==================== block 1
==> src/rtl/key_pkg.sv <==
// Shared types and default timing for the per-key event decoder.
// Default cycle counts assume a 50 MHz system clock.
package key_pkg;

  localparam int LONG_CYC_DEF = 50_000_000;
  localparam int GAP_CYC_DEF  = 15_000_000;

  typedef enum logic [2:0] {
    IDLE,
    PRESS1,
    WAIT2,
    PRESS2,
    LONG_HOLD
  } key_evt_state_t;

endpackage

==> src/rtl/key_event_decoder.sv <==
// Classifies one debounced key into click, double click and long press.
// One FSM plus a shared saturating cycle counter; all outputs registered.
module key_event_decoder
  import key_pkg::*;
#(
  parameter int LONG_CYC = LONG_CYC_DEF,
  parameter int GAP_CYC  = GAP_CYC_DEF
) (
  input  logic clk,
  input  logic rst,
  input  logic key_flag,
  input  logic key_state,
  output logic click,
  output logic dbl_click,
  output logic long_press,
  output logic busy
);

  localparam int MAX_CYC = (LONG_CYC > GAP_CYC) ? LONG_CYC : GAP_CYC;
  localparam int CW      = $clog2(MAX_CYC);

  localparam logic [CW-1:0] LONG_END = CW'(LONG_CYC - 1);
  localparam logic [CW-1:0] GAP_END  = CW'(GAP_CYC - 1);

  key_evt_state_t r_state;
  key_evt_state_t w_next;
  logic [CW-1:0]  r_cnt;

  logic r_click;
  logic r_dbl;
  logic r_long;
  logic r_busy;

  logic w_press;
  logic w_rel;
  logic w_long_hit;
  logic w_gap_hit;
  logic w_click;
  logic w_dbl;
  logic w_long;

  assign w_press    = key_flag & ~key_state;
  assign w_rel      = key_flag & key_state;
  assign w_long_hit = (r_cnt == LONG_END);
  assign w_gap_hit  = (r_cnt == GAP_END);

  // State, counter and registered pulses
  always_ff @(posedge clk) begin
    if (rst) begin
      r_state <= IDLE;
      r_cnt   <= '0;
      r_click <= 1'b0;
      r_dbl   <= 1'b0;
      r_long  <= 1'b0;
      r_busy  <= 1'b0;
    end else begin
      r_state <= w_next;
      if (w_next != r_state) begin
        r_cnt <= '0;
      end else if (r_cnt != '1) begin
        r_cnt <= r_cnt + 1'b1;
      end
      r_click <= w_click;
      r_dbl   <= w_dbl;
      r_long  <= w_long;
      r_busy  <= (w_next != IDLE);
    end
  end

  // Release beats the long threshold; press beats the gap timeout
  always_comb begin
    w_next = r_state;
    unique case (r_state)
      IDLE: begin
        if (w_press) w_next = PRESS1;
      end
      PRESS1: begin
        if (w_rel)           w_next = WAIT2;
        else if (w_long_hit) w_next = LONG_HOLD;
      end
      WAIT2: begin
        if (w_press)        w_next = PRESS2;
        else if (w_gap_hit) w_next = IDLE;
      end
      PRESS2: begin
        if (w_rel) w_next = IDLE;
      end
      LONG_HOLD: begin
        if (w_rel) w_next = IDLE;
      end
      default: w_next = IDLE;
    endcase
  end

  always_comb begin
    w_click = 1'b0;
    w_dbl   = 1'b0;
    w_long  = 1'b0;
    unique case (r_state)
      PRESS1:  w_long  = w_long_hit & ~w_rel;
      WAIT2:   w_click = w_gap_hit & ~w_press;
      PRESS2:  w_dbl   = w_rel;
      default: ;
    endcase
  end

  assign click      = r_click;
  assign dbl_click  = r_dbl;
  assign long_press = r_long;
  assign busy       = r_busy;

endmodule

==> config.mk <==
export PLATFORM = sky130hd
export DESIGN_NAME = key_event_decoder
export DESIGN_NICKNAME = d
export VERILOG_FILES = /design/src/rtl/key_pkg.sv /design/src/rtl/key_event_decoder.sv
export SDC_FILE = /design/constraint.sdc
export NUM_CORES = 1
export LEC_CHECK = 0
export CORE_ASPECT_RATIO = 0.75
export CORE_UTILIZATION = 43
export DETAILED_ROUTE_END_ITERATION = 8
export GPL_TIMING_DRIVEN = 0
export REMOVE_ABC_BUFFERS = 1
export SETUP_SLACK_MARGIN = 0.15
export SLEW_MARGIN = 10
export SYNTH_ARGS = -nofsm -noshare
export SYNTH_HDL_FRONTEND = slang
export SYNTH_SLANG_ARGS = --single-unit
==> constraint.sdc <==
create_clock -name clk -period 2.15 [get_ports clk]
set_input_delay 0.215 -clock clk [delete_from_list [all_inputs] [get_ports clk]]
set_output_delay 0.215 -clock clk [all_outputs]
set_load 0.02 [all_outputs]
### Gate-type map, block 1

Scale bar: 20 um.
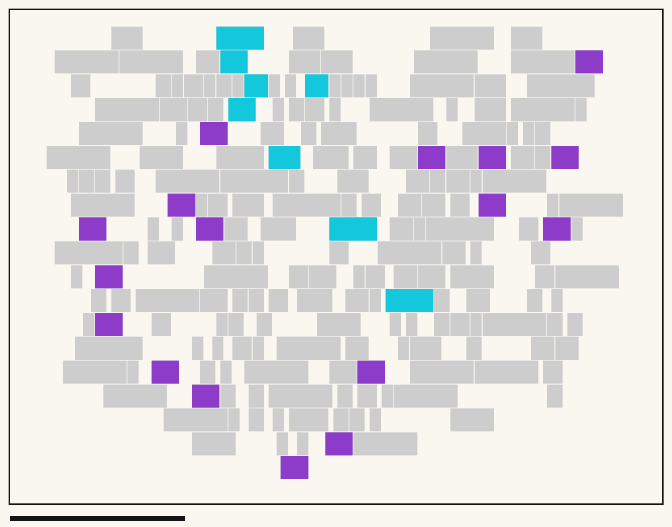
colour	family	cells
cyan	non-inverting ao/oa cells	8
purple	xor and xnor cells	17

### Cell sizes after repair, block 1

Scale bar: 20 um.
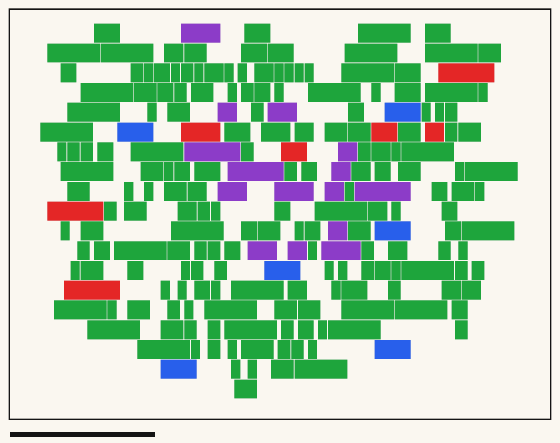
colour	size	cells	share	most used
red	_2 cells	7	3.3%	dfxtp_2
green	_0 and _1 cells	183	87%	dfxtp_1
blue	_6 and larger	6	2.8%	clkbuf_8
purple	_3 and _4 cells	15	7.1%	buf_4

==> results_slide.txt <==
Flow Results at a Glance

Final timing
  • Final hold violations: 0
  • Setup repair after global routing missed its margin: yes

Finish
  • Top reg by flops: r_cnt
  • Biggest cell category by area in the final layout: logic gates
  • Number of flip-flops in the largest register: 26
  • Number of nets in the final layout: between 200 and 250
  • Core utilization of the finished layout: a little over half

Worst setup path
  • Worst-path cell with the longest stage delay: sky130_fd_sc_hd__or4_1
  • Worst Path Max Fanout: 11
  • Critical path arrival: 2160 ps
  • Critical path capture point type: register
  • Crit. path cell count: 6

Detailed routing
  • Number of DRC markers in iteration 0: 142
  • Met3 wire len: roughly 260 um

Clock tree
  • CTS HTree Levels: 2
  • Number of buffers inserted by hold repair at cts: 0

Global route
  • Number of antenna violations at the first check in global routing: 0
  • Global-route wire length before repair: 6380 um

Outcome
  • Outcome: finished, final reports clean

Place
  • Final Wtd Congestion: 0.841

Power
  • Switching share of total power: a little over a fifth

==================== block 2
### Cells coloured by class, block 2

Scale bar: 20 um.
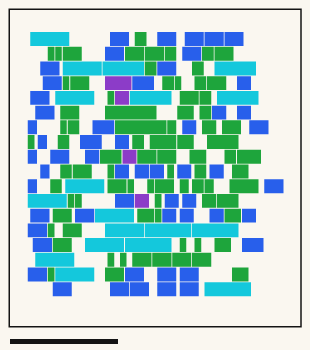
### Routing congestion map, block 2

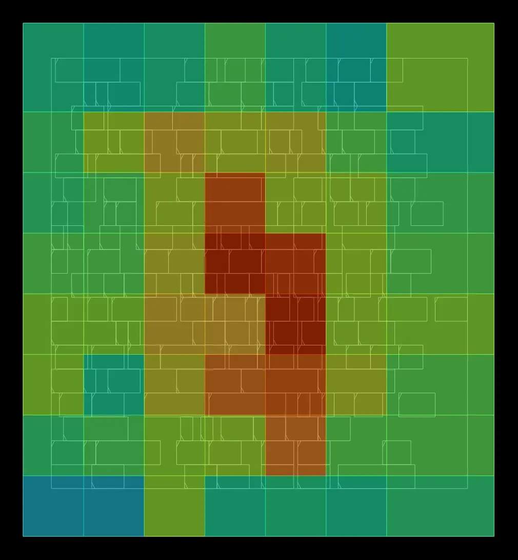
[src/rtl/pipe_cond_unit_d_to_e.sv]
// pipe_cond_unit_d_to_e: D->E pipeline register with NZCV flags and ARM condition evaluation.
// COND_NV_UNDEF_EN: when defined, UndefE flags a valid E instruction whose condition is 1111.
module pipe_cond_unit_d_to_e (
  input  logic       clk,
  input  logic       rst,
  input  logic       StallE,
  input  logic       FlushE,
  input  logic       PCSrcD,
  input  logic       RegWriteD,
  input  logic       MemtoRegD,
  input  logic       MemWriteD,
  input  logic       BranchD,
  input  logic       ALUSrcD,
  input  logic [1:0] ALUControlD,
  input  logic [1:0] FlagWriteD,
  input  logic [3:0] CondD,
  input  logic [3:0] ALUFlags,
  output logic       PCSrcE,
  output logic       RegWriteE,
  output logic       MemtoRegE,
  output logic       MemWriteE,
  output logic       BranchTakenE,
  output logic       ALUSrcE,
  output logic [1:0] ALUControlE,
  output logic       CondExE,
  output logic [3:0] FlagsE,
  output logic       UndefE
);
  logic       pcSrcR, regWriteR, memWriteR, branchR;
  logic [1:0] flagWriteE;
  logic [3:0] condE;
  logic       n, z, c, v;

  always_ff @(posedge clk) begin
    if (rst || FlushE) begin
      pcSrcR      <= 1'b0;
      regWriteR   <= 1'b0;
      MemtoRegE   <= 1'b0;
      memWriteR   <= 1'b0;
      branchR     <= 1'b0;
      ALUSrcE     <= 1'b0;
      ALUControlE <= 2'b00;
      flagWriteE  <= 2'b00;
      condE       <= 4'b1110;
    end else if (!StallE) begin
      pcSrcR      <= PCSrcD;
      regWriteR   <= RegWriteD;
      MemtoRegE   <= MemtoRegD;
      memWriteR   <= MemWriteD;
      branchR     <= BranchD;
      ALUSrcE     <= ALUSrcD;
      ALUControlE <= ALUControlD;
      flagWriteE  <= FlagWriteD;
      condE       <= CondD;
    end
  end

  // flush kills the incoming instruction only, so the leaving one still writes flags
  always_ff @(posedge clk) begin
    if (rst)
      FlagsE <= 4'b0000;
    else if (!StallE && CondExE)
      FlagsE <= {flagWriteE[1] ? ALUFlags[3:2] : FlagsE[3:2],
                 flagWriteE[0] ? ALUFlags[1:0] : FlagsE[1:0]};
  end

  assign {n, z, c, v} = FlagsE;

  always_comb begin
    CondExE = 1'b0;
    case (condE)
      4'b0000: CondExE = z;
      4'b0001: CondExE = !z;
      4'b0010: CondExE = c;
      4'b0011: CondExE = !c;
      4'b0100: CondExE = n;
      4'b0101: CondExE = !n;
      4'b0110: CondExE = v;
      4'b0111: CondExE = !v;
      4'b1000: CondExE = c && !z;
      4'b1001: CondExE = !c || z;
      4'b1010: CondExE = n == v;
      4'b1011: CondExE = n != v;
      4'b1100: CondExE = !z && (n == v);
      4'b1101: CondExE = z || (n != v);
      4'b1110: CondExE = 1'b1;
      default: CondExE = 1'b0;
    endcase
  end

  assign PCSrcE       = pcSrcR && CondExE;
  assign RegWriteE    = regWriteR && CondExE;
  assign MemWriteE    = memWriteR && CondExE;
  assign BranchTakenE = branchR && CondExE;

`ifdef COND_NV_UNDEF_EN
  logic validE;
  always_ff @(posedge clk) begin
    if (rst || FlushE)
      validE <= 1'b0;
    else if (!StallE)
      validE <= 1'b1;
  end
  assign UndefE = validE && (condE == 4'b1111);
`else
  assign UndefE = 1'b0;
`endif
endmodule

[config.mk]
export PLATFORM = sky130hd
export DESIGN_NAME = pipe_cond_unit_d_to_e
export DESIGN_NICKNAME = d
export VERILOG_FILES = /design/src/rtl/pipe_cond_unit_d_to_e.sv
export SDC_FILE = /design/constraint.sdc
export NUM_CORES = 1
export LEC_CHECK = 0
export CORE_ASPECT_RATIO = 1.1
export CORE_MARGIN = 3
export CORE_UTILIZATION = 40
export DETAILED_ROUTE_END_ITERATION = 8
export HOLD_SLACK_MARGIN = 0.02
export MAX_ROUTING_LAYER = met4
export PLACE_DENSITY_LB_ADDON = 0.2
export SETUP_SLACK_MARGIN = 0.4
export SLEW_MARGIN = 20
export SYNTH_ARGS = -nofsm -noshare
export SYNTH_HDL_FRONTEND = slang
export SYNTH_SLANG_ARGS = --single-unit
[constraint.sdc]
create_clock -name clk -period 2.5 [get_ports clk]
set_input_delay 0.5 -clock clk [delete_from_list [all_inputs] [get_ports clk]]
set_output_delay 0.5 -clock clk [all_outputs]
set_load 0.01 [all_outputs]
==> results_slide.txt <==
Flow Results at a Glance

Clock tree
  • Number of buffers inserted by hold repair at cts: 0
  • Clock latency on the worst-skew pair: about 290 ps

Final timing
  • Setup TNS: 0 ps
  • Final Slew Violations: 0
  • Final number of setup-violating endpoints: 0

Worst setup path
  • Worst setup path end: RegWriteE
  • Critical path arrival: 1820 ps
  • CP Data Required Time: 2000 ps
  • Highest cell delay on the worst timing path: around 370 ps

Finish
  • Fin cells: 188
  • Fraction of layout instances using a drive strength above 1: 30.4%

Min path
  • Hold path startpoint: MemtoRegE

Global route
  • Vias in the first global route: 942
  • Met1 track demand over resource: 21.9%

Outcome
  • Outcome: finished, final reports clean

Logic synthesis
  • Largest family of logic cells by area: simple AND/OR/NAND/NOR gates

Power
  • Flip-flop and latch power: around 300 uW
  • Comb. pwr: roughly 140 uW

Detailed routing
  • Max Used Layer: met4
  • Number of detailed-routing iterations run before antenna repair: 4
Notes on 'Cells coloured by class' of block 2 above:
colour	class	cells	share of their area
blue	remaining buffers and delay cells	55	32%
green	combinational and other logic	81	41%
cyan	sequential cells	18	25%
purple	clock drivers and dummy loads	4	2.4%

Notes on 'Routing congestion map' of block 2 above:
met2 demand-to-capacity share in global routing: 32.6%
total global routing track utilization: 19.0%
met3 Usage GRT: 3.29%
average detailed-routed wire length per instance: 13.3 um
GR peak layer: met2


==================== block 3
[src/rtl/qdriip_rd_tracker.sv]
// Read bookkeeping for the readback checker: outstanding-read count, in-order
// return count and the no-response watchdog.
module qdriip_rd_tracker #(
  parameter int MAX_OUTSTANDING = 16,
  parameter int TIMEOUT_CYCLES  = 4096,
  parameter int RET_W           = 4
) (
  input  logic             clk,
  input  logic             sys_rst,
  input  logic             active_i,
  input  logic             cmd_i,
  input  logic             valid_i,
  output logic [RET_W-1:0] ret_cnt_o,
  output logic             ret_ok_o,
  output logic             spurious_o,
  output logic             at_max_o,
  output logic             timeout_hit_o
);

  localparam int OUT_W = $clog2(MAX_OUTSTANDING + 1);
  localparam int TMO_W = $clog2(TIMEOUT_CYCLES + 1);

  logic [OUT_W-1:0] out_cnt_q, out_cnt_d;
  logic [RET_W-1:0] ret_cnt_q, ret_cnt_d;
  logic [TMO_W-1:0] tmo_cnt_q, tmo_cnt_d;
  logic             ret_ok;

  // A return with nothing outstanding is spurious and never decrements.
  assign ret_ok        = valid_i && (out_cnt_q != '0);
  assign ret_ok_o      = ret_ok;
  assign spurious_o    = valid_i && (out_cnt_q == '0);
  assign at_max_o      = (out_cnt_q == OUT_W'(MAX_OUTSTANDING));
  assign ret_cnt_o     = ret_cnt_q;
  assign timeout_hit_o = active_i && !valid_i && (out_cnt_q != '0) &&
                         (tmo_cnt_q == TMO_W'(TIMEOUT_CYCLES - 1));

  always_comb begin
    // NOTE: defaults first, so no path leaves a variable unassigned and infers a latch.
    out_cnt_d = out_cnt_q;
    ret_cnt_d = ret_cnt_q;
    tmo_cnt_d = tmo_cnt_q;
    if (cmd_i && !ret_ok) begin
      out_cnt_d = out_cnt_q + OUT_W'(1);
    end else if (!cmd_i && ret_ok) begin
      out_cnt_d = out_cnt_q - OUT_W'(1);
    end
    if (ret_ok) begin
      ret_cnt_d = ret_cnt_q + RET_W'(1);
    end
    if (valid_i) begin
      tmo_cnt_d = '0;
    end else if (active_i && (out_cnt_q != '0)) begin
      tmo_cnt_d = tmo_cnt_q + TMO_W'(1);
    end
  end

  always_ff @(posedge clk) begin
    // NOTE: state registers use non-blocking assignment so every flop samples pre-edge values.
    if (sys_rst) begin
      out_cnt_q <= '0;
      ret_cnt_q <= '0;
      tmo_cnt_q <= '0;
    end else begin
      out_cnt_q <= out_cnt_d;
      ret_cnt_q <= ret_cnt_d;
      tmo_cnt_q <= tmo_cnt_d;
    end
  end

endmodule

[config.mk]
export PLATFORM = sky130hd
export DESIGN_NAME = qdriip_rd_tracker
export DESIGN_NICKNAME = d
export VERILOG_FILES = /design/src/rtl/qdriip_rd_tracker.sv
export SDC_FILE = /design/constraint.sdc
export NUM_CORES = 1
export LEC_CHECK = 0
export CAP_MARGIN = 10
export CORE_UTILIZATION = 54
export DETAILED_ROUTE_END_ITERATION = 10
export GPL_TIMING_DRIVEN = 0
export PLACE_DENSITY = 0.77
export SLEW_MARGIN = 20
export SYNTH_ARGS = -nofsm -noshare
export SYNTH_HDL_FRONTEND = slang
export SYNTH_SLANG_ARGS = --single-unit
[constraint.sdc]
create_clock -name clk -period 3.8 [get_ports clk]
set_input_delay 0.76 -clock clk [delete_from_list [all_inputs] [get_ports clk]]
set_output_delay 0.76 -clock clk [all_outputs]
set_load 0.01 [all_outputs]
### Routing congestion map, block 3

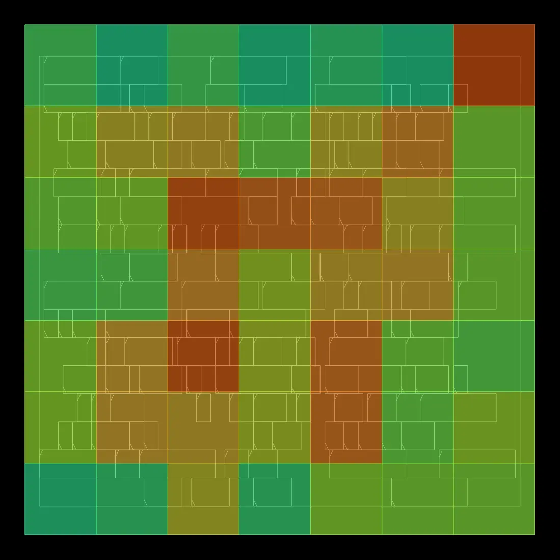
total global routing track utilization: 21.7%
average detailed-routed wire length per instance: 13.0 um
core utilization of the finished layout: 68.3%
met1 track demand over resource: 25.9%

==> results_slide.txt <==
Flow Results at a Glance

Logic synthesis
  • Post-Synth AOI/OAI Area: between 20% and 30%
  • Fraction of post-synthesis cell area in the top cell type by area: 36.6%
  • Async set or reset register ratio after synthesis: 0%
  • Cell with the most instances after synthesis: sky130_fd_sc_hd__dfxtp_1
  • Number of distinct library cell variants in the gate-level netlist after synthesis: 41
  • Avg Cell Area, Syn: ~9.3 um^2

Detailed routing
  • Met3 wire len: between 70 and 80 um
  • Final routed DRC violation total: 0

Worst setup path
  • Critical path arrival: between 2000 and 2500 ps
  • CP Data Required Time: a little over 3000 ps
  • Critical path capture point type: primary output

Min path
  • Hold path startpoint: tmo_cnt_q[9]
  • Worst hold path class: register to register

Final timing
  • Setup repair after global routing missed its margin: no
  • Fin worst setup slack: a little over 600 ps
  • Setup TNS: 0 ps
  • Transition time of the tightest slew-check pin: 473 ps

Finish
  • Register fraction of the total cell area: between 30% and 40%

Outcome
  • Outcome: finished, final reports clean

Clock tree
  • CTS HTree Levels: 1

Place
  • HPWL after DPL: 1680 um

Run
  • Count of maximum capacitance violations: 0

Global route
  • Pin count of the biggest net entering global routing: 12
  • Vias in the first global route: approximately 940

Power
  • Flip-flop and latch power: 298 uW

==================== block 4
### Routing congestion map, block 4

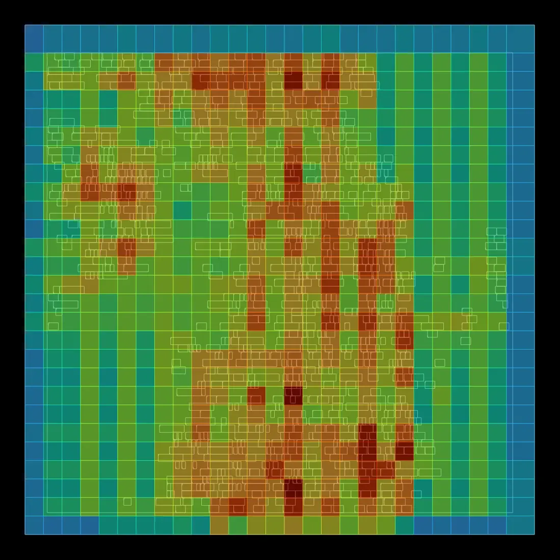
<file path="src/rtl/mbscore_fetch_unit.sv">
// Instruction-fetch responder for the multicycle core controller.
// Owns the PC, performs one memory read per accepted fetch over a
// req/ack handshake, and applies controller-commanded PC updates.
// Halt, PC misalignment and memory timeout are handled locally.
module mbscore_fetch_unit #(
    parameter int                    ADDR_WIDTH  = 32,
    parameter int                    DATA_WIDTH  = 32,
    parameter logic [ADDR_WIDTH-1:0] RESET_PC    = '0,
    parameter int                    TIMEOUT_CYC = 255
) (
    input  logic                  clk,
    input  logic                  rst,
    input  logic                  fetch_req,
    output logic                  fetch_ready,
    input  logic                  pc_upd,
    input  logic [1:0]            pc_sel,
    input  logic [15:0]           imm,
    input  logic [25:0]           target,
    input  logic [ADDR_WIDTH-1:0] jr_addr,
    input  logic                  hlt,
    output logic [DATA_WIDTH-1:0] inst,
    output logic                  inst_valid,
    output logic [ADDR_WIDTH-1:0] pc,
    output logic                  halted,
    output logic                  fetch_err,
    output logic                  mem_req,
    output logic [ADDR_WIDTH-1:0] mem_addr,
    input  logic                  mem_ack,
    input  logic [DATA_WIDTH-1:0] mem_rdata
);

    typedef enum logic [2:0] {
        S_IDLE = 3'd0,
        S_REQ  = 3'd1,
        S_DONE = 3'd2,
        S_HALT = 3'd3,
        S_ERR  = 3'd4
    } state_t;

    // Value the wait counter holds on the last permitted cycle without ack.
    localparam logic [7:0] TMO_LAST = 8'(TIMEOUT_CYC - 1);

    state_t                state;
    logic [7:0]            wait_cnt;
    logic                  stale;     // PC moved while the current read was in flight
    logic                  hlt_pend;  // halt requested while a read was in flight
    logic                  upd_ok;    // pc_upd takes effect this cycle
    logic [ADDR_WIDTH-1:0] pc_nxt;

    // Next PC for a given select; all arithmetic wraps modulo 2^ADDR_WIDTH.
    function automatic logic [ADDR_WIDTH-1:0] calc_pc(
        input logic [ADDR_WIDTH-1:0] cur,
        input logic [1:0]            sel,
        input logic [15:0]           off,
        input logic [25:0]           tgt,
        input logic [ADDR_WIDTH-1:0] jr
    );
        logic        [ADDR_WIDTH-1:0] seq;
        logic signed [ADDR_WIDTH-1:0] br;
        seq = cur + ADDR_WIDTH'(4);
        br  = {{(ADDR_WIDTH-18){off[15]}}, off, 2'b00};
        case (sel)
            2'b00:   calc_pc = seq;
            2'b01:   calc_pc = seq + br;
            2'b10:   calc_pc = {seq[ADDR_WIDTH-1:28], tgt, 2'b00};
            default: calc_pc = jr;
        endcase
    endfunction

    // A PC update is honoured only in live states and loses to any halt.
    always_comb begin
        upd_ok = pc_upd && !hlt && !hlt_pend &&
                 ((state == S_IDLE) || (state == S_REQ) || (state == S_DONE));
        pc_nxt = upd_ok ? calc_pc(pc, pc_sel, imm, target, jr_addr) : pc;
    end

    assign fetch_ready = (state == S_IDLE);

    // Fetch controller: state, PC, handshake and all registered outputs.
    always_ff @(posedge clk or negedge rst) begin
        if (!rst) begin
            state      <= S_IDLE;
            pc         <= RESET_PC;
            mem_addr   <= RESET_PC;
            mem_req    <= 1'b0;
            inst       <= '0;
            inst_valid <= 1'b0;
            halted     <= 1'b0;
            fetch_err  <= 1'b0;
            wait_cnt   <= '0;
            stale      <= 1'b0;
            hlt_pend   <= 1'b0;
        end else begin
            inst_valid <= 1'b0;
            pc         <= pc_nxt;
            case (state)
                S_IDLE: begin
                    if (hlt) begin
                        state  <= S_HALT;
                        halted <= 1'b1;
                    end else if (fetch_req) begin
                        // The fetch uses the PC after any coincident update.
                        if (pc_nxt[1:0] != 2'b00) begin
                            state     <= S_ERR;
                            fetch_err <= 1'b1;
                        end else begin
                            state    <= S_REQ;
                            mem_req  <= 1'b1;
                            mem_addr <= pc_nxt;
                            wait_cnt <= '0;
                            stale    <= 1'b0;
                        end
                    end
                end
                S_REQ: begin
                    if (mem_req) begin
                        if (mem_ack) begin
                            mem_req <= 1'b0;
                            if (hlt_pend || hlt) begin
                                state  <= S_HALT;
                                halted <= 1'b1;
                            end else if (stale || upd_ok) begin
                                // Data belongs to the old PC: drop it, idle one
                                // cycle with mem_req low, then re-issue.
                                stale <= 1'b0;
                            end else begin
                                state      <= S_DONE;
                                inst       <= mem_rdata;
                                inst_valid <= 1'b1;
                            end
                        end else begin
                            if (hlt)    hlt_pend <= 1'b1;
                            if (upd_ok) stale    <= 1'b1;
                            if (wait_cnt == TMO_LAST) begin
                                mem_req   <= 1'b0;
                                state     <= S_ERR;
                                fetch_err <= 1'b1;
                            end else begin
                                wait_cnt <= wait_cnt + 8'd1;
                            end
                        end
                    end else begin
                        // Gap cycle after a discarded read.
                        if (hlt || hlt_pend) begin
                            state  <= S_HALT;
                            halted <= 1'b1;
                        end else if (pc_nxt[1:0] != 2'b00) begin
                            state     <= S_ERR;
                            fetch_err <= 1'b1;
                        end else begin
                            mem_req  <= 1'b1;
                            mem_addr <= pc_nxt;
                            wait_cnt <= '0;
                        end
                    end
                end
                S_DONE: begin
                    if (hlt) begin
                        state  <= S_HALT;
                        halted <= 1'b1;
                    end else begin
                        state <= S_IDLE;
                    end
                end
                S_HALT: state <= S_HALT;
                S_ERR:  state <= S_ERR;
                default: begin
                    state     <= S_ERR;
                    fetch_err <= 1'b1;
                end
            endcase
        end
    end

endmodule
</file>
<file path="config.mk">
export PLATFORM = sky130hd
export DESIGN_NAME = mbscore_fetch_unit
export DESIGN_NICKNAME = d
export VERILOG_FILES = /design/src/rtl/mbscore_fetch_unit.sv
export SDC_FILE = /design/constraint.sdc
export NUM_CORES = 1
export LEC_CHECK = 0
export ABC_AREA = 0
export CORE_MARGIN = 8
export CORE_UTILIZATION = 25
export CTS_BUF_LIST = sky130_fd_sc_hd__clkbuf_8
export DETAILED_ROUTE_END_ITERATION = 8
export GPL_ROUTABILITY_DRIVEN = 0
export SLEW_MARGIN = 20
export SYNTH_ARGS = -nofsm -noshare
export SYNTH_HDL_FRONTEND = slang
export SYNTH_SLANG_ARGS = --single-unit
</file>
<file path="constraint.sdc">
create_clock -name clk -period 6.3 [get_ports clk]
set_input_delay 1.26 -clock clk [delete_from_list [all_inputs] [get_ports clk]]
set_output_delay 1.26 -clock clk [all_outputs]
set_load 0.02 [all_outputs]
</file>
==> results_slide.txt <==
Flow Results at a Glance

Power
  • Overall power: between 4 and 5 mW
  • Seq pwr share: between 20% and 30%

Worst setup path
  • Worst setup path end: mem_addr[27]
  • CP Data Required Time: between 6000 and 7000 ps
  • List of cells traversed by the critical path: clkdlybuf4s50_1 -> ha_1 -> a21oi_1 -> a21oi_1 -> o21ai_0 -> a32oi_1 -> a41oi_2 -> xnor2_1 -> mux4_2 -> mux2_4 -> mux2_4

Place
  • Cell count after placement: 1368
  • Place WS: about 1500 ps

Clock tree
  • Sinks on Clock Net: ~110
  • Clock Path Buffers: 2

Detailed routing
  • Met1 layer wirelength in the final routing: between 10000 and 15000 um
  • Average detailed-routed wire length per instance: between 15 and 20 um

Global route
  • Pin count of the biggest net entering global routing: ~74
  • Met3 Usage GRT: under 10%

Finish
  • Flip-flop and latch area: roughly 2800 um^2

Die
  • Vert. Die Dim: 190 um

Logic synthesis
  • Yosys Instances: a little under 800
  • Number of distinct library cell variants in the gate-level netlist after synthesis: about 67

Outcome
  • Outcome: finished, final reports clean
About 'Routing congestion map' of block 4:
GR peak layer: met2
met2 demand-to-capacity share in global routing: 23.7%
core utilization of the finished layout: 35.4%


==================== block 5
### Cells coloured by class, block 5

Scale bar: 20 um.
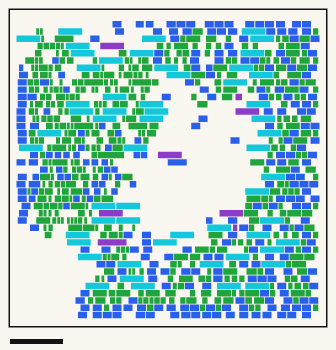
### Routing congestion map, block 5

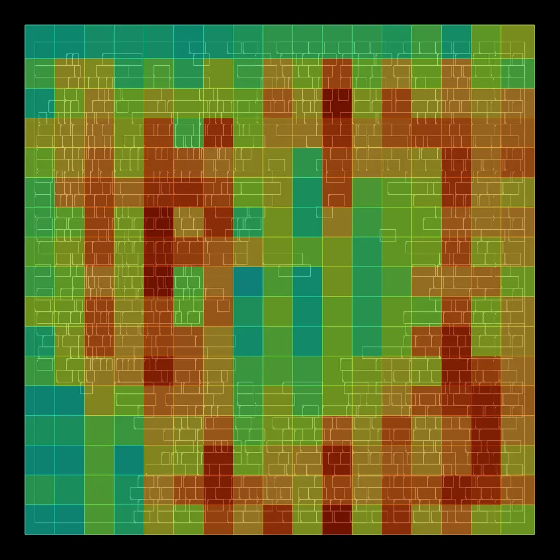
$ cat src/rtl/hier_node_dispatch.sv
// Tree node: routes upstream requests to one of NUM_CHILDREN children, tracks per-child
// in-flight counts, and merges child responses upstream via a round-robin arbiter into a register.
module hier_node_dispatch #(
  parameter  int NUM_CHILDREN    = 5,
  parameter  int DATA_W          = 32,
  parameter  int MAX_OUTSTANDING = 4,
  localparam int IDX_W           = (NUM_CHILDREN == 1) ? 1 : $clog2(NUM_CHILDREN),
  localparam int CNT_W           = $clog2(MAX_OUTSTANDING + 1)
) (
  input  logic                           clk,
  input  logic                           rst_n,
  input  logic                           req_valid,
  output logic                           req_ready,
  input  logic [IDX_W-1:0]               req_child,
  input  logic [DATA_W-1:0]              req_data,
  output logic [NUM_CHILDREN-1:0]        c_req_valid,
  input  logic [NUM_CHILDREN-1:0]        c_req_ready,
  output logic [DATA_W-1:0]              c_req_data,
  input  logic [NUM_CHILDREN-1:0]        c_rsp_valid,
  output logic [NUM_CHILDREN-1:0]        c_rsp_ready,
  input  logic [NUM_CHILDREN*DATA_W-1:0] c_rsp_data,
  output logic                           rsp_valid,
  input  logic                           rsp_ready,
  output logic [IDX_W-1:0]               rsp_child,
  output logic [DATA_W-1:0]              rsp_data,
  output logic                           err_bad_idx,
  output logic                           err_unexp_rsp
);

  localparam logic [IDX_W:0]   NUM_LIMIT = (IDX_W + 1)'(NUM_CHILDREN);
  localparam logic [IDX_W-1:0] LAST_IDX  = IDX_W'(NUM_CHILDREN - 1);
  localparam logic [CNT_W-1:0] CNT_MAX   = CNT_W'(MAX_OUTSTANDING);

  logic [CNT_W-1:0]        cnt_q [NUM_CHILDREN];
  logic [NUM_CHILDREN-1:0] full, cnt_zero, req_sel, req_hs, rsp_hs;
  logic                    idx_valid;

  logic                    load_en;
  logic                    gnt_found;
  logic                    gnt_valid;
  logic [IDX_W-1:0]        gnt_idx;
  logic [DATA_W-1:0]       gnt_data;

  logic                    rsp_valid_q;
  logic [IDX_W-1:0]        rsp_child_q;
  logic [DATA_W-1:0]       rsp_data_q;
  logic [IDX_W-1:0]        ptr_q, ptr_d;
  logic                    err_bad_idx_q, err_unexp_rsp_q;

  assign idx_valid  = ({1'b0, req_child} < NUM_LIMIT);
  assign c_req_data = req_data;
  // Out-of-range indices are swallowed so a bad request never stalls upstream.
  assign req_ready  = idx_valid ? |(req_sel & c_req_ready & ~full) : 1'b1;

  generate
    for (genvar gi = 0; gi < NUM_CHILDREN; gi++) begin : g_child
      assign full[gi]        = (cnt_q[gi] == CNT_MAX);
      assign cnt_zero[gi]    = (cnt_q[gi] == '0);
      assign req_sel[gi]     = (req_child == IDX_W'(gi));
      assign c_req_valid[gi] = req_valid & req_sel[gi] & ~full[gi];
      assign req_hs[gi]      = c_req_valid[gi] & c_req_ready[gi];
      assign rsp_hs[gi]      = c_rsp_valid[gi] & c_rsp_ready[gi];
      assign c_rsp_ready[gi] = gnt_valid & (gnt_idx == IDX_W'(gi));

      always_ff @(posedge clk or negedge rst_n) begin
        if (!rst_n) begin
          cnt_q[gi] <= '0;
        end else if (req_hs[gi] && !rsp_hs[gi]) begin
          cnt_q[gi] <= cnt_q[gi] + CNT_W'(1);
        end else if (rsp_hs[gi] && !req_hs[gi] && !cnt_zero[gi]) begin
          cnt_q[gi] <= cnt_q[gi] - CNT_W'(1);
        end
      end
    end
  endgenerate

  assign load_en   = ~rsp_valid_q | rsp_ready;
  assign gnt_valid = load_en & gnt_found;

  // Pass 1 picks the lowest requester overall (wrap-around case); pass 2 overrides it
  // with the lowest requester at or above the pointer when one exists.
  always_comb begin
    gnt_found = 1'b0;
    gnt_idx   = '0;
    for (int i = NUM_CHILDREN - 1; i >= 0; i--) begin
      if (c_rsp_valid[i]) begin
        gnt_found = 1'b1;
        gnt_idx   = IDX_W'(i);
      end
    end
    for (int i = NUM_CHILDREN - 1; i >= 0; i--) begin
      if (c_rsp_valid[i] && (IDX_W'(i) >= ptr_q)) begin
        gnt_idx = IDX_W'(i);
      end
    end
  end

  always_comb begin
    gnt_data = '0;
    for (int i = 0; i < NUM_CHILDREN; i++) begin
      if (gnt_idx == IDX_W'(i)) begin
        gnt_data = c_rsp_data[i*DATA_W +: DATA_W];
      end
    end
  end

  assign ptr_d = (gnt_idx == LAST_IDX) ? '0 : gnt_idx + IDX_W'(1);

  always_ff @(posedge clk or negedge rst_n) begin
    if (!rst_n) begin
      rsp_valid_q     <= 1'b0;
      rsp_child_q     <= '0;
      rsp_data_q      <= '0;
      ptr_q           <= '0;
      err_bad_idx_q   <= 1'b0;
      err_unexp_rsp_q <= 1'b0;
    end else begin
      err_bad_idx_q   <= req_valid & ~idx_valid;
      err_unexp_rsp_q <= |(rsp_hs & cnt_zero);
      if (load_en) begin
        rsp_valid_q <= gnt_found;
        if (gnt_found) begin
          rsp_child_q <= gnt_idx;
          rsp_data_q  <= gnt_data;
          ptr_q       <= ptr_d;
        end
      end
    end
  end

  assign rsp_valid     = rsp_valid_q;
  assign rsp_child     = rsp_child_q;
  assign rsp_data      = rsp_data_q;
  assign err_bad_idx   = err_bad_idx_q;
  assign err_unexp_rsp = err_unexp_rsp_q;

endmodule

$ cat config.mk
export PLATFORM = sky130hd
export DESIGN_NAME = hier_node_dispatch
export DESIGN_NICKNAME = d
export VERILOG_FILES = /design/src/rtl/hier_node_dispatch.sv
export SDC_FILE = /design/constraint.sdc
export NUM_CORES = 1
export LEC_CHECK = 0
export CAP_MARGIN = 20
export CORE_MARGIN = 2
export CORE_UTILIZATION = 39
export CTS_CLUSTER_DIAMETER = 50
export DETAILED_ROUTE_END_ITERATION = 12
export GPL_TIMING_DRIVEN = 1
export PLACE_DENSITY = 0.9
export SYNTH_ARGS = -nofsm -noshare
export SYNTH_HDL_FRONTEND = slang
export SYNTH_SLANG_ARGS = --single-unit
export TNS_END_PERCENT = 20
$ cat constraint.sdc
create_clock -name clk -period 4.55 [get_ports clk]
set_clock_uncertainty 0.1 [all_clocks]
set_input_delay 1.1375 -clock clk [delete_from_list [all_inputs] [get_ports clk]]
set_output_delay 1.1375 -clock clk [all_outputs]
set_load 0.01 [all_outputs]
==> results_slide.txt <==
Flow Results at a Glance

Finish
  • Clock buffer and inverter area fraction after layout: around 2.2%
  • Area taken by multi-input logic gates: 3220 um^2
  • Fraction of layout instances using a drive strength above 1: between 10% and 20%

Power
  • Switching share of total power: 43.9%
  • Internal power summed over all cells: 2.18 mW

Worst setup path
  • Worst-path cell with the longest stage delay: sky130_fd_sc_hd__clkdlybuf4s50_1
  • Number of cells on the worst reg-to-reg path: 14
  • Highest cell delay on the worst timing path: roughly 470 ps
  • Most used cell along the critical path: sky130_fd_sc_hd__ha_1
  • Critical path arrival: 3220 ps

Place
  • HPWL after DPL: ~14000 um
  • Area after DPL: about 7400 um^2

Global route
  • Met1 track demand over resource: between 30% and 40%

Detailed routing
  • Via density: 5.79
  • Met2 routed WL: 9050 um

Min path
  • Worst hold path class: register to register

Outcome
  • Outcome: finished, final reports clean

Logic synthesis
  • EDFF count, synth: 0

Clock tree
  • Post-CTS setup buffers: 0
About 'Cells coloured by class' of block 5:
colour	class	cells	share of their area
blue	remaining buffers and delay cells	266	35%
purple	clock drivers and dummy loads	8	2.3%
cyan	sequential cells	56	19%
green	combinational and other logic	447	44%

About 'Routing congestion map' of block 5:
GR peak layer: met2
average detailed-routed wire length per instance: 19.4 um


==================== block 6
### Cells coloured by class, block 6

Scale bar: 20 um.
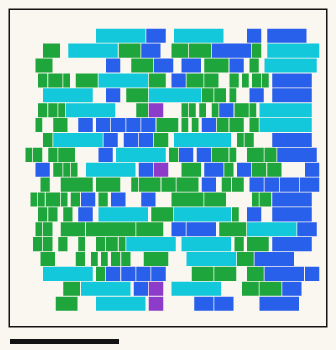
### Routing congestion map, block 6

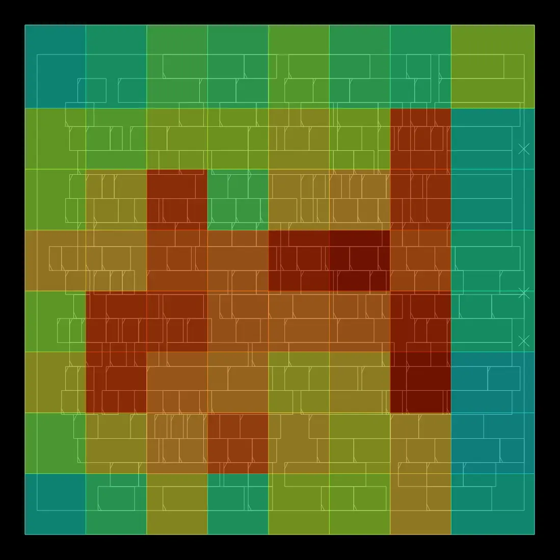
[config.mk]
export PLATFORM = sky130hd
export DESIGN_NAME = playseq_sequenciador_preview
export DESIGN_NICKNAME = d
export VERILOG_FILES = /design/src/rtl/playseq_sequenciador_preview.sv
export SDC_FILE = /design/constraint.sdc
export NUM_CORES = 1
export LEC_CHECK = 0
export CAP_MARGIN = 20
export CORE_UTILIZATION = 44
export DETAILED_ROUTE_END_ITERATION = 12
export PLACE_DENSITY = 0.72
export SLEW_MARGIN = 10
export SYNTH_ARGS = -nofsm -noshare
export SYNTH_HDL_FRONTEND = slang
export SYNTH_SLANG_ARGS = --single-unit
export TNS_END_PERCENT = 100
[constraint.sdc]
create_clock -name clock -period 1.83 [get_ports clock]
set_input_delay 0.2745 -clock clock [delete_from_list [all_inputs] [get_ports clock]]
set_output_delay 0.2745 -clock clock [all_outputs]
set_load 0.1 [all_outputs]
[src/rtl/playseq_sequenciador_preview.sv]
// playseq_sequenciador_preview: shows stored entries 0..limite on the LEDs, each lit ON_CYCLES then blanked OFF_CYCLES.
module playseq_sequenciador_preview #(
    parameter int ADDR_W     = 4,
    parameter int DATA_W     = 4,
    parameter int ON_CYCLES  = 1000,
    parameter int OFF_CYCLES = 500
) (
    input  logic              clock,
    input  logic              reset,
    input  logic              iniciar,
    input  logic              abortar,
    input  logic [ADDR_W-1:0] limite,
    input  logic [DATA_W-1:0] mem_dado,
    output logic [ADDR_W-1:0] mem_endereco,
    output logic [DATA_W-1:0] leds,
    output logic              ocupado,
    output logic              pronto,
    output logic [2:0]        db_estado
);
    localparam int MAXC = ON_CYCLES > OFF_CYCLES ? ON_CYCLES : OFF_CYCLES;
    localparam int TW   = MAXC > 1 ? $clog2(MAXC) : 1;
    localparam logic [TW-1:0] ON_LAST  = TW'(ON_CYCLES - 1);
    localparam logic [TW-1:0] OFF_LAST = TW'(OFF_CYCLES - 1);

    typedef enum logic [2:0] {
        OCIOSO  = 3'd0,
        BUSCA   = 3'd1,
        ACESO   = 3'd2,
        APAGADO = 3'd3,
        FIM     = 3'd4
    } estado_t;

    estado_t           r_estado;
    logic [ADDR_W-1:0] r_lim;
    logic [ADDR_W-1:0] r_end;
    logic [DATA_W-1:0] r_led;
    logic [TW-1:0]     r_timer;

    always_ff @(posedge clock or negedge reset) begin
        if (!reset) begin
            r_estado <= OCIOSO;
            r_lim    <= '0;
            r_end    <= '0;
            r_led    <= '0;
            r_timer  <= '0;
        end else if (r_estado != OCIOSO && abortar) begin
            r_estado <= OCIOSO;
            r_end    <= '0;
        end else begin
            case (r_estado)
                OCIOSO: begin
                    r_end <= '0;
                    if (iniciar && !abortar) begin
                        r_lim    <= limite;
                        r_estado <= BUSCA;
                    end
                end
                BUSCA: begin
                    r_led    <= mem_dado;
                    r_timer  <= '0;
                    r_estado <= ACESO;
                end
                ACESO: begin
                    r_timer  <= r_timer == ON_LAST ? '0 : r_timer + 1'b1;
                    r_estado <= r_timer == ON_LAST ? APAGADO : ACESO;
                end
                APAGADO: begin
                    r_timer <= r_timer == OFF_LAST ? '0 : r_timer + 1'b1;
                    // compare before incrementing so the last address never wraps
                    if (r_timer == OFF_LAST) begin
                        r_estado <= r_end == r_lim ? FIM : BUSCA;
                        r_end    <= r_end == r_lim ? r_end : r_end + 1'b1;
                    end
                end
                FIM: begin
                    r_end    <= '0;
                    r_estado <= OCIOSO;
                end
                default: begin
                    r_end    <= '0;
                    r_estado <= OCIOSO;
                end
            endcase
        end
    end

    assign mem_endereco = r_end;
    assign leds         = r_estado == ACESO ? r_led : '0;
    assign ocupado      = r_estado != OCIOSO;
    assign pronto       = r_estado == FIM;
    assign db_estado    = r_estado;
endmodule

==> results_slide.txt <==
Flow Results at a Glance

Outcome
  • Violations in the final reports: DRC, setup timing
  • Outcome: finished with violations

Die
  • Die Wd: roughly 58 um
  • Tap Cells: 31
  • Fp util: a little under half

Worst setup path
  • Type of element launching the critical path: register

Logic synthesis
  • Avg Cell Area, Syn: ~9.4 um^2
  • Top cells by instance count after synthesis: 25 x sky130_fd_sc_hd__dfrtp_1, 15 x sky130_fd_sc_hd__nand2_1, 15 x sky130_fd_sc_hd__o21ai_0
  • Number of register bits inferred by synthesis: 25
  • Sequential area share after synthesis: 45.7%
  • EDFF count, synth: 0

Finish
  • Number of clock buffer instances in the layout: 3
  • Most frequent cells in the layout: 38 x sky130_fd_sc_hd__buf_4, 18 x sky130_fd_sc_hd__dfrtp_1, 14 x sky130_fd_sc_hd__nand2_1
  • Inserted Diodes: 0

Final timing
  • Fin worst setup slack: -89.7 ps
  • Final number of setup-violating endpoints: 10

Global route
  • GR peak layer: met2

Detailed routing
  • Number of DRC markers in iteration 0: 36
  • Final routed DRC violation total: 3

Clock tree
  • # resized after CTS: 10

Power
  • Internal power summed over all cells: roughly 1.1 mW
Notes on 'Cells coloured by class' of block 6 above:
colour	class	cells	share of their area
green	combinational and other logic	117	38%
cyan	sequential cells	25	30%
blue	remaining buffers and delay cells	62	30%
purple	clock drivers and dummy loads	4	1.4%

Notes on 'Routing congestion map' of block 6 above:
total global routing track utilization: 25.7%
met2 demand-to-capacity share in global routing: 46.2%


==================== block 7
$ cat config.mk
export PLATFORM = sky130hd
export DESIGN_NAME = smol_lsu
export DESIGN_NICKNAME = d
export VERILOG_FILES = /design/src/rtl/smol_lsu_pkg.sv /design/src/rtl/smol_lane_align.sv /design/src/rtl/smol_lsu.sv
export SDC_FILE = /design/constraint.sdc
export NUM_CORES = 1
export LEC_CHECK = 0
export ABC_CLOCK_PERIOD_IN_PS = 3400
export CORE_MARGIN = 2
export CORE_UTILIZATION = 44
export DETAILED_ROUTE_END_ITERATION = 16
export PLACE_DENSITY = 0.74
export RECOVER_POWER = 50
export SLEW_MARGIN = 20
export SYNTH_ARGS = -nofsm -noshare
export SYNTH_HDL_FRONTEND = slang
export SYNTH_SLANG_ARGS = --single-unit
export TNS_END_PERCENT = 5
$ cat constraint.sdc
create_clock -name clk -period 3.4 [get_ports clk]
set_clock_uncertainty 0.2 [all_clocks]
set_input_delay 0.34 -clock clk [delete_from_list [all_inputs] [get_ports clk]]
set_output_delay 0.34 -clock clk [all_outputs]
set_load 0.005 [all_outputs]
$ cat src/rtl/smol_lsu_pkg.sv
// smol_lsu_pkg: shared definitions for the SmolCore load/store unit.
//   - size encodings for byte/half/word requests
//   - FSM state enum used by smol_lsu
//   - lsu_misaligned(): alignment / legal-size check for a request
package smol_lsu_pkg;

  localparam logic [1:0] SZ_BYTE = 2'd0;
  localparam logic [1:0] SZ_HALF = 2'd1;
  localparam logic [1:0] SZ_WORD = 2'd2;

  typedef enum logic [2:0] {
    ST_IDLE = 3'd0,
    ST_RD   = 3'd1,
    ST_CAP  = 3'd2,
    ST_WR   = 3'd3,
    ST_RESP = 3'd4
  } lsu_state_t;

  // Returns 1 when the request can never be served: size 3, or a half/word
  // whose low address bits do not sit on its natural boundary.
  function automatic logic lsu_misaligned(input logic [1:0] size,
                                          input logic [1:0] addr);
    logic bad;
    case (size)
      SZ_BYTE: bad = 1'b0;
      SZ_HALF: bad = addr[0];
      SZ_WORD: bad = (addr != 2'b00);
      default: bad = 1'b1;
    endcase
    return bad;
  endfunction

endpackage

$ cat src/rtl/smol_lane_align.sv
// smol_lane_align: combinational byte-lane steering for smol_lsu.
// Ports:
//   word        in  32  word returned by the data memory
//   addr        in   2  low byte-address bits of the request
//   size        in   2  SZ_BYTE / SZ_HALF / SZ_WORD
//   is_unsigned in   1  zero-extend sub-word loads
//   wdata       in  32  right-aligned store data
//   load_data   out 32  extracted and extended load value
//   store_word  out 32  word with the store lane merged in
module smol_lane_align
  import smol_lsu_pkg::*;
(
  input  logic [31:0] word,
  input  logic [1:0]  addr,
  input  logic [1:0]  size,
  input  logic        is_unsigned,
  input  logic [31:0] wdata,
  output logic [31:0] load_data,
  output logic [31:0] store_word
);

  logic [7:0]  byte_lane_s;
  logic [15:0] half_lane_s;
  logic        byte_sign_s;
  logic        half_sign_s;

  // Pick the addressed byte and half lanes out of the little-endian word.
  always_comb begin
    byte_lane_s = word[{addr, 3'b000} +: 8];
    half_lane_s = word[{addr[1], 4'b0000} +: 16];
    byte_sign_s = byte_lane_s[7] & ~is_unsigned;
    half_sign_s = half_lane_s[15] & ~is_unsigned;
  end

  // Extend the selected lane to 32 bits; word loads ignore is_unsigned.
  always_comb begin
    load_data = 32'd0;
    case (size)
      SZ_BYTE: load_data = {{24{byte_sign_s}}, byte_lane_s};
      SZ_HALF: load_data = {{16{half_sign_s}}, half_lane_s};
      SZ_WORD: load_data = word;
      default: load_data = 32'd0;
    endcase
  end

  // Overlay the low store bits onto the addressed lane of the old word.
  always_comb begin
    store_word = word;
    case (size)
      SZ_BYTE: store_word[{addr, 3'b000} +: 8]     = wdata[7:0];
      SZ_HALF: store_word[{addr[1], 4'b0000} +: 16] = wdata[15:0];
      SZ_WORD: store_word = wdata;
      default: store_word = word;
    endcase
  end

endmodule

$ cat src/rtl/smol_lsu.sv
// smol_lsu: SmolCore memory-stage load/store unit.
// Accepts one byte/half/word load or store at a time, drives a word-only
// memory port with one-cycle read latency, and returns one response per
// request. Sub-word stores are done as read-modify-write.
// Ports:
//   clk, rst_n                    clock, async active-low reset
//   reqValid/reqReady             request handshake (ready only in IDLE)
//   reqWrite, reqSize,
//   reqUnsigned, reqAddr, reqWdata request fields
//   rspValid, rspData, rspErr     one-cycle response strobe and payload
//   memRead, memWrite, memAddr,
//   writeData, readData           data memory port; the memory indexes
//                                 words with memAddr[MEM_AW+1:2]
module smol_lsu
  import smol_lsu_pkg::*;
#(
  parameter int unsigned MEM_AW = 32'd5
) (
  input  logic        clk,
  input  logic        rst_n,
  input  logic        reqValid,
  output logic        reqReady,
  input  logic        reqWrite,
  input  logic [1:0]  reqSize,
  input  logic        reqUnsigned,
  input  logic [31:0] reqAddr,
  input  logic [31:0] reqWdata,
  output logic        rspValid,
  output logic [31:0] rspData,
  output logic        rspErr,
  output logic        memRead,
  output logic        memWrite,
  output logic [31:0] memAddr,
  output logic [31:0] writeData,
  input  logic [31:0] readData
);

  // The memory word index must fit inside the 32-bit byte address.
  if (MEM_AW < 32'd1 || MEM_AW > 32'd30) begin : g_mem_aw_check
    $error("smol_lsu: MEM_AW must be in 1..30");
  end

  lsu_state_t  state_r, next_s;

  logic        write_r;
  logic [1:0]  size_r;
  logic        unsigned_r;
  logic [31:0] addr_r;
  logic [31:0] wdata_r;

  logic        ready_r;
  logic        rsp_valid_r;
  logic        rsp_err_r;
  logic [31:0] rsp_data_r;
  logic        mem_read_r;
  logic        mem_write_r;
  logic [31:0] mem_addr_r;
  logic [31:0] write_data_r;

  logic        accept_s;
  logic        req_err_s;
  logic        req_word_store_s;
  logic [31:0] load_data_s;
  logic [31:0] store_word_s;

  // Request decode for the IDLE-cycle accept.
  always_comb begin
    accept_s         = (state_r == ST_IDLE) & reqValid;
    req_err_s        = lsu_misaligned(reqSize, reqAddr[1:0]);
    req_word_store_s = reqWrite & (reqSize == SZ_WORD) & ~req_err_s;
  end

  // Next-state logic for the request sequencer.
  always_comb begin
    next_s = ST_IDLE;
    case (state_r)
      ST_IDLE: begin
        if (!reqValid) begin
          next_s = ST_IDLE;
        end else if (req_err_s) begin
          next_s = ST_RESP;
        end else if (req_word_store_s) begin
          next_s = ST_WR;
        end else begin
          next_s = ST_RD;
        end
      end
      ST_RD:   next_s = ST_CAP;
      ST_CAP:  next_s = write_r ? ST_WR : ST_RESP;
      ST_WR:   next_s = ST_RESP;
      ST_RESP: next_s = ST_IDLE;
      default: next_s = ST_IDLE;
    endcase
  end

  smol_lane_align u_lane_align (
    .word        (readData),
    .addr        (addr_r[1:0]),
    .size        (size_r),
    .is_unsigned (unsigned_r),
    .wdata       (wdata_r),
    .load_data   (load_data_s),
    .store_word  (store_word_s)
  );

  // State register.
  always_ff @(posedge clk or negedge rst_n) begin
    if (!rst_n) begin
      state_r <= ST_IDLE;
    end else begin
      state_r <= next_s;
    end
  end

  // Request field latches, loaded on accept.
  always_ff @(posedge clk or negedge rst_n) begin
    if (!rst_n) begin
      write_r    <= 1'b0;
      size_r     <= SZ_BYTE;
      unsigned_r <= 1'b0;
      addr_r     <= 32'd0;
      wdata_r    <= 32'd0;
    end else if (accept_s) begin
      write_r    <= reqWrite;
      size_r     <= reqSize;
      unsigned_r <= reqUnsigned;
      addr_r     <= reqAddr;
      wdata_r    <= reqWdata;
    end
  end

  // Control outputs are registered copies of the decoded next state, so
  // they match the state they belong to with no combinational path out.
  always_ff @(posedge clk or negedge rst_n) begin
    if (!rst_n) begin
      ready_r     <= 1'b1;
      mem_read_r  <= 1'b0;
      mem_write_r <= 1'b0;
      rsp_valid_r <= 1'b0;
    end else begin
      ready_r     <= (next_s == ST_IDLE);
      mem_read_r  <= (next_s == ST_RD);
      mem_write_r <= (next_s == ST_WR);
      rsp_valid_r <= (next_s == ST_RESP);
    end
  end

  // Address and response payload. rspErr is only ever set by an erroring
  // accept (which goes straight to RESP), and rspData only by the load
  // capture in CAP, so both read as 0 in every other cycle.
  always_ff @(posedge clk or negedge rst_n) begin
    if (!rst_n) begin
      mem_addr_r <= 32'd0;
      rsp_err_r  <= 1'b0;
      rsp_data_r <= 32'd0;
    end else begin
      if (next_s == ST_IDLE) begin
        mem_addr_r <= 32'd0;
      end else if (accept_s) begin
        mem_addr_r <= reqAddr;
      end
      rsp_err_r  <= accept_s & req_err_s;
      rsp_data_r <= ((state_r == ST_CAP) && !write_r) ? load_data_s : 32'd0;
    end
  end

  // Store word: straight from the request for word stores, merged with
  // the freshly read word for sub-word stores.
  always_ff @(posedge clk or negedge rst_n) begin
    if (!rst_n) begin
      write_data_r <= 32'd0;
    end else if (accept_s && req_word_store_s) begin
      write_data_r <= reqWdata;
    end else if ((state_r == ST_CAP) && write_r) begin
      write_data_r <= store_word_s;
    end
  end

  assign reqReady  = ready_r;
  assign memRead   = mem_read_r;
  assign memWrite  = mem_write_r;
  assign memAddr   = mem_addr_r;
  assign writeData = write_data_r;
  assign rspValid  = rsp_valid_r;
  assign rspErr    = rsp_err_r;
  assign rspData   = rsp_data_r;

endmodule

### Where the registers sit, block 7

Scale bar: 50 um. Other sequential cells in the stronger grey, the rest of the logic in the fainter grey.
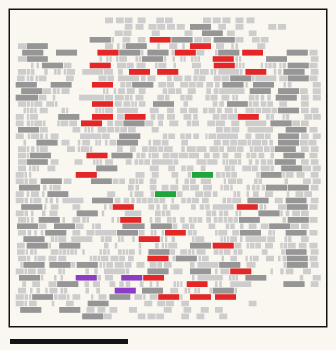
colour	signal	flops
green	addr_r	2
purple	state_r	3
red	wdata_r	32
not coloured	105

==> results_slide.txt <==
Flow Results at a Glance

Logic synthesis
  • Adder-cell area share of the yosys netlist: 0.846%
  • Dominant Register Cell: sky130_fd_sc_hd__dfrtp_1
  • Number of register bits inferred by synthesis: between 100 and 150

Outcome
  • Violations in the final reports: capacitance limit, slew limit
  • Outcome: finished with violations

Finish
  • Clock buffer and inverter area fraction after layout: 6.09%
  • Inserted Diodes: 0
  • Core utilization of the finished layout: ~62%

Die
  • Fp util: approximately 45%
  • Core Box Area: around 17000 um^2
  • Die area: approximately 18000 um^2
  • Number of core rows: 47

Clock tree
  • Clock Path Buffers: 2
  • CTS HTree Levels: 4
  • # resized after CTS: 0

Worst setup path
  • CP Data Required Time: around 3600 ps
  • Flop2flop setup slack: 610 ps
  • Type of element launching the critical path: register
  • Worst reg2reg endpoint: writeData[19]

Global route
  • Met1 track demand over resource: between 30% and 40%
  • Number of antenna violations at the first check in global routing: 0

Place
  • Count of buffers from port buffering: about 200

Run
  • Count of maximum capacitance violations: 1

Power
  • Switching share of total power: about two fifths
  • Combinational group share of total power: ~44%
  • Seq pwr share: between 30% and 40%

Final timing
  • Final number of setup-violating endpoints: 0
  • Final Slew Violations: 34

Min path
  • End point of the most critical hold path: memAddr[3]

==================== block 8
### Where the registers sit, block 8

Scale bar: 20 um. Other sequential cells in the stronger grey, the rest of the logic in the fainter grey.
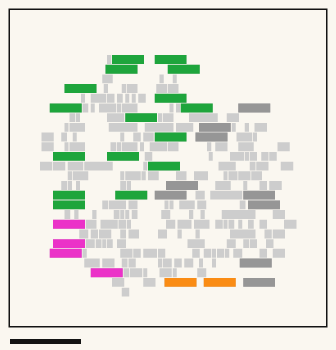
File: src/rtl/bnn_class_accum_if.sv
// Handshake bundle between the BNN neuron layer, the class accumulator and the result consumer.
// The slave side is the accumulator; the master side drives samples and takes results.
interface bnn_class_accum_if #(
    parameter int NUM_NEURONS = 4,
    parameter int CNT_W       = 4
);
    localparam int IDX_W = (NUM_NEURONS > 1) ? $clog2(NUM_NEURONS) : 1;

    logic                   in_valid;
    logic                   in_ready;
    logic [NUM_NEURONS-1:0] in_act;
    logic                   out_valid;
    logic                   out_ready;
    logic [IDX_W-1:0]       out_class;
    logic [CNT_W-1:0]       out_count;
    logic                   out_tie;

    modport master (
        output in_valid, in_act, out_ready,
        input  in_ready, out_valid, out_class, out_count, out_tie
    );

    modport slave (
        input  in_valid, in_act, out_ready,
        output in_ready, out_valid, out_class, out_count, out_tie
    );
endinterface

File: src/rtl/bnn_class_accum.sv
// Accumulates per-neuron votes over WINDOW binary activation samples, then scans the
// counters one neuron per cycle to find the winning class (lowest index wins ties).
module bnn_class_accum #(
    parameter int NUM_NEURONS = 4,
    parameter int WINDOW      = 8,
    parameter int CNT_W       = 4
) (
    input  logic clk,
    input  logic reset,
    input  logic flush,
    bnn_class_accum_if.slave bus
);
    localparam int IDX_W = (NUM_NEURONS > 1) ? $clog2(NUM_NEURONS) : 1;
    localparam logic [CNT_W-1:0] LAST_SAMPLE = CNT_W'(WINDOW - 1);
    localparam logic [IDX_W-1:0] LAST_K      = IDX_W'(NUM_NEURONS - 1);

    typedef enum logic [1:0] {
        ACCUM  = 2'd0,
        ARGMAX = 2'd1,
        HOLD   = 2'd2
    } state_t;

    state_t           state_reg, state_next;
    logic [CNT_W-1:0] count_reg [NUM_NEURONS];
    logic [CNT_W-1:0] sample_cnt_reg, sample_cnt_next;
    logic [IDX_W-1:0] k_reg, k_next;
    logic [IDX_W-1:0] best_idx_reg, best_idx_next;
    logic [CNT_W-1:0] best_cnt_reg, best_cnt_next;
    logic             tie_reg, tie_next;
    logic             accept;
    logic             clear_counts;
    logic [CNT_W-1:0] count_at_k;

    // Ready is a pure state decode, so acceptance never depends combinationally on ready.
    assign accept     = (state_reg == ACCUM) && bus.in_valid;
    assign count_at_k = count_reg[k_reg];

    always_comb begin
        state_next      = state_reg;
        sample_cnt_next = sample_cnt_reg;
        k_next          = k_reg;
        best_idx_next   = best_idx_reg;
        best_cnt_next   = best_cnt_reg;
        tie_next        = tie_reg;
        clear_counts    = 1'b0;

        if (flush) begin
            state_next      = ACCUM;
            sample_cnt_next = '0;
            k_next          = '0;
            best_idx_next   = '0;
            best_cnt_next   = '0;
            tie_next        = 1'b0;
            clear_counts    = 1'b1;
        end else begin
            case (state_reg)
                ACCUM: begin
                    if (accept) begin
                        sample_cnt_next = sample_cnt_reg + 1'b1;
                        if (sample_cnt_reg == LAST_SAMPLE) begin
                            state_next = ARGMAX;
                            k_next     = '0;
                        end
                    end
                end
                ARGMAX: begin
                    if (k_reg == '0) begin
                        best_idx_next = '0;
                        best_cnt_next = count_at_k;
                        tie_next      = 1'b0;
                    end else if (count_at_k > best_cnt_reg) begin
                        best_idx_next = k_reg;
                        best_cnt_next = count_at_k;
                        tie_next      = 1'b0;
                    end else if (count_at_k == best_cnt_reg) begin
                        tie_next = 1'b1;
                    end
                    if (k_reg == LAST_K) begin
                        state_next = HOLD;
                    end else begin
                        k_next = k_reg + 1'b1;
                    end
                end
                HOLD: begin
                    if (bus.out_ready) begin
                        state_next      = ACCUM;
                        sample_cnt_next = '0;
                        clear_counts    = 1'b1;
                    end
                end
                default: begin
                    state_next = ACCUM;
                end
            endcase
        end
    end

    always_ff @(posedge clk or posedge reset) begin
        if (reset) begin
            state_reg      <= ACCUM;
            sample_cnt_reg <= '0;
            k_reg          <= '0;
            best_idx_reg   <= '0;
            best_cnt_reg   <= '0;
            tie_reg        <= 1'b0;
        end else begin
            state_reg      <= state_next;
            sample_cnt_reg <= sample_cnt_next;
            k_reg          <= k_next;
            best_idx_reg   <= best_idx_next;
            best_cnt_reg   <= best_cnt_next;
            tie_reg        <= tie_next;
        end
    end

    // WINDOW fits in CNT_W bits, so a vote counter can never wrap.
    generate
        for (genvar gi = 0; gi < NUM_NEURONS; gi++) begin : g_vote
            always_ff @(posedge clk or posedge reset) begin
                if (reset) begin
                    count_reg[gi] <= '0;
                end else if (clear_counts) begin
                    count_reg[gi] <= '0;
                end else if (accept) begin
                    count_reg[gi] <= count_reg[gi] + CNT_W'(bus.in_act[gi]);
                end
            end
        end
    endgenerate

    assign bus.in_ready  = (state_reg == ACCUM);
    assign bus.out_valid = (state_reg == HOLD);
    assign bus.out_class = (state_reg == HOLD) ? best_idx_reg : '0;
    assign bus.out_count = (state_reg == HOLD) ? best_cnt_reg : '0;
    assign bus.out_tie   = (state_reg == HOLD) ? tie_reg : 1'b0;

endmodule
File: src/flat_wrapper.sv
// flat-port wrapper written by rule: the top's interface ports become plain ports
module bnn_class_accum_flat 
#(
    parameter int NUM_NEURONS = 4,
    parameter int WINDOW      = 8,
    parameter int CNT_W       = 4
)
  (clk, reset, flush, bus_in_valid, bus_in_act, bus_out_ready, bus_in_ready, bus_out_valid, bus_out_class, bus_out_count, bus_out_tie);
  bnn_class_accum_if #(.NUM_NEURONS(NUM_NEURONS), .CNT_W(CNT_W)) bus_i ();
  input  logic clk;
  input  logic reset;
  input  logic flush;
  input wire logic [$bits(bus_i.in_valid)-1:0] bus_in_valid;
  input wire logic [$bits(bus_i.in_act)-1:0] bus_in_act;
  input wire logic [$bits(bus_i.out_ready)-1:0] bus_out_ready;
  output wire logic [$bits(bus_i.in_ready)-1:0] bus_in_ready;
  output wire logic [$bits(bus_i.out_valid)-1:0] bus_out_valid;
  output wire logic [$bits(bus_i.out_class)-1:0] bus_out_class;
  output wire logic [$bits(bus_i.out_count)-1:0] bus_out_count;
  output wire logic [$bits(bus_i.out_tie)-1:0] bus_out_tie;
  assign bus_i.in_valid = bus_in_valid;
  assign bus_i.in_act = bus_in_act;
  assign bus_i.out_ready = bus_out_ready;
  assign bus_in_ready = bus_i.in_ready;
  assign bus_out_valid = bus_i.out_valid;
  assign bus_out_class = bus_i.out_class;
  assign bus_out_count = bus_i.out_count;
  assign bus_out_tie = bus_i.out_tie;
  bnn_class_accum #(.NUM_NEURONS(NUM_NEURONS), .WINDOW(WINDOW), .CNT_W(CNT_W)) u_core (.clk(clk), .reset(reset), .flush(flush), .bus(bus_i));
endmodule
File: config.mk
export PLATFORM = sky130hd
export DESIGN_NAME = bnn_class_accum_flat
export DESIGN_NICKNAME = d
export VERILOG_FILES = /design/src/rtl/bnn_class_accum_if.sv /design/src/rtl/bnn_class_accum.sv /design/src/flat_wrapper.sv
export SDC_FILE = /design/constraint.sdc
export NUM_CORES = 1
export LEC_CHECK = 0
export CORE_MARGIN = 8
export CORE_UTILIZATION = 35
export CTS_CLUSTER_DIAMETER = 50
export DETAILED_ROUTE_END_ITERATION = 8
export GPL_TIMING_DRIVEN = 0
export PLACE_DENSITY = 0.51
export SLEW_MARGIN = 40
export SYNTH_ARGS = -nofsm -noshare
export SYNTH_HDL_FRONTEND = slang
export SYNTH_SLANG_ARGS = --single-unit
File: constraint.sdc
create_clock -name clk -period 2.4 [get_ports clk]
set_input_delay 0.36 -clock clk [delete_from_list [all_inputs] [get_ports clk]]
set_output_delay 0.36 -clock clk [all_outputs]
set_load 0.01 [all_outputs]
==> results_slide.txt <==
Flow Results at a Glance

Place
  • HPWL after DPL: approximately 3000 um

Finish
  • Inserted Diodes: 0
  • Fraction of layout instances using a drive strength above 1: 14.4%
  • Count of plain and timing-repair buffers: 30

Detailed routing
  • Final routed DRC violation total: 0
  • Final ANT Viol Nets: 0
  • Final routed wirelength across all metal layers: 3950 um

Power
  • Maximum VDD drop: ~0.3 mV
  • Psw: 249 uW

Worst setup path
  • Worst reg2reg endpoint: u_core.best_cnt_reg[3]
  • List of cells traversed by the critical path: buf_6 -> mux4_2 -> ha_4 -> nor2b_4 -> o211ai_1 -> a221oi_4 -> buf_12 -> mux2i_1 -> nor2_1

Final timing
  • Hold Worst Slack: around 500 ps
  • Fin worst setup slack: -48.1 ps
  • Final number of setup-violating endpoints: 4
  • Transition time of the tightest slew-check pin: about 660 ps

Outcome
  • Outcome: finished with violations
  • Violations in the final reports: setup timing

Die
  • Vert. Die Dim: between 80 and 90 um
  • Core Box Area: 5110 um^2

Clock tree
  • # resized after CTS: 3
  • Clock Path Buffers: 2

Logic synthesis
  • Sequential area share after synthesis: roughly two fifths
  • Netlist area before placement: about 1800 um^2

Global route
  • Overflow left after global routing: 0
## Picture notes: 'Where the registers sit' of block 8
colour	signal	flops
orange	u_core.state_reg	2
green	u_core.count_reg	16
magenta	u_core.sample_cnt_reg	4


==================== block 9
$ cat src/rtl/uart_tx_arbiter_pkg.sv
// Shared definitions for the UART transmit arbiter: controller state encoding,
// UART frame constants and the default serializer timing.
package uart_tx_arbiter_pkg;

    typedef enum logic [1:0] {
        ST_IDLE    = 2'd0,
        ST_SEND    = 2'd1,
        ST_WAIT_HI = 2'd2,
        ST_WAIT_LO = 2'd3
    } state_t;

    localparam logic UART_START_BIT  = 1'b0;
    localparam logic UART_STOP_BIT   = 1'b1;
    localparam int   UART_FRAME_BITS = 10;
    localparam int   UART_CLOCK_FREQ = 50_000_000;
    localparam int   UART_BAUD       = 9600;

    // Round-robin successor of a requester index.
    function automatic int wrap_inc(input int idx, input int n);
        return (idx == n - 1) ? 0 : idx + 1;
    endfunction

endpackage

$ cat src/rtl/uart_tx_arbiter_rr_pick.sv
// Combinational round-robin picker: first valid index scanning from rr_ptr upward,
// wrapping modulo NUM_REQ. Reusable for any valid-vector arbitration.
module uart_tx_arbiter_rr_pick #(
    parameter int NUM_REQ = 4,
    parameter int PTR_W   = $clog2(NUM_REQ)
) (
    input  logic [NUM_REQ-1:0] valid,
    input  logic [PTR_W-1:0]   rr_ptr,
    output logic [NUM_REQ-1:0] winner,
    output logic [PTR_W-1:0]   winner_idx,
    output logic               any_valid
);

    logic [PTR_W-1:0] idx;

    always_comb begin
        // NOTE: every output gets a default before the scan, so no path can infer a latch.
        winner     = '0;
        winner_idx = '0;
        any_valid  = 1'b0;
        idx        = '0;
        for (int k = 0; k < NUM_REQ; k++) begin
            idx = PTR_W'((int'(rr_ptr) + k) % NUM_REQ);
            if (!any_valid && valid[idx]) begin
                any_valid   = 1'b1;
                winner[idx] = 1'b1;
                winner_idx  = idx;
            end
        end
    end

endmodule

$ cat src/rtl/uart_tx_arbiter.sv
// Shares one uart_tx serializer among NUM_REQ byte-stream requesters, granting it for
// a whole packet in round-robin order and flagging a serializer that never goes busy.
module uart_tx_arbiter
    import uart_tx_arbiter_pkg::*;
#(
    parameter int NUM_REQ       = 4,
    parameter int BUSY_WAIT_MAX = 4
) (
    input  logic                 clk,
    input  logic                 rst_n,
    input  logic [NUM_REQ-1:0]   req_valid,
    input  logic [8*NUM_REQ-1:0] req_data,
    input  logic [NUM_REQ-1:0]   req_last,
    output logic [NUM_REQ-1:0]   req_ready,
    output logic [NUM_REQ-1:0]   grant,
    output logic                 tx_start,
    output logic [7:0]           tx_data,
    input  logic                 tx_busy,
    output logic                 active,
    output logic                 err
);

    localparam int PTR_W  = $clog2(NUM_REQ);
    localparam int WAIT_W = $clog2(BUSY_WAIT_MAX + 1);

    state_t               state;
    state_t               state_nx;
    logic [PTR_W-1:0]     rr_ptr;
    logic [PTR_W-1:0]     owner;
    logic                 last_q;
    logic [WAIT_W-1:0]    wait_cnt;
    logic [NUM_REQ-1:0]   pick_onehot;
    logic [PTR_W-1:0]     pick_idx;
    logic                 pick_any;
    logic                 arb_go;
    logic                 owner_valid;
    logic                 busy_timeout;
    logic [PTR_W-1:0]     ptr_after_owner;

    uart_tx_arbiter_rr_pick #(
        .NUM_REQ (NUM_REQ),
        .PTR_W   (PTR_W)
    ) u_rr_pick (
        .valid      (req_valid),
        .rr_ptr     (rr_ptr),
        .winner     (pick_onehot),
        .winner_idx (pick_idx),
        .any_valid  (pick_any)
    );

    assign arb_go          = pick_any && !tx_busy;
    assign owner_valid     = req_valid[owner];
    assign busy_timeout    = !tx_busy && (wait_cnt == WAIT_W'(BUSY_WAIT_MAX - 1));
    assign ptr_after_owner = PTR_W'(wrap_inc(int'(owner), NUM_REQ));

    always_ff @(posedge clk or negedge rst_n) begin
        if (!rst_n) begin
            state <= ST_IDLE;
        end else begin
            state <= state_nx;
        end
    end

    always_comb begin
        state_nx = state;
        case (state)
            ST_IDLE:    if (arb_go) state_nx = ST_SEND;
            ST_SEND:    if (owner_valid) state_nx = ST_WAIT_HI;
            ST_WAIT_HI: begin
                if (tx_busy)           state_nx = ST_WAIT_LO;
                else if (busy_timeout) state_nx = ST_IDLE;
            end
            ST_WAIT_LO: if (!tx_busy) state_nx = last_q ? ST_IDLE : ST_SEND;
            default:    state_nx = ST_IDLE;
        endcase
    end

    // Registered datapath: grant, byte capture, start pulse, busy watchdog, error pulse.
    always_ff @(posedge clk or negedge rst_n) begin
        if (!rst_n) begin
            grant    <= '0;
            owner    <= '0;
            rr_ptr   <= '0;
            tx_start <= 1'b0;
            tx_data  <= '0;
            last_q   <= 1'b0;
            wait_cnt <= '0;
            err      <= 1'b0;
        end else begin
            // NOTE: non-blocking throughout, so every branch sees the pre-edge register values.
            tx_start <= 1'b0;
            err      <= 1'b0;
            case (state)
                ST_IDLE: begin
                    if (arb_go) begin
                        grant <= pick_onehot;
                        owner <= pick_idx;
                    end
                end
                ST_SEND: begin
                    if (owner_valid) begin
                        tx_data  <= req_data[{owner, 3'b000} +: 8];
                        tx_start <= 1'b1;
                        last_q   <= req_last[owner];
                        wait_cnt <= '0;
                    end
                end
                ST_WAIT_HI: begin
                    if (busy_timeout) begin
                        err    <= 1'b1;
                        grant  <= '0;
                        rr_ptr <= ptr_after_owner;
                    end else if (!tx_busy) begin
                        wait_cnt <= wait_cnt + 1'b1;
                    end
                end
                ST_WAIT_LO: begin
                    if (!tx_busy && last_q) begin
                        grant  <= '0;
                        rr_ptr <= ptr_after_owner;
                    end
                end
                default: ;
            endcase
        end
    end

    always_comb begin
        active    = (state != ST_IDLE);
        req_ready = (state == ST_SEND) ? grant : '0;
    end

endmodule

$ cat config.mk
export PLATFORM = sky130hd
export DESIGN_NAME = uart_tx_arbiter
export DESIGN_NICKNAME = d
export VERILOG_FILES = /design/src/rtl/uart_tx_arbiter_pkg.sv /design/src/rtl/uart_tx_arbiter_rr_pick.sv /design/src/rtl/uart_tx_arbiter.sv
export SDC_FILE = /design/constraint.sdc
export NUM_CORES = 1
export LEC_CHECK = 0
export CORE_MARGIN = 4
export CORE_UTILIZATION = 51
export CTS_BUF_LIST = sky130_fd_sc_hd__clkbuf_4
export CTS_CLUSTER_SIZE = 12
export DETAILED_ROUTE_END_ITERATION = 8
export PLACE_DENSITY_LB_ADDON = 0.08
export SETUP_SLACK_MARGIN = 0.3
export SKIP_CTS_REPAIR_TIMING = 1
export SLEW_MARGIN = 20
export SYNTH_ARGS = -nofsm -noshare
export SYNTH_HDL_FRONTEND = slang
export SYNTH_SLANG_ARGS = --single-unit
$ cat constraint.sdc
create_clock -name clk -period 5.95 [get_ports clk]
set_input_delay 0.595 -clock clk [delete_from_list [all_inputs] [get_ports clk]]
set_output_delay 0.595 -clock clk [all_outputs]
set_load 0.02 [all_outputs]
==> results_slide.txt <==
Flow Results at a Glance

Final timing
  • Hold Worst Slack: 232 ps
  • Period Utilization, post-route: around half

Place
  • HPWL after DPL: around 3300 um

Worst setup path
  • Critical path capture point type: register

Outcome
  • Outcome: finished, final reports clean

Power
  • Switching share of total power: around 41%
  • Part of the total power dissipated in the clock network: 10.5%

Global route
  • Global-route wire length before repair: 7020 um
  • Pin count of the biggest net entering global routing: 25
  • Vias in the first global route: 1555

Finish
  • Top reg by flops: tx_data
  • Flip-flop and latch area: about 600 um^2
  • Fraction of area in non-clock buffers: roughly 25%
  • Number of flip-flops in the largest register: 8

Logic synthesis
  • Number of distinct library cell variants in the gate-level netlist after synthesis: ~43
  • Avg Cell Area, Syn: roughly 11 um^2
### Gate-type map, block 9

Scale bar: 20 um.
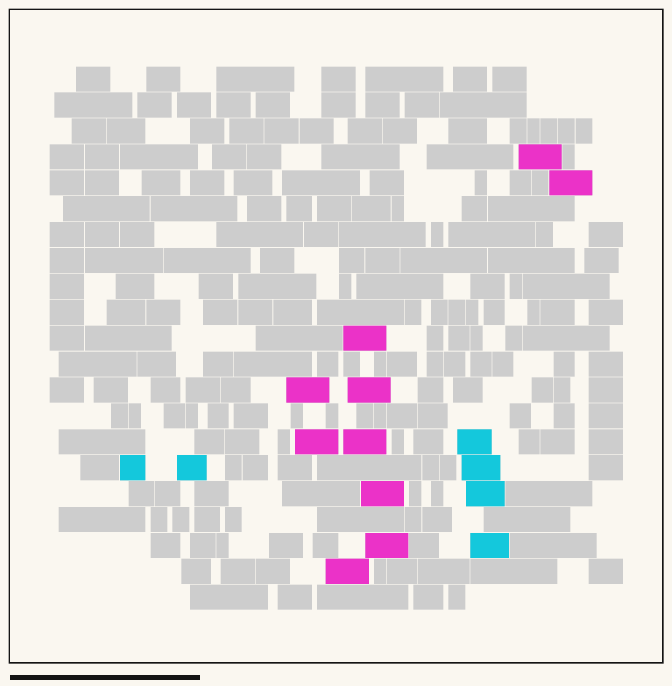
colour	family	cells
magenta	fa/ha/maj cells	10
cyan	non-inverting ao/oa cells	6

### Routing congestion map, block 9

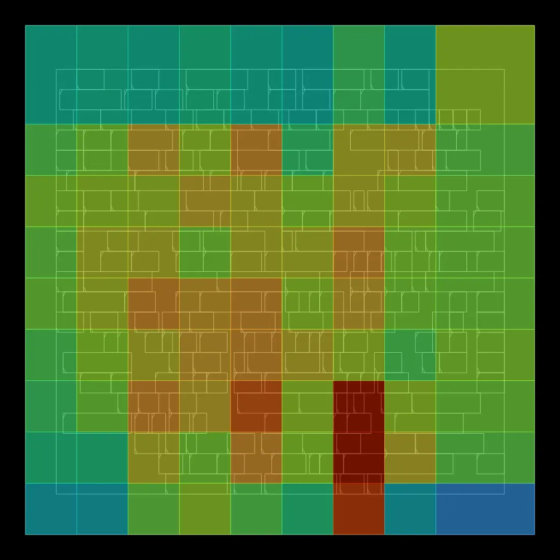
met2 demand-to-capacity share in global routing: 35.2%
average detailed-routed wire length per instance: 16.2 um
met1 track demand over resource: 24.1%


==================== block 10
### src/rtl/fifo_wptr_full.sv
// Write-side pointer and full-flag stage of an async FIFO: binary write pointer, RAM strobe/address,
// registered Gray write pointer for the read domain, and full/level against the synchronized read pointer.
module fifo_wptr_full #(
    parameter int ADDR_WIDTH = 4
) (
    input  logic                  clk,
    input  logic                  rst,
    input  logic                  wr_valid,
    output logic                  wr_ready,
    output logic                  wr_en,
    output logic [ADDR_WIDTH-1:0] wr_addr,
    input  logic [ADDR_WIDTH:0]   rq2_rptr_gray,
    output logic [ADDR_WIDTH:0]   wptr_gray,
    output logic                  full,
    output logic [ADDR_WIDTH:0]   wr_level
);

    localparam int PW = ADDR_WIDTH + 1;

    function automatic logic [PW-1:0] bin2gray(input logic [PW-1:0] b);
        return b ^ (b >> 1);
    endfunction

    function automatic logic [PW-1:0] gray2bin(input logic [PW-1:0] g);
        logic [PW-1:0] b;
        b = g;
        for (int i = PW - 2; i >= 0; i--) begin
            b[i] = b[i+1] ^ g[i];
        end
        return b;
    endfunction

    logic [PW-1:0] wbin_q, wbin_d;
    logic [PW-1:0] gray_q, gray_d;
    logic          full_q, full_d;
    logic [PW-1:0] level_q, level_d;
    logic [PW-1:0] rbin_s;
    logic [PW-1:0] full_target_s;

    // Handshake depends only on the registered full flag; writes are suppressed while in reset.
    always_comb begin
        wr_ready = ~full_q;
        wr_en    = wr_valid & ~full_q & ~rst;
    end

    // Next-state: pointer advance, its Gray image, and full/level against the synced read pointer.
    always_comb begin
        wbin_d = wbin_q;
        if (wr_en) begin
            wbin_d = wbin_q + PW'(1);
        end else begin
            wbin_d = wbin_q;
        end
        rbin_s        = gray2bin(rq2_rptr_gray);
        gray_d        = bin2gray(wbin_d);
        // Full when the write pointer is exactly one lap ahead: top two Gray bits inverted.
        full_target_s = {~rq2_rptr_gray[ADDR_WIDTH:ADDR_WIDTH-1], rq2_rptr_gray[ADDR_WIDTH-2:0]};
        full_d        = (gray_d == full_target_s);
        level_d       = wbin_d - rbin_s;
    end

    // State registers with synchronous reset.
    always_ff @(posedge clk) begin
        if (rst) begin
            wbin_q  <= '0;
            gray_q  <= '0;
            full_q  <= 1'b0;
            level_q <= '0;
        end else begin
            wbin_q  <= wbin_d;
            gray_q  <= gray_d;
            full_q  <= full_d;
            level_q <= level_d;
        end
    end

    assign wr_addr   = wbin_q[ADDR_WIDTH-1:0];
    assign wptr_gray = gray_q;
    assign full      = full_q;
    assign wr_level  = level_q;

endmodule

### config.mk
export PLATFORM = sky130hd
export DESIGN_NAME = fifo_wptr_full
export DESIGN_NICKNAME = d
export VERILOG_FILES = /design/src/rtl/fifo_wptr_full.sv
export SDC_FILE = /design/constraint.sdc
export NUM_CORES = 1
export LEC_CHECK = 0
export CORE_MARGIN = 4
export CORE_UTILIZATION = 60
export DETAILED_ROUTE_END_ITERATION = 6
export DONT_BUFFER_PORTS = 1
export PLACE_DENSITY_LB_ADDON = 0.1
export SYNTH_ARGS = -nofsm -noshare
export SYNTH_HDL_FRONTEND = slang
export SYNTH_SLANG_ARGS = --single-unit
### constraint.sdc
create_clock -name clk -period 4.1 [get_ports clk]
set_clock_uncertainty 0.15 [all_clocks]
set_input_delay 0.82 -clock clk [delete_from_list [all_inputs] [get_ports clk]]
set_output_delay 0.82 -clock clk [all_outputs]
set_load 0.005 [all_outputs]
==> results_slide.txt <==
Flow Results at a Glance

Outcome
  • Outcome: finished, final reports clean

Final timing
  • Final number of setup-violating endpoints: 0
  • Setup repair after global routing missed its margin: no
  • Worst max-slew margin expressed relative to the limit: ~60%
  • Hold Worst Slack: between 400 and 500 ps

Power
  • Switching share of total power: 27.3%
  • Flip-flop and latch power: approximately 170 uW

Worst setup path
  • Crit. path cell count: 11
  • Worst reg2reg endpoint: wr_level[4]
  • Dominant delay contributor by cell family on the critical path: XOR/XNOR gates
  • Worst setup path end: wr_level[4]

Die
  • Vert. Die Dim: ~45 um
  • Tap Cells: 15
  • Fp util: ~64%

Logic synthesis
  • Simple-gate share of the synthesized area: roughly 15%
  • Top cells by instance count after synthesis: 15 x sky130_fd_sc_hd__dfxtp_1, 13 x sky130_fd_sc_hd__nor2_1, 9 x sky130_fd_sc_hd__xnor2_1
  • Number of distinct library cell variants in the gate-level netlist after synthesis: 23
  • Yosys Instances: about 80

Finish
  • Combinational gates: 55
  • Fraction of area in non-clock buffers: 0%
  • Register fraction of the total cell area: between 30% and 40%
  • Share of cell area taken by multi-input logic gates: around 57%
  • Number of clock buffer instances in the layout: 4
  • Number of nets in the final layout: between 90 and 100
  • Post-route standard cell area excluding fillers: about 870 um^2

Detailed routing
  • Via density: ~5.5
  • Final routed wirelength across all metal layers: between 1000 and 1500 um

Global route
  • Number of antenna violations at the first check in global routing: 0
### Gate-type map, block 10

Scale bar: 10 um.
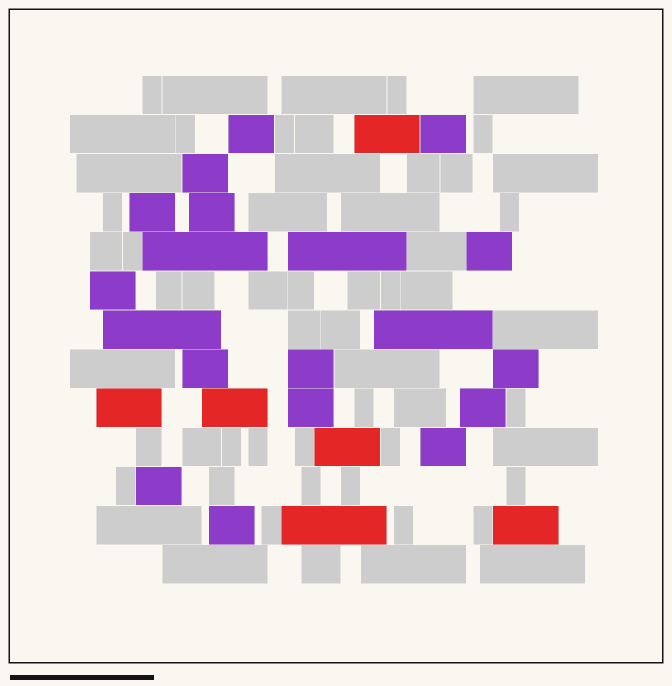
colour	family	cells
red	fa/ha/maj cells	6
purple	xor and xnor cells	19

### Routing congestion map, block 10

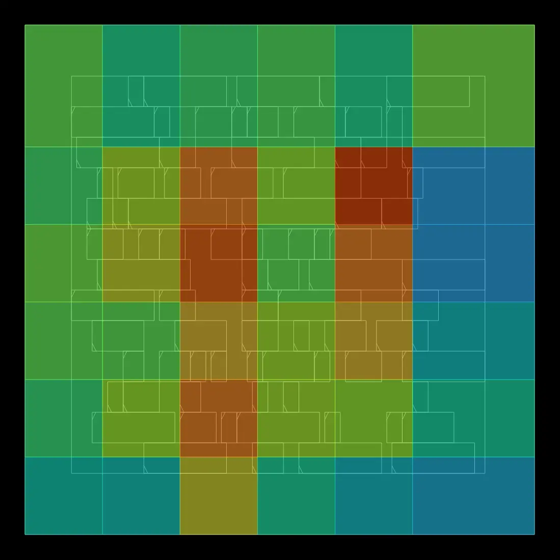
core utilization of the finished layout: 66.6%
GR peak layer: met2
met3 Usage GRT: 5.58%
met2 demand-to-capacity share in global routing: 24.0%
average detailed-routed wire length per instance: 13.8 um


==================== block 11
===== config.mk =====
export PLATFORM = sky130hd
export DESIGN_NAME = mux4_rr_arbiter
export DESIGN_NICKNAME = d
export VERILOG_FILES = /design/src/rtl/mux4_rr_arbiter.sv
export SDC_FILE = /design/constraint.sdc
export NUM_CORES = 1
export LEC_CHECK = 0
export CAP_MARGIN = 5
export CELL_PAD_IN_SITES_DETAIL_PLACEMENT = 1
export CELL_PAD_IN_SITES_GLOBAL_PLACEMENT = 1
export CORE_ASPECT_RATIO = 1.25
export CORE_MARGIN = 2
export CORE_UTILIZATION = 37
export DETAILED_ROUTE_END_ITERATION = 8
export PLACE_DENSITY_LB_ADDON = 0.1
export SLEW_MARGIN = 10
export SYNTH_ARGS = -nofsm -noshare
export SYNTH_HDL_FRONTEND = slang
export SYNTH_SLANG_ARGS = --single-unit

===== constraint.sdc =====
create_clock -name clk_in -period 2.68 [get_ports clk_in]
set_input_delay 0.536 -clock clk_in [delete_from_list [all_inputs] [get_ports clk_in]]
set_output_delay 0.536 -clock clk_in [all_outputs]
set_load 0.01 [all_outputs]

===== src/rtl/mux4_rr_arbiter.sv =====
// Round-robin arbiter that owns a 4:1 bit mux. One requester holds the mux
// at a time, for at most HOLD_MAX cycles. Each release is followed by a
// one-cycle turnaround, and the next grant starts at the index after the
// previous owner.
module mux4_rr_arbiter #(
  parameter int HOLD_MAX = 8
) (
  input  logic       clk_in,
  input  logic       rst_n_in,
  input  logic [3:0] req_in,
  input  logic [3:0] data_in,
  output logic [3:0] grant_out,
  output logic [1:0] sel_out,
  output logic       busy_out,
  output logic       y_out
);

  localparam int             CW       = (HOLD_MAX > 1) ? $clog2(HOLD_MAX) : 1;
  localparam logic [CW-1:0]  CNT_LAST = CW'(HOLD_MAX - 1);

  typedef enum logic [1:0] {
    IDLE  = 2'd0,
    GRANT = 2'd1,
    TURN  = 2'd2
  } state_t;

  state_t        r_state, w_state_nxt;
  logic [1:0]    r_ptr, w_ptr_nxt;
  logic [CW-1:0] r_cnt, w_cnt_nxt;
  logic [3:0]    r_grant, w_grant_nxt;
  logic [1:0]    r_sel, w_sel_nxt;
  logic          r_busy, w_busy_nxt;

  logic          w_any;
  logic [1:0]    w_win;
  logic [1:0]    w_idx;
  logic          w_release;

  // Rotating priority scan. Iterating from lowest to highest priority lets
  // the last hit be the winner, so no separate "found" flag is needed.
  always_comb begin
    w_any = 1'b0;
    w_win = r_ptr;
    w_idx = r_ptr;
    for (int k = 3; k >= 0; k--) begin
      w_idx = r_ptr + 2'(k);
      if (req_in[w_idx]) begin
        w_any = 1'b1;
        w_win = w_idx;
      end
    end
  end

  // Owner drop and timeout can coincide; both map to a single release.
  assign w_release = ~req_in[r_sel] | (r_cnt == CNT_LAST);

  // Next-state and next-output logic. Every value defaults to holding.
  always_comb begin
    w_state_nxt = r_state;
    w_ptr_nxt   = r_ptr;
    w_cnt_nxt   = r_cnt;
    w_grant_nxt = r_grant;
    w_sel_nxt   = r_sel;
    w_busy_nxt  = r_busy;
    case (r_state)
      GRANT: begin
        if (w_release) begin
          // The owner goes to the back of the line. sel_out keeps the last owner.
          w_state_nxt = TURN;
          w_grant_nxt = 4'b0000;
          w_busy_nxt  = 1'b0;
          w_ptr_nxt   = r_sel + 2'd1;
          w_cnt_nxt   = '0;
        end else begin
          w_cnt_nxt   = r_cnt + CW'(1);
        end
      end
      default: begin
        // IDLE and TURN both arbitrate. TURN already uses the advanced pointer.
        if (w_any) begin
          w_state_nxt = GRANT;
          w_grant_nxt = 4'b0001 << w_win;
          w_sel_nxt   = w_win;
          w_busy_nxt  = 1'b1;
          w_cnt_nxt   = '0;
        end else begin
          w_state_nxt = IDLE;
          w_grant_nxt = 4'b0000;
          w_busy_nxt  = 1'b0;
        end
      end
    endcase
  end

  // State and output registers, with synchronous active-low reset.
  always_ff @(posedge clk_in) begin
    if (!rst_n_in) begin
      r_state <= IDLE;
      r_ptr   <= 2'd0;
      r_cnt   <= '0;
      r_grant <= 4'b0000;
      r_sel   <= 2'd0;
      r_busy  <= 1'b0;
    end else begin
      r_state <= w_state_nxt;
      r_ptr   <= w_ptr_nxt;
      r_cnt   <= w_cnt_nxt;
      r_grant <= w_grant_nxt;
      r_sel   <= w_sel_nxt;
      r_busy  <= w_busy_nxt;
    end
  end

  assign grant_out = r_grant;
  assign sel_out   = r_sel;
  assign busy_out  = r_busy;
  assign y_out     = r_busy & data_in[r_sel];

endmodule

### Gate-type map, block 11

Scale bar: 10 um.
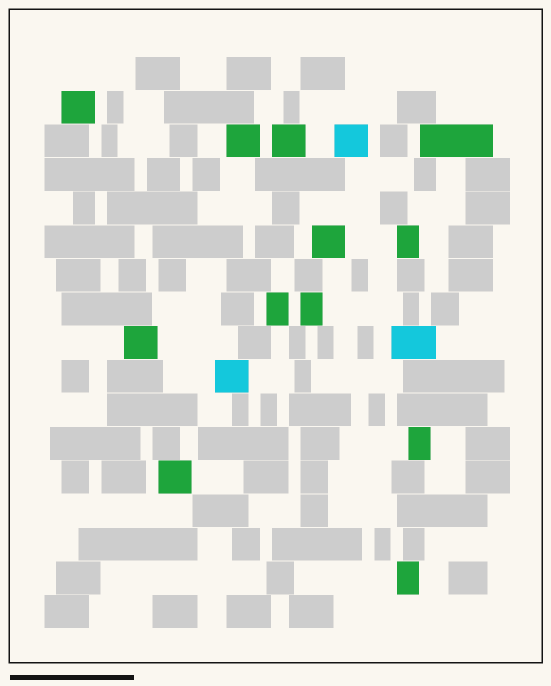
colour	family	cells
green	aoi and oai cells	12
cyan	non-inverting ao/oa cells	3

### Where the registers sit, block 11

Scale bar: 10 um. Other sequential cells in the stronger grey, the rest of the logic in the fainter grey.
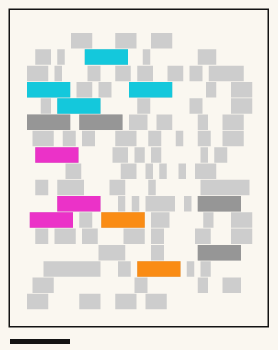
colour	signal	flops
magenta	r_cnt	3
orange	r_state	2
cyan	grant_out	4

==> results_slide.txt <==
Flow Results at a Glance

Die
  • Number of core rows: 17
  • Vert. Die Dim: around 53 um
  • Die Wd: about 43 um

Global route
  • Number of antenna violations at the first check in global routing: 0
  • GR peak layer: met2
  • Met1 track demand over resource: 20.0%
  • Total global routing track utilization: 16.4%

Run
  • Number of logged tool warnings: 26

Power
  • Power group with the largest share: sequential cells
  • Switching share of total power: 27.7%
  • Clock network power consumption: 122 uW

Clock tree
  • Clock latency on the worst-skew pair: 270 ps

Worst setup path
  • Worst setup path end: y_out
  • Worst Path Max Fanout: 1
  • Worst-path cell with the longest stage delay: sky130_fd_sc_hd__mux4_1
  • Critical path arrival: a little over 2000 ps
  • RR Startpoint: sel_out[0]

Finish
  • Inserted Diodes: 0
  • Fin cells: 112
  • Number of clock buffer instances in the layout: 4
  • Register fraction of the total cell area: between 20% and 30%

Detailed routing
  • Final routed wirelength across all metal layers: roughly 1600 um
  • Number of detailed-routing iterations run before antenna repair: 1

Logic synthesis
  • Simple-gate share of the synthesized area: 30.4%
  • Number of distinct library cell variants in the gate-level netlist after synthesis: 30
  • Biggest area consumer among synthesized cells: sky130_fd_sc_hd__dfxtp_1
  • Adder-cell area share of the yosys netlist: 3.56%

Outcome
  • Outcome: finished, final reports clean

Place
  • Cell count after placement: 108

==================== block 12
### Routing congestion map, block 12

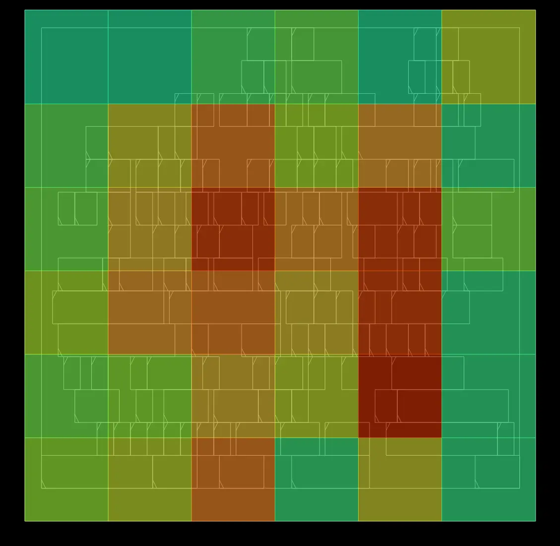
### Cell sizes after repair, block 12

Scale bar: 10 um.
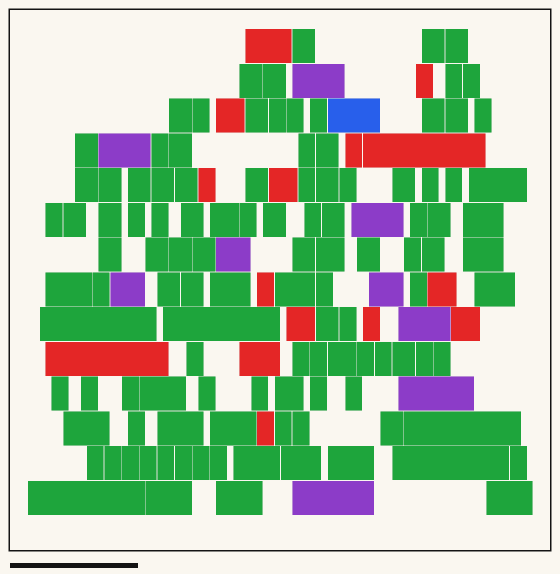
### src/rtl/rr_arbiter.sv
`timescale 1ns/1ps
// rr_arbiter: round-robin arbiter feeding the mux priority selector.
// Arbitrates PORT_NUM requesters and holds a registered one-hot grant that
// steers exactly one lane through the downstream mux.
//
// Optional feature macro: RR_ARB_PKT_LOCK_EN
//   defined   - a grant is held until the handshake beat carrying last_i[w]
//   undefined - every handshake releases the grant (beat-level round robin)
//
// Ports:
//   clk_i    rising-edge clock
//   rst_i    asynchronous active-high reset
//   req_i    per-port request (source valid)
//   last_i   per-port end-of-packet flag, sampled in the handshake cycle
//   ready_i  downstream ready for the muxed beat
//   grant_o  registered one-hot grant (or zero), drives mux.ctrl_i
//   valid_o  muxed beat valid, |(grant_o & req_i)
//   ack_o    per-port ready, grant_o & {PORT_NUM{ready_i}}
//   busy_o   high while a grant is held
module rr_arbiter #(
  parameter int unsigned PORT_NUM = 4
) (
  input  logic                clk_i,
  input  logic                rst_i,
  input  logic [PORT_NUM-1:0] req_i,
  input  logic [PORT_NUM-1:0] last_i,
  input  logic                ready_i,
  output logic [PORT_NUM-1:0] grant_o,
  output logic                valid_o,
  output logic [PORT_NUM-1:0] ack_o,
  output logic                busy_o
);

  localparam int unsigned PTR_W = (PORT_NUM > 1) ? $clog2(PORT_NUM) : 1;

  typedef enum logic {
    ST_IDLE  = 1'b0,
    ST_GRANT = 1'b1
  } state_e;

  state_e              state_q, state_d;
  logic [PTR_W-1:0]    ptr_q, ptr_d;
  logic [PORT_NUM-1:0] grant_q, grant_d;

  logic [PTR_W-1:0]    win_idx;
  logic [PTR_W-1:0]    ptr_adv;
  logic [PTR_W-1:0]    arb_ptr;
  logic [PORT_NUM-1:0] req_rot;
  logic [PORT_NUM-1:0] pick_rot;
  logic [PORT_NUM-1:0] arb_grant;
  logic                handshake;
  logic                hs_release;
  logic                withdraw;

  // Outputs derived from the registered grant; no added latency.
  assign grant_o = grant_q;
  assign valid_o = |(grant_q & req_i);
  assign ack_o   = grant_q & {PORT_NUM{ready_i}};
  assign busy_o  = (state_q == ST_GRANT);

  assign handshake = valid_o & ready_i;
  // With a grant held, the granted request dropping is exactly valid_o low.
  assign withdraw  = ~valid_o;

`ifdef RR_ARB_PKT_LOCK_EN
  assign hs_release = handshake & (|(grant_q & last_i));
`else
  assign hs_release = handshake;
  logic unused_last;
  assign unused_last = ^last_i;
`endif

  // Index of the currently granted port.
  always_comb begin : win_enc
    win_idx = '0;
    for (int i = 0; i < int'(PORT_NUM); i++) begin
      if (grant_q[i]) win_idx = PTR_W'(i);
    end
  end

  assign ptr_adv = PTR_W'((32'(win_idx) + 32'd1) % 32'(PORT_NUM));

  // From IDLE arbitrate from ptr; in GRANT re-arbitrate from the advanced
  // pointer so a release edge can hand over with no idle bubble.
  assign arb_ptr = (state_q == ST_GRANT) ? ptr_adv : ptr_q;

  // Rotate requests so arb_ptr sits at bit 0, isolate the lowest set bit,
  // then rotate the pick back into port order.
  always_comb begin : arb
    req_rot   = PORT_NUM'({req_i, req_i} >> arb_ptr);
    pick_rot  = req_rot & (~req_rot + PORT_NUM'(1));
    arb_grant = PORT_NUM'(({pick_rot, pick_rot} << arb_ptr) >> PORT_NUM);
  end

  // Next-state: handshake release beats withdrawal when both apply.
  always_comb begin : nxt
    state_d = state_q;
    ptr_d   = ptr_q;
    grant_d = grant_q;
    case (state_q)
      ST_IDLE: begin
        if (|req_i) begin
          grant_d = arb_grant;
          state_d = ST_GRANT;
        end
      end
      ST_GRANT: begin
        if (hs_release) begin
          ptr_d   = ptr_adv;
          grant_d = arb_grant;
          state_d = (|arb_grant) ? ST_GRANT : ST_IDLE;
        end else if (withdraw) begin
          grant_d = '0;
          state_d = ST_IDLE;
        end
      end
      default: begin
        grant_d = '0;
        state_d = ST_IDLE;
      end
    endcase
  end

  // State, pointer and grant registers.
  always_ff @(posedge clk_i or posedge rst_i) begin
    if (rst_i) begin
      state_q <= ST_IDLE;
      ptr_q   <= '0;
      grant_q <= '0;
    end else begin
      state_q <= state_d;
      ptr_q   <= ptr_d;
      grant_q <= grant_d;
    end
  end

endmodule

### config.mk
export PLATFORM = sky130hd
export DESIGN_NAME = rr_arbiter
export DESIGN_NICKNAME = d
export VERILOG_FILES = /design/src/rtl/rr_arbiter.sv
export SDC_FILE = /design/constraint.sdc
export NUM_CORES = 1
export LEC_CHECK = 0
export ABC_AREA = 1
export CORE_UTILIZATION = 46
export DETAILED_ROUTE_END_ITERATION = 8
export GPL_TIMING_DRIVEN = 0
export PLACE_DENSITY_LB_ADDON = 0.2
export SLEW_MARGIN = 20
export SYNTH_ARGS = -nofsm -noshare
export SYNTH_HDL_FRONTEND = slang
export SYNTH_SLANG_ARGS = --single-unit
### constraint.sdc
create_clock -name clk_i -period 2 [get_ports clk_i]
set_clock_uncertainty 0.05 [all_clocks]
set_input_delay 0.4 -clock clk_i [delete_from_list [all_inputs] [get_ports clk_i]]
set_output_delay 0.4 -clock clk_i [all_outputs]
set_load 0.01 [all_outputs]
==> results_slide.txt <==
Flow Results at a Glance

Outcome
  • Outcome: finished, final reports clean

Power
  • Leakage power figure: 0.513 nW
  • Switching share of total power: between 50 and 60%
  • Power per standard cell area: ~1900 nW/um^2
  • Comb. pwr: approximately 1.4 mW
  • Combinational group share of total power: about three quarters
  • Part of the total power dissipated in the clock network: roughly 7%

Place
  • Final Wtd Congestion: 0.788
  • Cell count after placement: between 150 and 200

Worst setup path
  • List of cells traversed by the critical path: dlygate4sd2_1 -> a22o_1 -> nor2_1 -> inv_1 -> dlygate4sd2_1
  • Highest cell delay on the worst timing path: around 280 ps
  • Startpoint-to-endpoint class of the critical path: input pin to primary output
  • Type of element launching the critical path: input pin

Die
  • Tap Cells: 16
  • Core Box Area: 1510 um^2
  • Fp util: 49.5%

Finish
  • FILL cells: about 150
  • Number of flip-flops in the largest register: 4

Clock tree
  • Post-CTS setup buffers: 0
  • # resized after CTS: 7

Final timing
  • Setup repair after global routing missed its margin: no

Global route
  • Pin count of the biggest net entering global routing: 11
  • Number of antenna violations at the first check in global routing: 0
  • Vias in the first global route: 856

Logic synthesis
  • Cells after synthesis: about 120
  • Sequential area share after synthesis: between 20% and 30%
  • Proportion of synthesized area in mux cells: 0%
  • Async set or reset register ratio after synthesis: 100%

Detailed routing
  • Count of vias placed by the detailed router: between 800 and 900
  • Met3 wire len: roughly 93 um
About 'Routing congestion map' of block 12:
average detailed-routed wire length per instance: 13.0 um
met3 Usage GRT: 6.90%
GR peak layer: met2

About 'Cell sizes after repair' of block 12:
colour	size	cells	share
purple	_3 and _4 cells	9	6.5%
red	_2 cells	15	11%
green	_0 and _1 cells	114	82%
blue	_6 and larger	1	0.72%


==================== block 13
### Cell sizes after repair, block 13

Scale bar: 20 um.
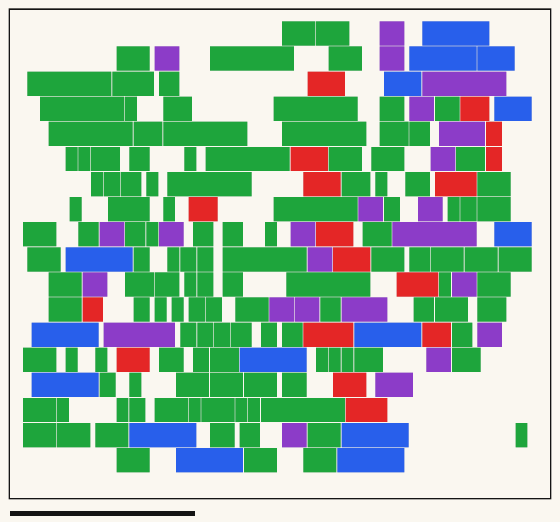
### Routing congestion map, block 13

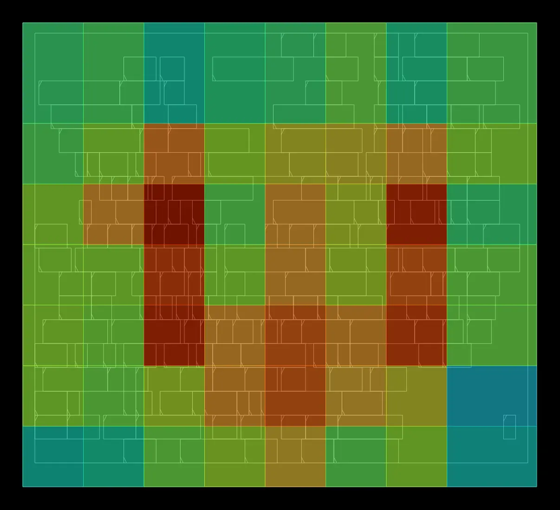
### Where the registers sit, block 13

Scale bar: 20 um. Other sequential cells in the stronger grey, the rest of the logic in the fainter grey.
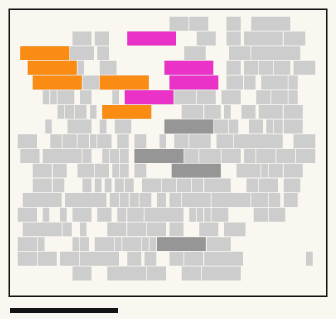
## config.mk

```make
export PLATFORM = sky130hd
export DESIGN_NAME = multicycle_control
export DESIGN_NICKNAME = d
export VERILOG_FILES = /design/src/rtl/cpu_ctrl_pkg.sv /design/src/rtl/cond_unit.sv /design/src/rtl/multicycle_control.sv
export SDC_FILE = /design/constraint.sdc
export NUM_CORES = 1
export LEC_CHECK = 0
export CORE_ASPECT_RATIO = 0.9
export CORE_MARGIN = 1
export CORE_UTILIZATION = 39
export DETAILED_ROUTE_END_ITERATION = 6
export PLACE_DENSITY = 0.81
export SYNTH_ARGS = -nofsm -noshare
export SYNTH_HDL_FRONTEND = slang
export SYNTH_SLANG_ARGS = --single-unit
```

## constraint.sdc

```tcl
create_clock -name clk -period 3.6 [get_ports clk]
set_input_delay 1.08 -clock clk [delete_from_list [all_inputs] [get_ports clk]]
set_output_delay 1.08 -clock clk [all_outputs]
set_load 0.05 [all_outputs]
```

## src/rtl/cpu_ctrl_pkg.sv

```systemverilog
// rtl/cpu_ctrl_pkg.sv - shared encodings for the multicycle control FSM
package cpu_ctrl_pkg;

    typedef enum logic [3:0] {
        FETCH, DECODE, EXECUTE, ALU_WB, MEM_ADDR, MEM_READ, MEM_WB, MEM_WRITE, BRANCH
    } state_t;

    localparam logic [3:0] ALU_AND = 4'b0000;
    localparam logic [3:0] ALU_SUB = 4'b0010;
    localparam logic [3:0] ALU_ADD = 4'b0100;
    localparam logic [3:0] ALU_ORR = 4'b1100;

    localparam logic [1:0] OP_DP  = 2'b00;
    localparam logic [1:0] OP_MEM = 2'b01;
    localparam logic [1:0] OP_BR  = 2'b10;
    localparam logic [1:0] OP_ILL = 2'b11;

    localparam logic [3:0] CMD_AND = 4'b0000;
    localparam logic [3:0] CMD_SUB = 4'b0010;
    localparam logic [3:0] CMD_ADD = 4'b0100;
    localparam logic [3:0] CMD_CMP = 4'b1010;
    localparam logic [3:0] CMD_ORR = 4'b1100;

    localparam logic [3:0] COND_EQ = 4'h0, COND_NE = 4'h1, COND_CS = 4'h2, COND_CC = 4'h3;
    localparam logic [3:0] COND_MI = 4'h4, COND_PL = 4'h5, COND_VS = 4'h6, COND_VC = 4'h7;
    localparam logic [3:0] COND_HI = 4'h8, COND_LS = 4'h9, COND_GE = 4'ha, COND_LT = 4'hb;
    localparam logic [3:0] COND_GT = 4'hc, COND_LE = 4'hd, COND_AL = 4'he, COND_NV = 4'hf;

    localparam logic [1:0] SRCB_RD2  = 2'd0;
    localparam logic [1:0] SRCB_IMM  = 2'd1;
    localparam logic [1:0] SRCB_FOUR = 2'd2;

    localparam logic [1:0] IMM_DP  = 2'd0;
    localparam logic [1:0] IMM_MEM = 2'd1;
    localparam logic [1:0] IMM_BR  = 2'd2;

    localparam logic [1:0] RES_ALUOUT = 2'd0;
    localparam logic [1:0] RES_RDATA  = 2'd1;
    localparam logic [1:0] RES_ALU    = 2'd2;

    // CMP runs as a subtract; any cmd without a dedicated op falls back to ADD
    function automatic logic [3:0] alu_decode(input logic [3:0] cmd);
        case (cmd)
            CMD_SUB, CMD_CMP: return ALU_SUB;
            CMD_AND:          return ALU_AND;
            CMD_ORR:          return ALU_ORR;
            default:          return ALU_ADD;
        endcase
    endfunction

endpackage

```

## src/rtl/cond_unit.sv

```systemverilog
// rtl/cond_unit.sv - ARM-style condition field evaluation against NZCV
module cond_unit
    import cpu_ctrl_pkg::*;
(
    input  logic [3:0] cond,
    input  logic [3:0] flags,
    output logic       cond_pass
);
    logic n, z, c, v;
    assign {n, z, c, v} = flags;

    always_comb begin
        cond_pass = 1'b0;
        case (cond)
            COND_EQ: cond_pass = z;
            COND_NE: cond_pass = !z;
            COND_CS: cond_pass = c;
            COND_CC: cond_pass = !c;
            COND_MI: cond_pass = n;
            COND_PL: cond_pass = !n;
            COND_VS: cond_pass = v;
            COND_VC: cond_pass = !v;
            COND_HI: cond_pass = c && !z;
            COND_LS: cond_pass = !c || z;
            COND_GE: cond_pass = (n == v);
            COND_LT: cond_pass = (n != v);
            COND_GT: cond_pass = !z && (n == v);
            COND_LE: cond_pass = z || (n != v);
            COND_AL: cond_pass = 1'b1;
            default: cond_pass = 1'b0;
        endcase
    end
endmodule

```

## src/rtl/multicycle_control.sv

```systemverilog
// rtl/multicycle_control.sv - multicycle datapath control FSM with NZCV register
module multicycle_control
    import cpu_ctrl_pkg::*;
#(
    parameter int MEM_TIMEOUT = 16
) (
    input  logic        clk,
    input  logic        rst,
    input  logic [31:0] instruction,
    input  logic [3:0]  alu_flags,
    input  logic        mem_ready,
    output logic        pc_write,
    output logic        ir_write,
    output logic        adr_src,
    output logic        mem_req,
    output logic        mem_write,
    output logic        reg_write,
    output logic        alu_src_a,
    output logic [1:0]  alu_src_b,
    output logic [1:0]  imm_src,
    output logic [1:0]  result_src,
    output logic [3:0]  alu_control,
    output logic [3:0]  flags,
    output logic        illegal,
    output logic        bus_error
);
    localparam int CW = (MEM_TIMEOUT < 2) ? 1 : $clog2(MEM_TIMEOUT + 1);

    state_t        state, state_next;
    logic [CW-1:0] count;
    logic          cond_pass, wait_state, timeout, flag_we;

    logic [3:0] cond, cmd;
    logic [1:0] op;
    logic       i_bit, s_bit;
    assign cond  = instruction[31:28];
    assign op    = instruction[27:26];
    assign i_bit = instruction[25];
    assign cmd   = instruction[24:21];
    assign s_bit = instruction[20];

    logic unused_bits;
    assign unused_bits = ^instruction[19:0];

    cond_unit u_cond (
        .cond      (cond),
        .flags     (flags),
        .cond_pass (cond_pass)
    );

    assign wait_state = (state == FETCH) || (state == MEM_READ) || (state == MEM_WRITE);
    assign timeout    = (MEM_TIMEOUT != 0) && wait_state && !mem_ready
                        && (32'(count) == 32'(MEM_TIMEOUT - 1));
    assign flag_we    = (state == EXECUTE) && (s_bit || cmd == CMD_CMP);

    always_ff @(posedge clk or posedge rst) begin
        if (rst) begin
            state <= FETCH;
            flags <= 4'b0000;
            count <= '0;
        end else begin
            state <= state_next;
            if (flag_we)
                flags <= alu_flags;
            // restart the wait count whenever a wait state is (re)entered
            if (!wait_state || state_next != state || timeout)
                count <= '0;
            else if (!mem_ready)
                count <= count + 1'b1;
        end
    end

    always_comb begin
        state_next  = state;
        pc_write    = 1'b0;
        ir_write    = 1'b0;
        adr_src     = 1'b0;
        mem_req     = 1'b0;
        mem_write   = 1'b0;
        reg_write   = 1'b0;
        alu_src_a   = 1'b0;
        alu_src_b   = SRCB_RD2;
        imm_src     = IMM_DP;
        result_src  = RES_ALUOUT;
        alu_control = ALU_ADD;
        illegal     = 1'b0;
        bus_error   = 1'b0;
        case (state)
            FETCH: begin
                mem_req    = 1'b1;
                alu_src_a  = 1'b1;
                alu_src_b  = SRCB_FOUR;
                result_src = RES_ALU;
                if (timeout) begin
                    bus_error  = 1'b1;
                    state_next = FETCH;
                end else if (mem_ready) begin
                    ir_write   = 1'b1;
                    pc_write   = 1'b1;
                    state_next = DECODE;
                end
            end
            DECODE: begin
                if (!cond_pass)
                    state_next = FETCH;
                else begin
                    case (op)
                        OP_DP:   state_next = EXECUTE;
                        OP_MEM:  state_next = MEM_ADDR;
                        OP_BR:   state_next = BRANCH;
                        default: begin
                            illegal    = 1'b1;
                            state_next = FETCH;
                        end
                    endcase
                end
            end
            EXECUTE: begin
                alu_src_b   = i_bit ? SRCB_IMM : SRCB_RD2;
                alu_control = alu_decode(cmd);
                state_next  = (cmd == CMD_CMP) ? FETCH : ALU_WB;
            end
            ALU_WB: begin
                reg_write  = 1'b1;
                result_src = RES_ALUOUT;
                state_next = FETCH;
            end
            MEM_ADDR: begin
                alu_src_b  = SRCB_IMM;
                imm_src    = IMM_MEM;
                state_next = s_bit ? MEM_READ : MEM_WRITE;
            end
            MEM_READ: begin
                mem_req = 1'b1;
                adr_src = 1'b1;
                if (timeout) begin
                    bus_error  = 1'b1;
                    state_next = FETCH;
                end else if (mem_ready)
                    state_next = MEM_WB;
            end
            MEM_WB: begin
                reg_write  = 1'b1;
                result_src = RES_RDATA;
                state_next = FETCH;
            end
            MEM_WRITE: begin
                mem_req   = 1'b1;
                mem_write = 1'b1;
                adr_src   = 1'b1;
                if (timeout) begin
                    bus_error  = 1'b1;
                    state_next = FETCH;
                end else if (mem_ready)
                    state_next = FETCH;
            end
            BRANCH: begin
                alu_src_b  = SRCB_IMM;
                imm_src    = IMM_BR;
                result_src = RES_ALU;
                pc_write   = 1'b1;
                state_next = FETCH;
            end
            default: state_next = FETCH;
        endcase
        // the FETCH decode stays visible during reset, but nothing may commit
        if (rst) begin
            pc_write  = 1'b0;
            ir_write  = 1'b0;
            reg_write = 1'b0;
            mem_write = 1'b0;
            illegal   = 1'b0;
            bus_error = 1'b0;
        end
    end
endmodule

```

==> results_slide.txt <==
Flow Results at a Glance

Power
  • Power group with the largest share: combinational cells
  • Clock network power consumption: roughly 90 uW
  • Maximum VDD drop: 0.576 mV
  • Internal power summed over all cells: between 600 and 700 uW

Final timing
  • Final number of setup-violating endpoints: 0
  • Final hold violations: 0
  • Post-layout min period: approximately 3600 ps
  • Final Slew Violations: 0
  • Achievable Freq: 279 MHz

Worst setup path
  • Critical path capture point type: primary output
  • Crit. path cell count: 8
  • Highest cell delay on the worst timing path: between 300 and 400 ps

Die
  • Die Wd: 58.5 um
  • Tap Cells: around 40
  • Core Box Area: roughly 2700 um^2

Clock tree
  • CTS tree: built
  • CTS HTree Levels: 1

Global route
  • Vias in the first global route: approximately 1.2k
  • Total global routing track utilization: 21.9%

Logic synthesis
  • Adder-cell area share of the yosys netlist: under 10%
  • EDFF count, synth: 0
  • Avg Cell Area, Syn: 8.49 um^2
  • Biggest area consumer among synthesized cells: sky130_fd_sc_hd__dfrtp_1

Min path
  • Worst hold path class: register to register
  • End point of the most critical hold path: count[4]

Finish
  • Number of sequential cells in the layout: 13
  • Post-route standard cell area excluding fillers: roughly 1900 um^2
  • Biggest cell category by area in the final layout: logic gates

Outcome
  • Outcome: finished, final reports clean
## Picture notes: 'Cell sizes after repair' of block 13
colour	size	cells	share	most used
green	_0 and _1 cells	129	70%	clkdlybuf4s50_1
purple	_3 and _4 cells	24	13%	buf_4
blue	_6 and larger	15	8.1%	buf_12
red	_2 cells	17	9.2%	mux2_2

## Picture notes: 'Routing congestion map' of block 13
met2 demand-to-capacity share in global routing: 42.1%
core utilization of the finished layout: 67.9%
met1 track demand over resource: 24.7%

## Picture notes: 'Where the registers sit' of block 13
colour	signal	flops	where
orange	count	5	north-west
magenta	flags	4	north
not coloured	4


==================== block 14
### Cell sizes after repair, block 14

Scale bar: 50 um.
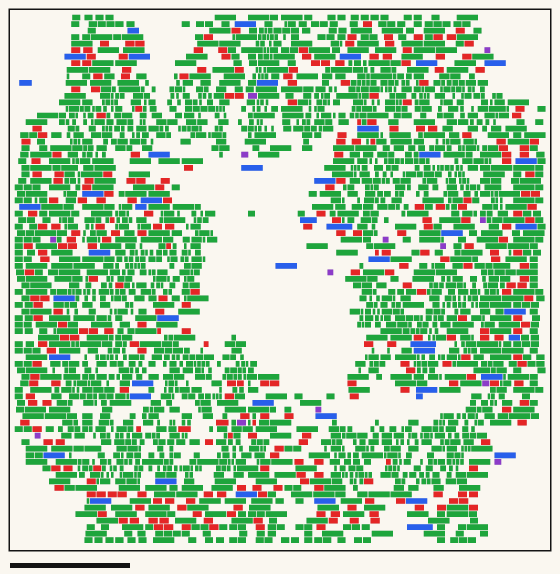
### Cells coloured by class, block 14

Scale bar: 50 um.
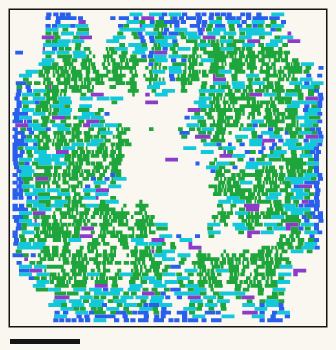
### Gate-type map, block 14

Scale bar: 50 um.
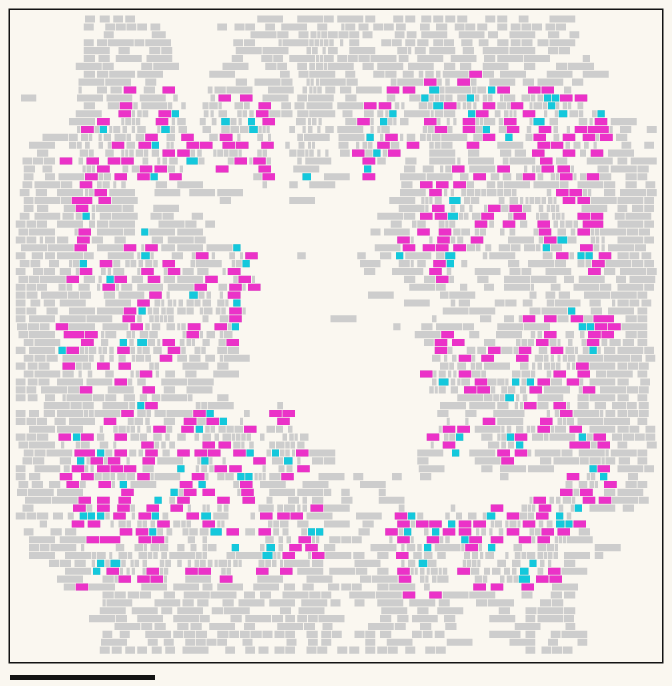
File: config.mk
export PLATFORM = sky130hd
export DESIGN_NAME = sprite_hit_pipe
export DESIGN_NICKNAME = d
export VERILOG_FILES = /design/src/rtl/sprite_hit_pipe.sv
export SDC_FILE = /design/constraint.sdc
export NUM_CORES = 1
export LEC_CHECK = 0
export CORE_MARGIN = 1.5
export CORE_UTILIZATION = 45
export CTS_CLUSTER_SIZE = 14
export DETAILED_ROUTE_END_ITERATION = 10
export PLACE_DENSITY = 0.78
export SLEW_MARGIN = 0
export SYNTH_ARGS = -nofsm -noshare
export SYNTH_HDL_FRONTEND = slang
export SYNTH_SLANG_ARGS = --single-unit
File: constraint.sdc
create_clock -name clock -period 8.63 [get_ports clock]
set_input_delay 0.863 -clock clock [delete_from_list [all_inputs] [get_ports clock]]
set_output_delay 0.863 -clock clock [all_outputs]
set_load 0.03 [all_outputs]
File: src/rtl/sprite_hit_pipe.sv
// Two-stage pixel-vs-sprite rectangle hit pipeline with valid/ready handshake
// and sticky per-frame collision flags for sprites overlapping on one pixel.
module sprite_hit_pipe #(
    parameter int  NUM_SPRITES = 4,
    parameter int  COORD_W     = 16,
    localparam int IDX_W       = (NUM_SPRITES > 1) ? $clog2(NUM_SPRITES) : 1,
    localparam int SPR_W       = 4 * COORD_W
) (
    input  logic                         clock,
    input  logic                         resetn,
    input  logic [NUM_SPRITES*SPR_W-1:0] sprites_in,
    input  logic [NUM_SPRITES-1:0]       sprite_en,
    input  logic                         frame_start,
    input  logic                         pix_valid,
    output logic                         pix_ready,
    input  logic [COORD_W-1:0]           pix_x,
    input  logic [COORD_W-1:0]           pix_y,
    output logic                         hit_valid,
    input  logic                         hit_ready,
    output logic [NUM_SPRITES-1:0]       hit_vec,
    output logic                         hit_any,
    output logic [IDX_W-1:0]             hit_idx,
    output logic [NUM_SPRITES-1:0]       collide_flags,
    output logic                         collide_any
);

    logic                         advance;
    logic                         transfer;
    logic                         multi_hit;

    logic                         s1_valid_q;
    logic [COORD_W-1:0]           s1_x_q;
    logic [COORD_W-1:0]           s1_y_q;
    logic [NUM_SPRITES*SPR_W-1:0] s1_spr_q;
    logic [NUM_SPRITES-1:0]       s1_en_q;

    logic                         hit_valid_q;
    logic [NUM_SPRITES-1:0]       hit_vec_q;
    logic [NUM_SPRITES-1:0]       hit_vec_d;
    logic                         hit_any_q;
    logic [IDX_W-1:0]             hit_idx_q;
    logic [IDX_W-1:0]             hit_idx_d;

    logic [NUM_SPRITES-1:0]       collide_q;
    logic [NUM_SPRITES-1:0]       collide_d;

    // Both stages move together; a held result freezes the whole pipe.
    assign advance   = !hit_valid_q || hit_ready;
    assign pix_ready = advance;
    assign transfer  = hit_valid_q && hit_ready;

    always_ff @(posedge clock or negedge resetn) begin
        if (!resetn) begin
            s1_valid_q <= 1'b0;
            s1_x_q     <= '0;
            s1_y_q     <= '0;
            s1_spr_q   <= '0;
            s1_en_q    <= '0;
        end else if (advance) begin
            s1_valid_q <= pix_valid;
            if (pix_valid) begin
                s1_x_q   <= pix_x;
                s1_y_q   <= pix_y;
                s1_spr_q <= sprites_in;
                s1_en_q  <= sprite_en;
            end
        end
    end

    // Far edges use one extra bit so rectangles past the top coordinate clamp, not wrap.
    always_comb begin
        logic [COORD_W-1:0] sx, sy, sw, sh;
        logic [COORD_W:0]   x_end, y_end;
        logic               in_x, in_y;
        hit_vec_d = '0;
        for (int i = 0; i < NUM_SPRITES; i++) begin
            sx    = s1_spr_q[SPR_W*i + 3*COORD_W +: COORD_W];
            sy    = s1_spr_q[SPR_W*i + 2*COORD_W +: COORD_W];
            sw    = s1_spr_q[SPR_W*i + 1*COORD_W +: COORD_W];
            sh    = s1_spr_q[SPR_W*i +: COORD_W];
            x_end = {1'b0, sx} + {1'b0, sw};
            y_end = {1'b0, sy} + {1'b0, sh};
            in_x  = (s1_x_q >= sx) && ({1'b0, s1_x_q} < x_end);
            in_y  = (s1_y_q >= sy) && ({1'b0, s1_y_q} < y_end);
            hit_vec_d[i] = s1_valid_q && s1_en_q[i] && in_x && in_y;
        end
    end

    always_comb begin
        hit_idx_d = '0;
        for (int i = NUM_SPRITES - 1; i >= 0; i--) begin
            if (hit_vec_d[i]) begin
                hit_idx_d = IDX_W'(i);
            end
        end
    end

    always_ff @(posedge clock or negedge resetn) begin
        if (!resetn) begin
            hit_valid_q <= 1'b0;
            hit_vec_q   <= '0;
            hit_any_q   <= 1'b0;
            hit_idx_q   <= '0;
        end else if (advance) begin
            hit_valid_q <= s1_valid_q;
            hit_vec_q   <= hit_vec_d;
            hit_any_q   <= |hit_vec_d;
            hit_idx_q   <= hit_idx_d;
        end
    end

    // Two or more bits set: clearing the lowest set bit leaves something behind.
    assign multi_hit = |(hit_vec_q & (hit_vec_q - 1'b1));

    always_comb begin
        collide_d = collide_q;
        if (frame_start) begin
            collide_d = '0;
        end
        if (transfer && multi_hit) begin
            collide_d = collide_d | hit_vec_q;
        end
    end

    always_ff @(posedge clock or negedge resetn) begin
        if (!resetn) begin
            collide_q <= '0;
        end else begin
            collide_q <= collide_d;
        end
    end

    assign hit_valid     = hit_valid_q;
    assign hit_vec       = hit_vec_q;
    assign hit_any       = hit_any_q;
    assign hit_idx       = hit_idx_q;
    assign collide_flags = collide_q;
    assign collide_any   = |collide_q;

endmodule

==> results_slide.txt <==
Flow Results at a Glance

Run
  • Count of maximum capacitance violations: 0

Die
  • Die Wd: ~220 um
  • Vert. Die Dim: 225 um

Power
  • Combinational group share of total power: about 48%
  • Internal power summed over all cells: approximately 4.3 mW
  • Power group with the largest share: combinational cells
  • Comb. pwr: around 3.3 mW
  • Overall power: between 6 and 7 mW

Worst setup path
  • Buffers plus inverters on the worst setup path: 0
  • RR Startpoint: s1_spr_q[176]

Finish
  • Area taken by multi-input logic gates: 13700 um^2
  • Most numerous logic cell after layout: sky130_fd_sc_hd__ha_1
  • Inserted Diodes: 3
  • Flip-flop and latch area: between 7000 and 8000 um^2

Logic synthesis
  • EDFF count, synth: 0
  • Cells after synthesis: between 2k and 2.5k
  • Netlist area before placement: 22100 um^2

Outcome
  • Outcome: finished, final reports clean

Place
  • Final Wtd Congestion: a little under 0.9
  • HPWL after DPL: 44400 um

Detailed routing
  • Met1 layer wirelength in the final routing: between 20000 and 25000 um
  • Average detailed-routed wire length per instance: around 18 um

Clock tree
  • Clock Path Buffers: 3

Final timing
  • Period Utilization, post-route: 59.1%
About 'Cell sizes after repair' of block 14:
colour	size	cells	share	most used
blue	_6 and larger	48	2.0%	clkbuf_16
red	_2 cells	312	13%	mux2_2
purple	_3 and _4 cells	13	0.54%	buf_4
green	_0 and _1 cells	2051	85%	ha_1

About 'Cells coloured by class' of block 14:
colour	class	cells	share of their area
purple	clock drivers and dummy loads	65	4.6%
green	combinational and other logic	1738	54%
cyan	sequential cells	305	29%
blue	remaining buffers and delay cells	316	12%

About 'Gate-type map' of block 14:
colour	family	cells	where
cyan	non-inverting ao/oa cells	116	spread over the die
magenta	fa/ha/maj cells	384	spread over the die



## Gallery

Cell sizes after repair.
panel A
Scale bar: 10 um.
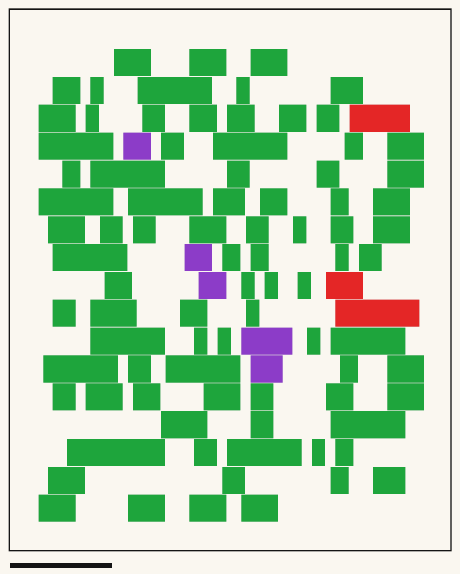
panel B
Scale bar: 50 um.
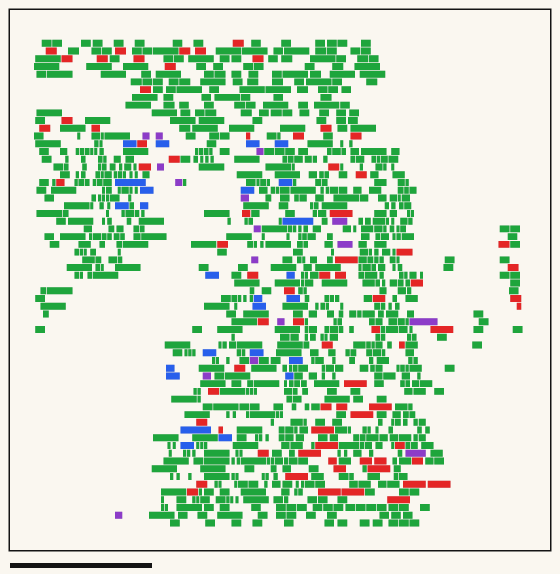
panel C
Scale bar: 20 um.
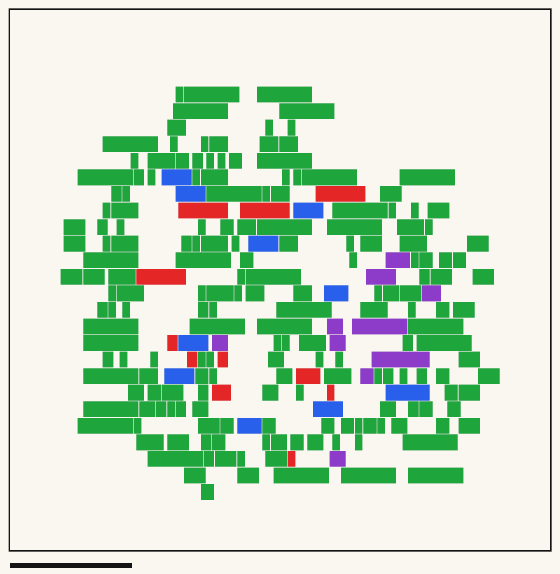
panel D
Scale bar: 20 um.
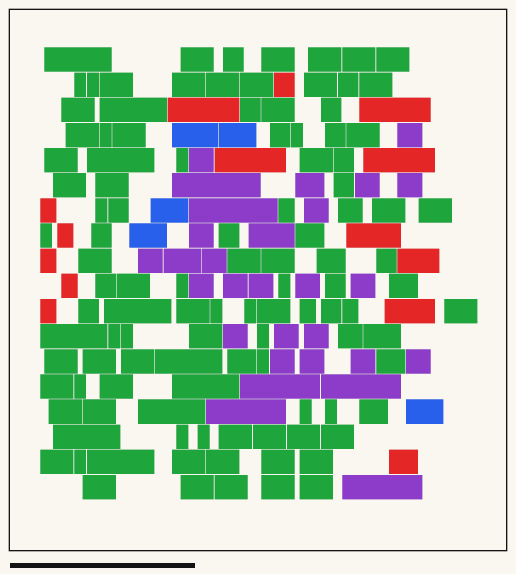
panel E
Scale bar: 20 um.
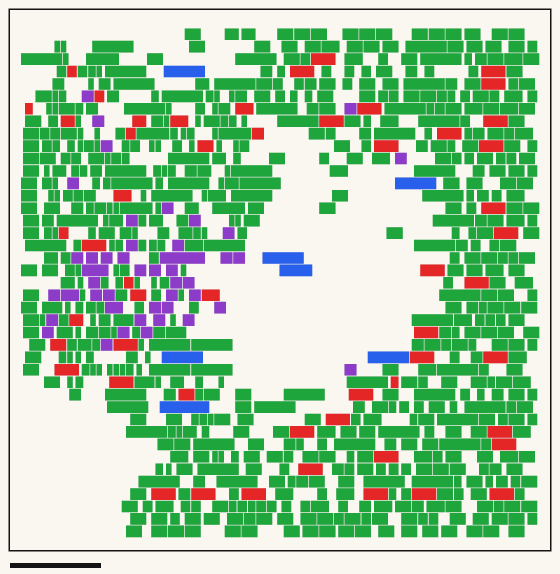
panel F
Scale bar: 20 um.
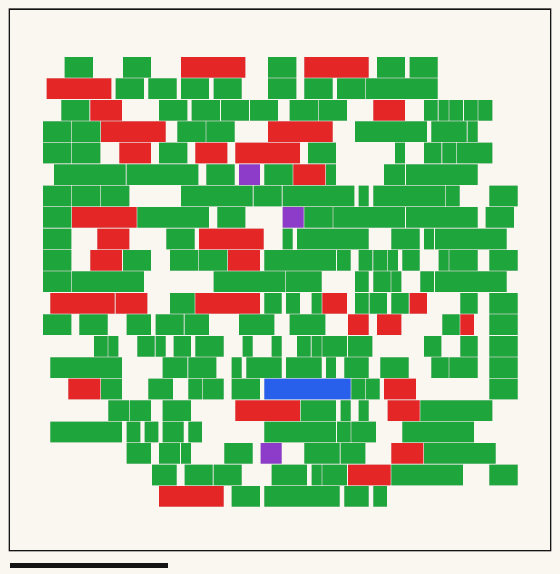
The one with the smallest die is panel A.
The one with the most cells is panel B.
panel A -> block 11
panel B -> block 4
panel C -> block 8
panel E -> block 5
panel D -> block 2
panel F -> block 9

Key to panel E:
colour	size	cells	share	most used
blue	_6 and larger	7	0.90%	clkbuf_16
purple	_3 and _4 cells	45	5.8%	buf_4
green	_0 and _1 cells	672	86%	clkdlybuf4s50_1
red	_2 cells	53	6.8%	a221oi_2


==> gallery <==
Routing congestion map.
(a)
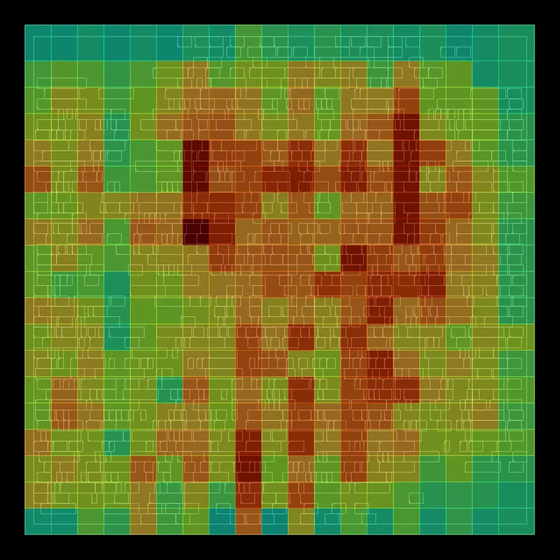
(b)
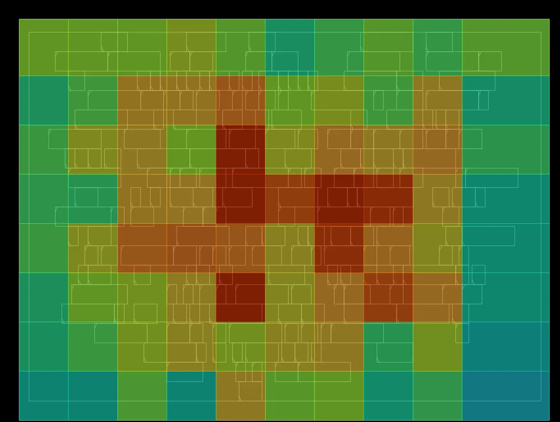
(c)
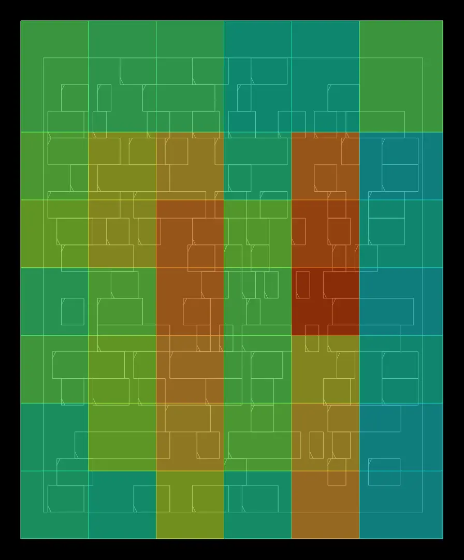
(d)
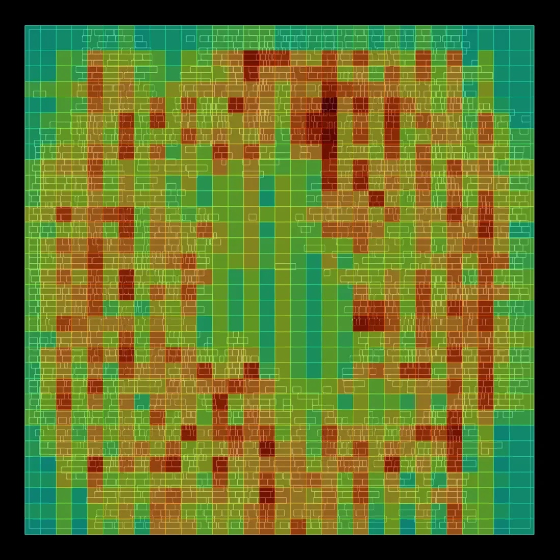
Of these, lowest track usage: (c)
- block 14 = (d)
- block 1 = (b)
- block 7 = (a)
- block 11 = (c)

Power and IR drop assume default switching activity.
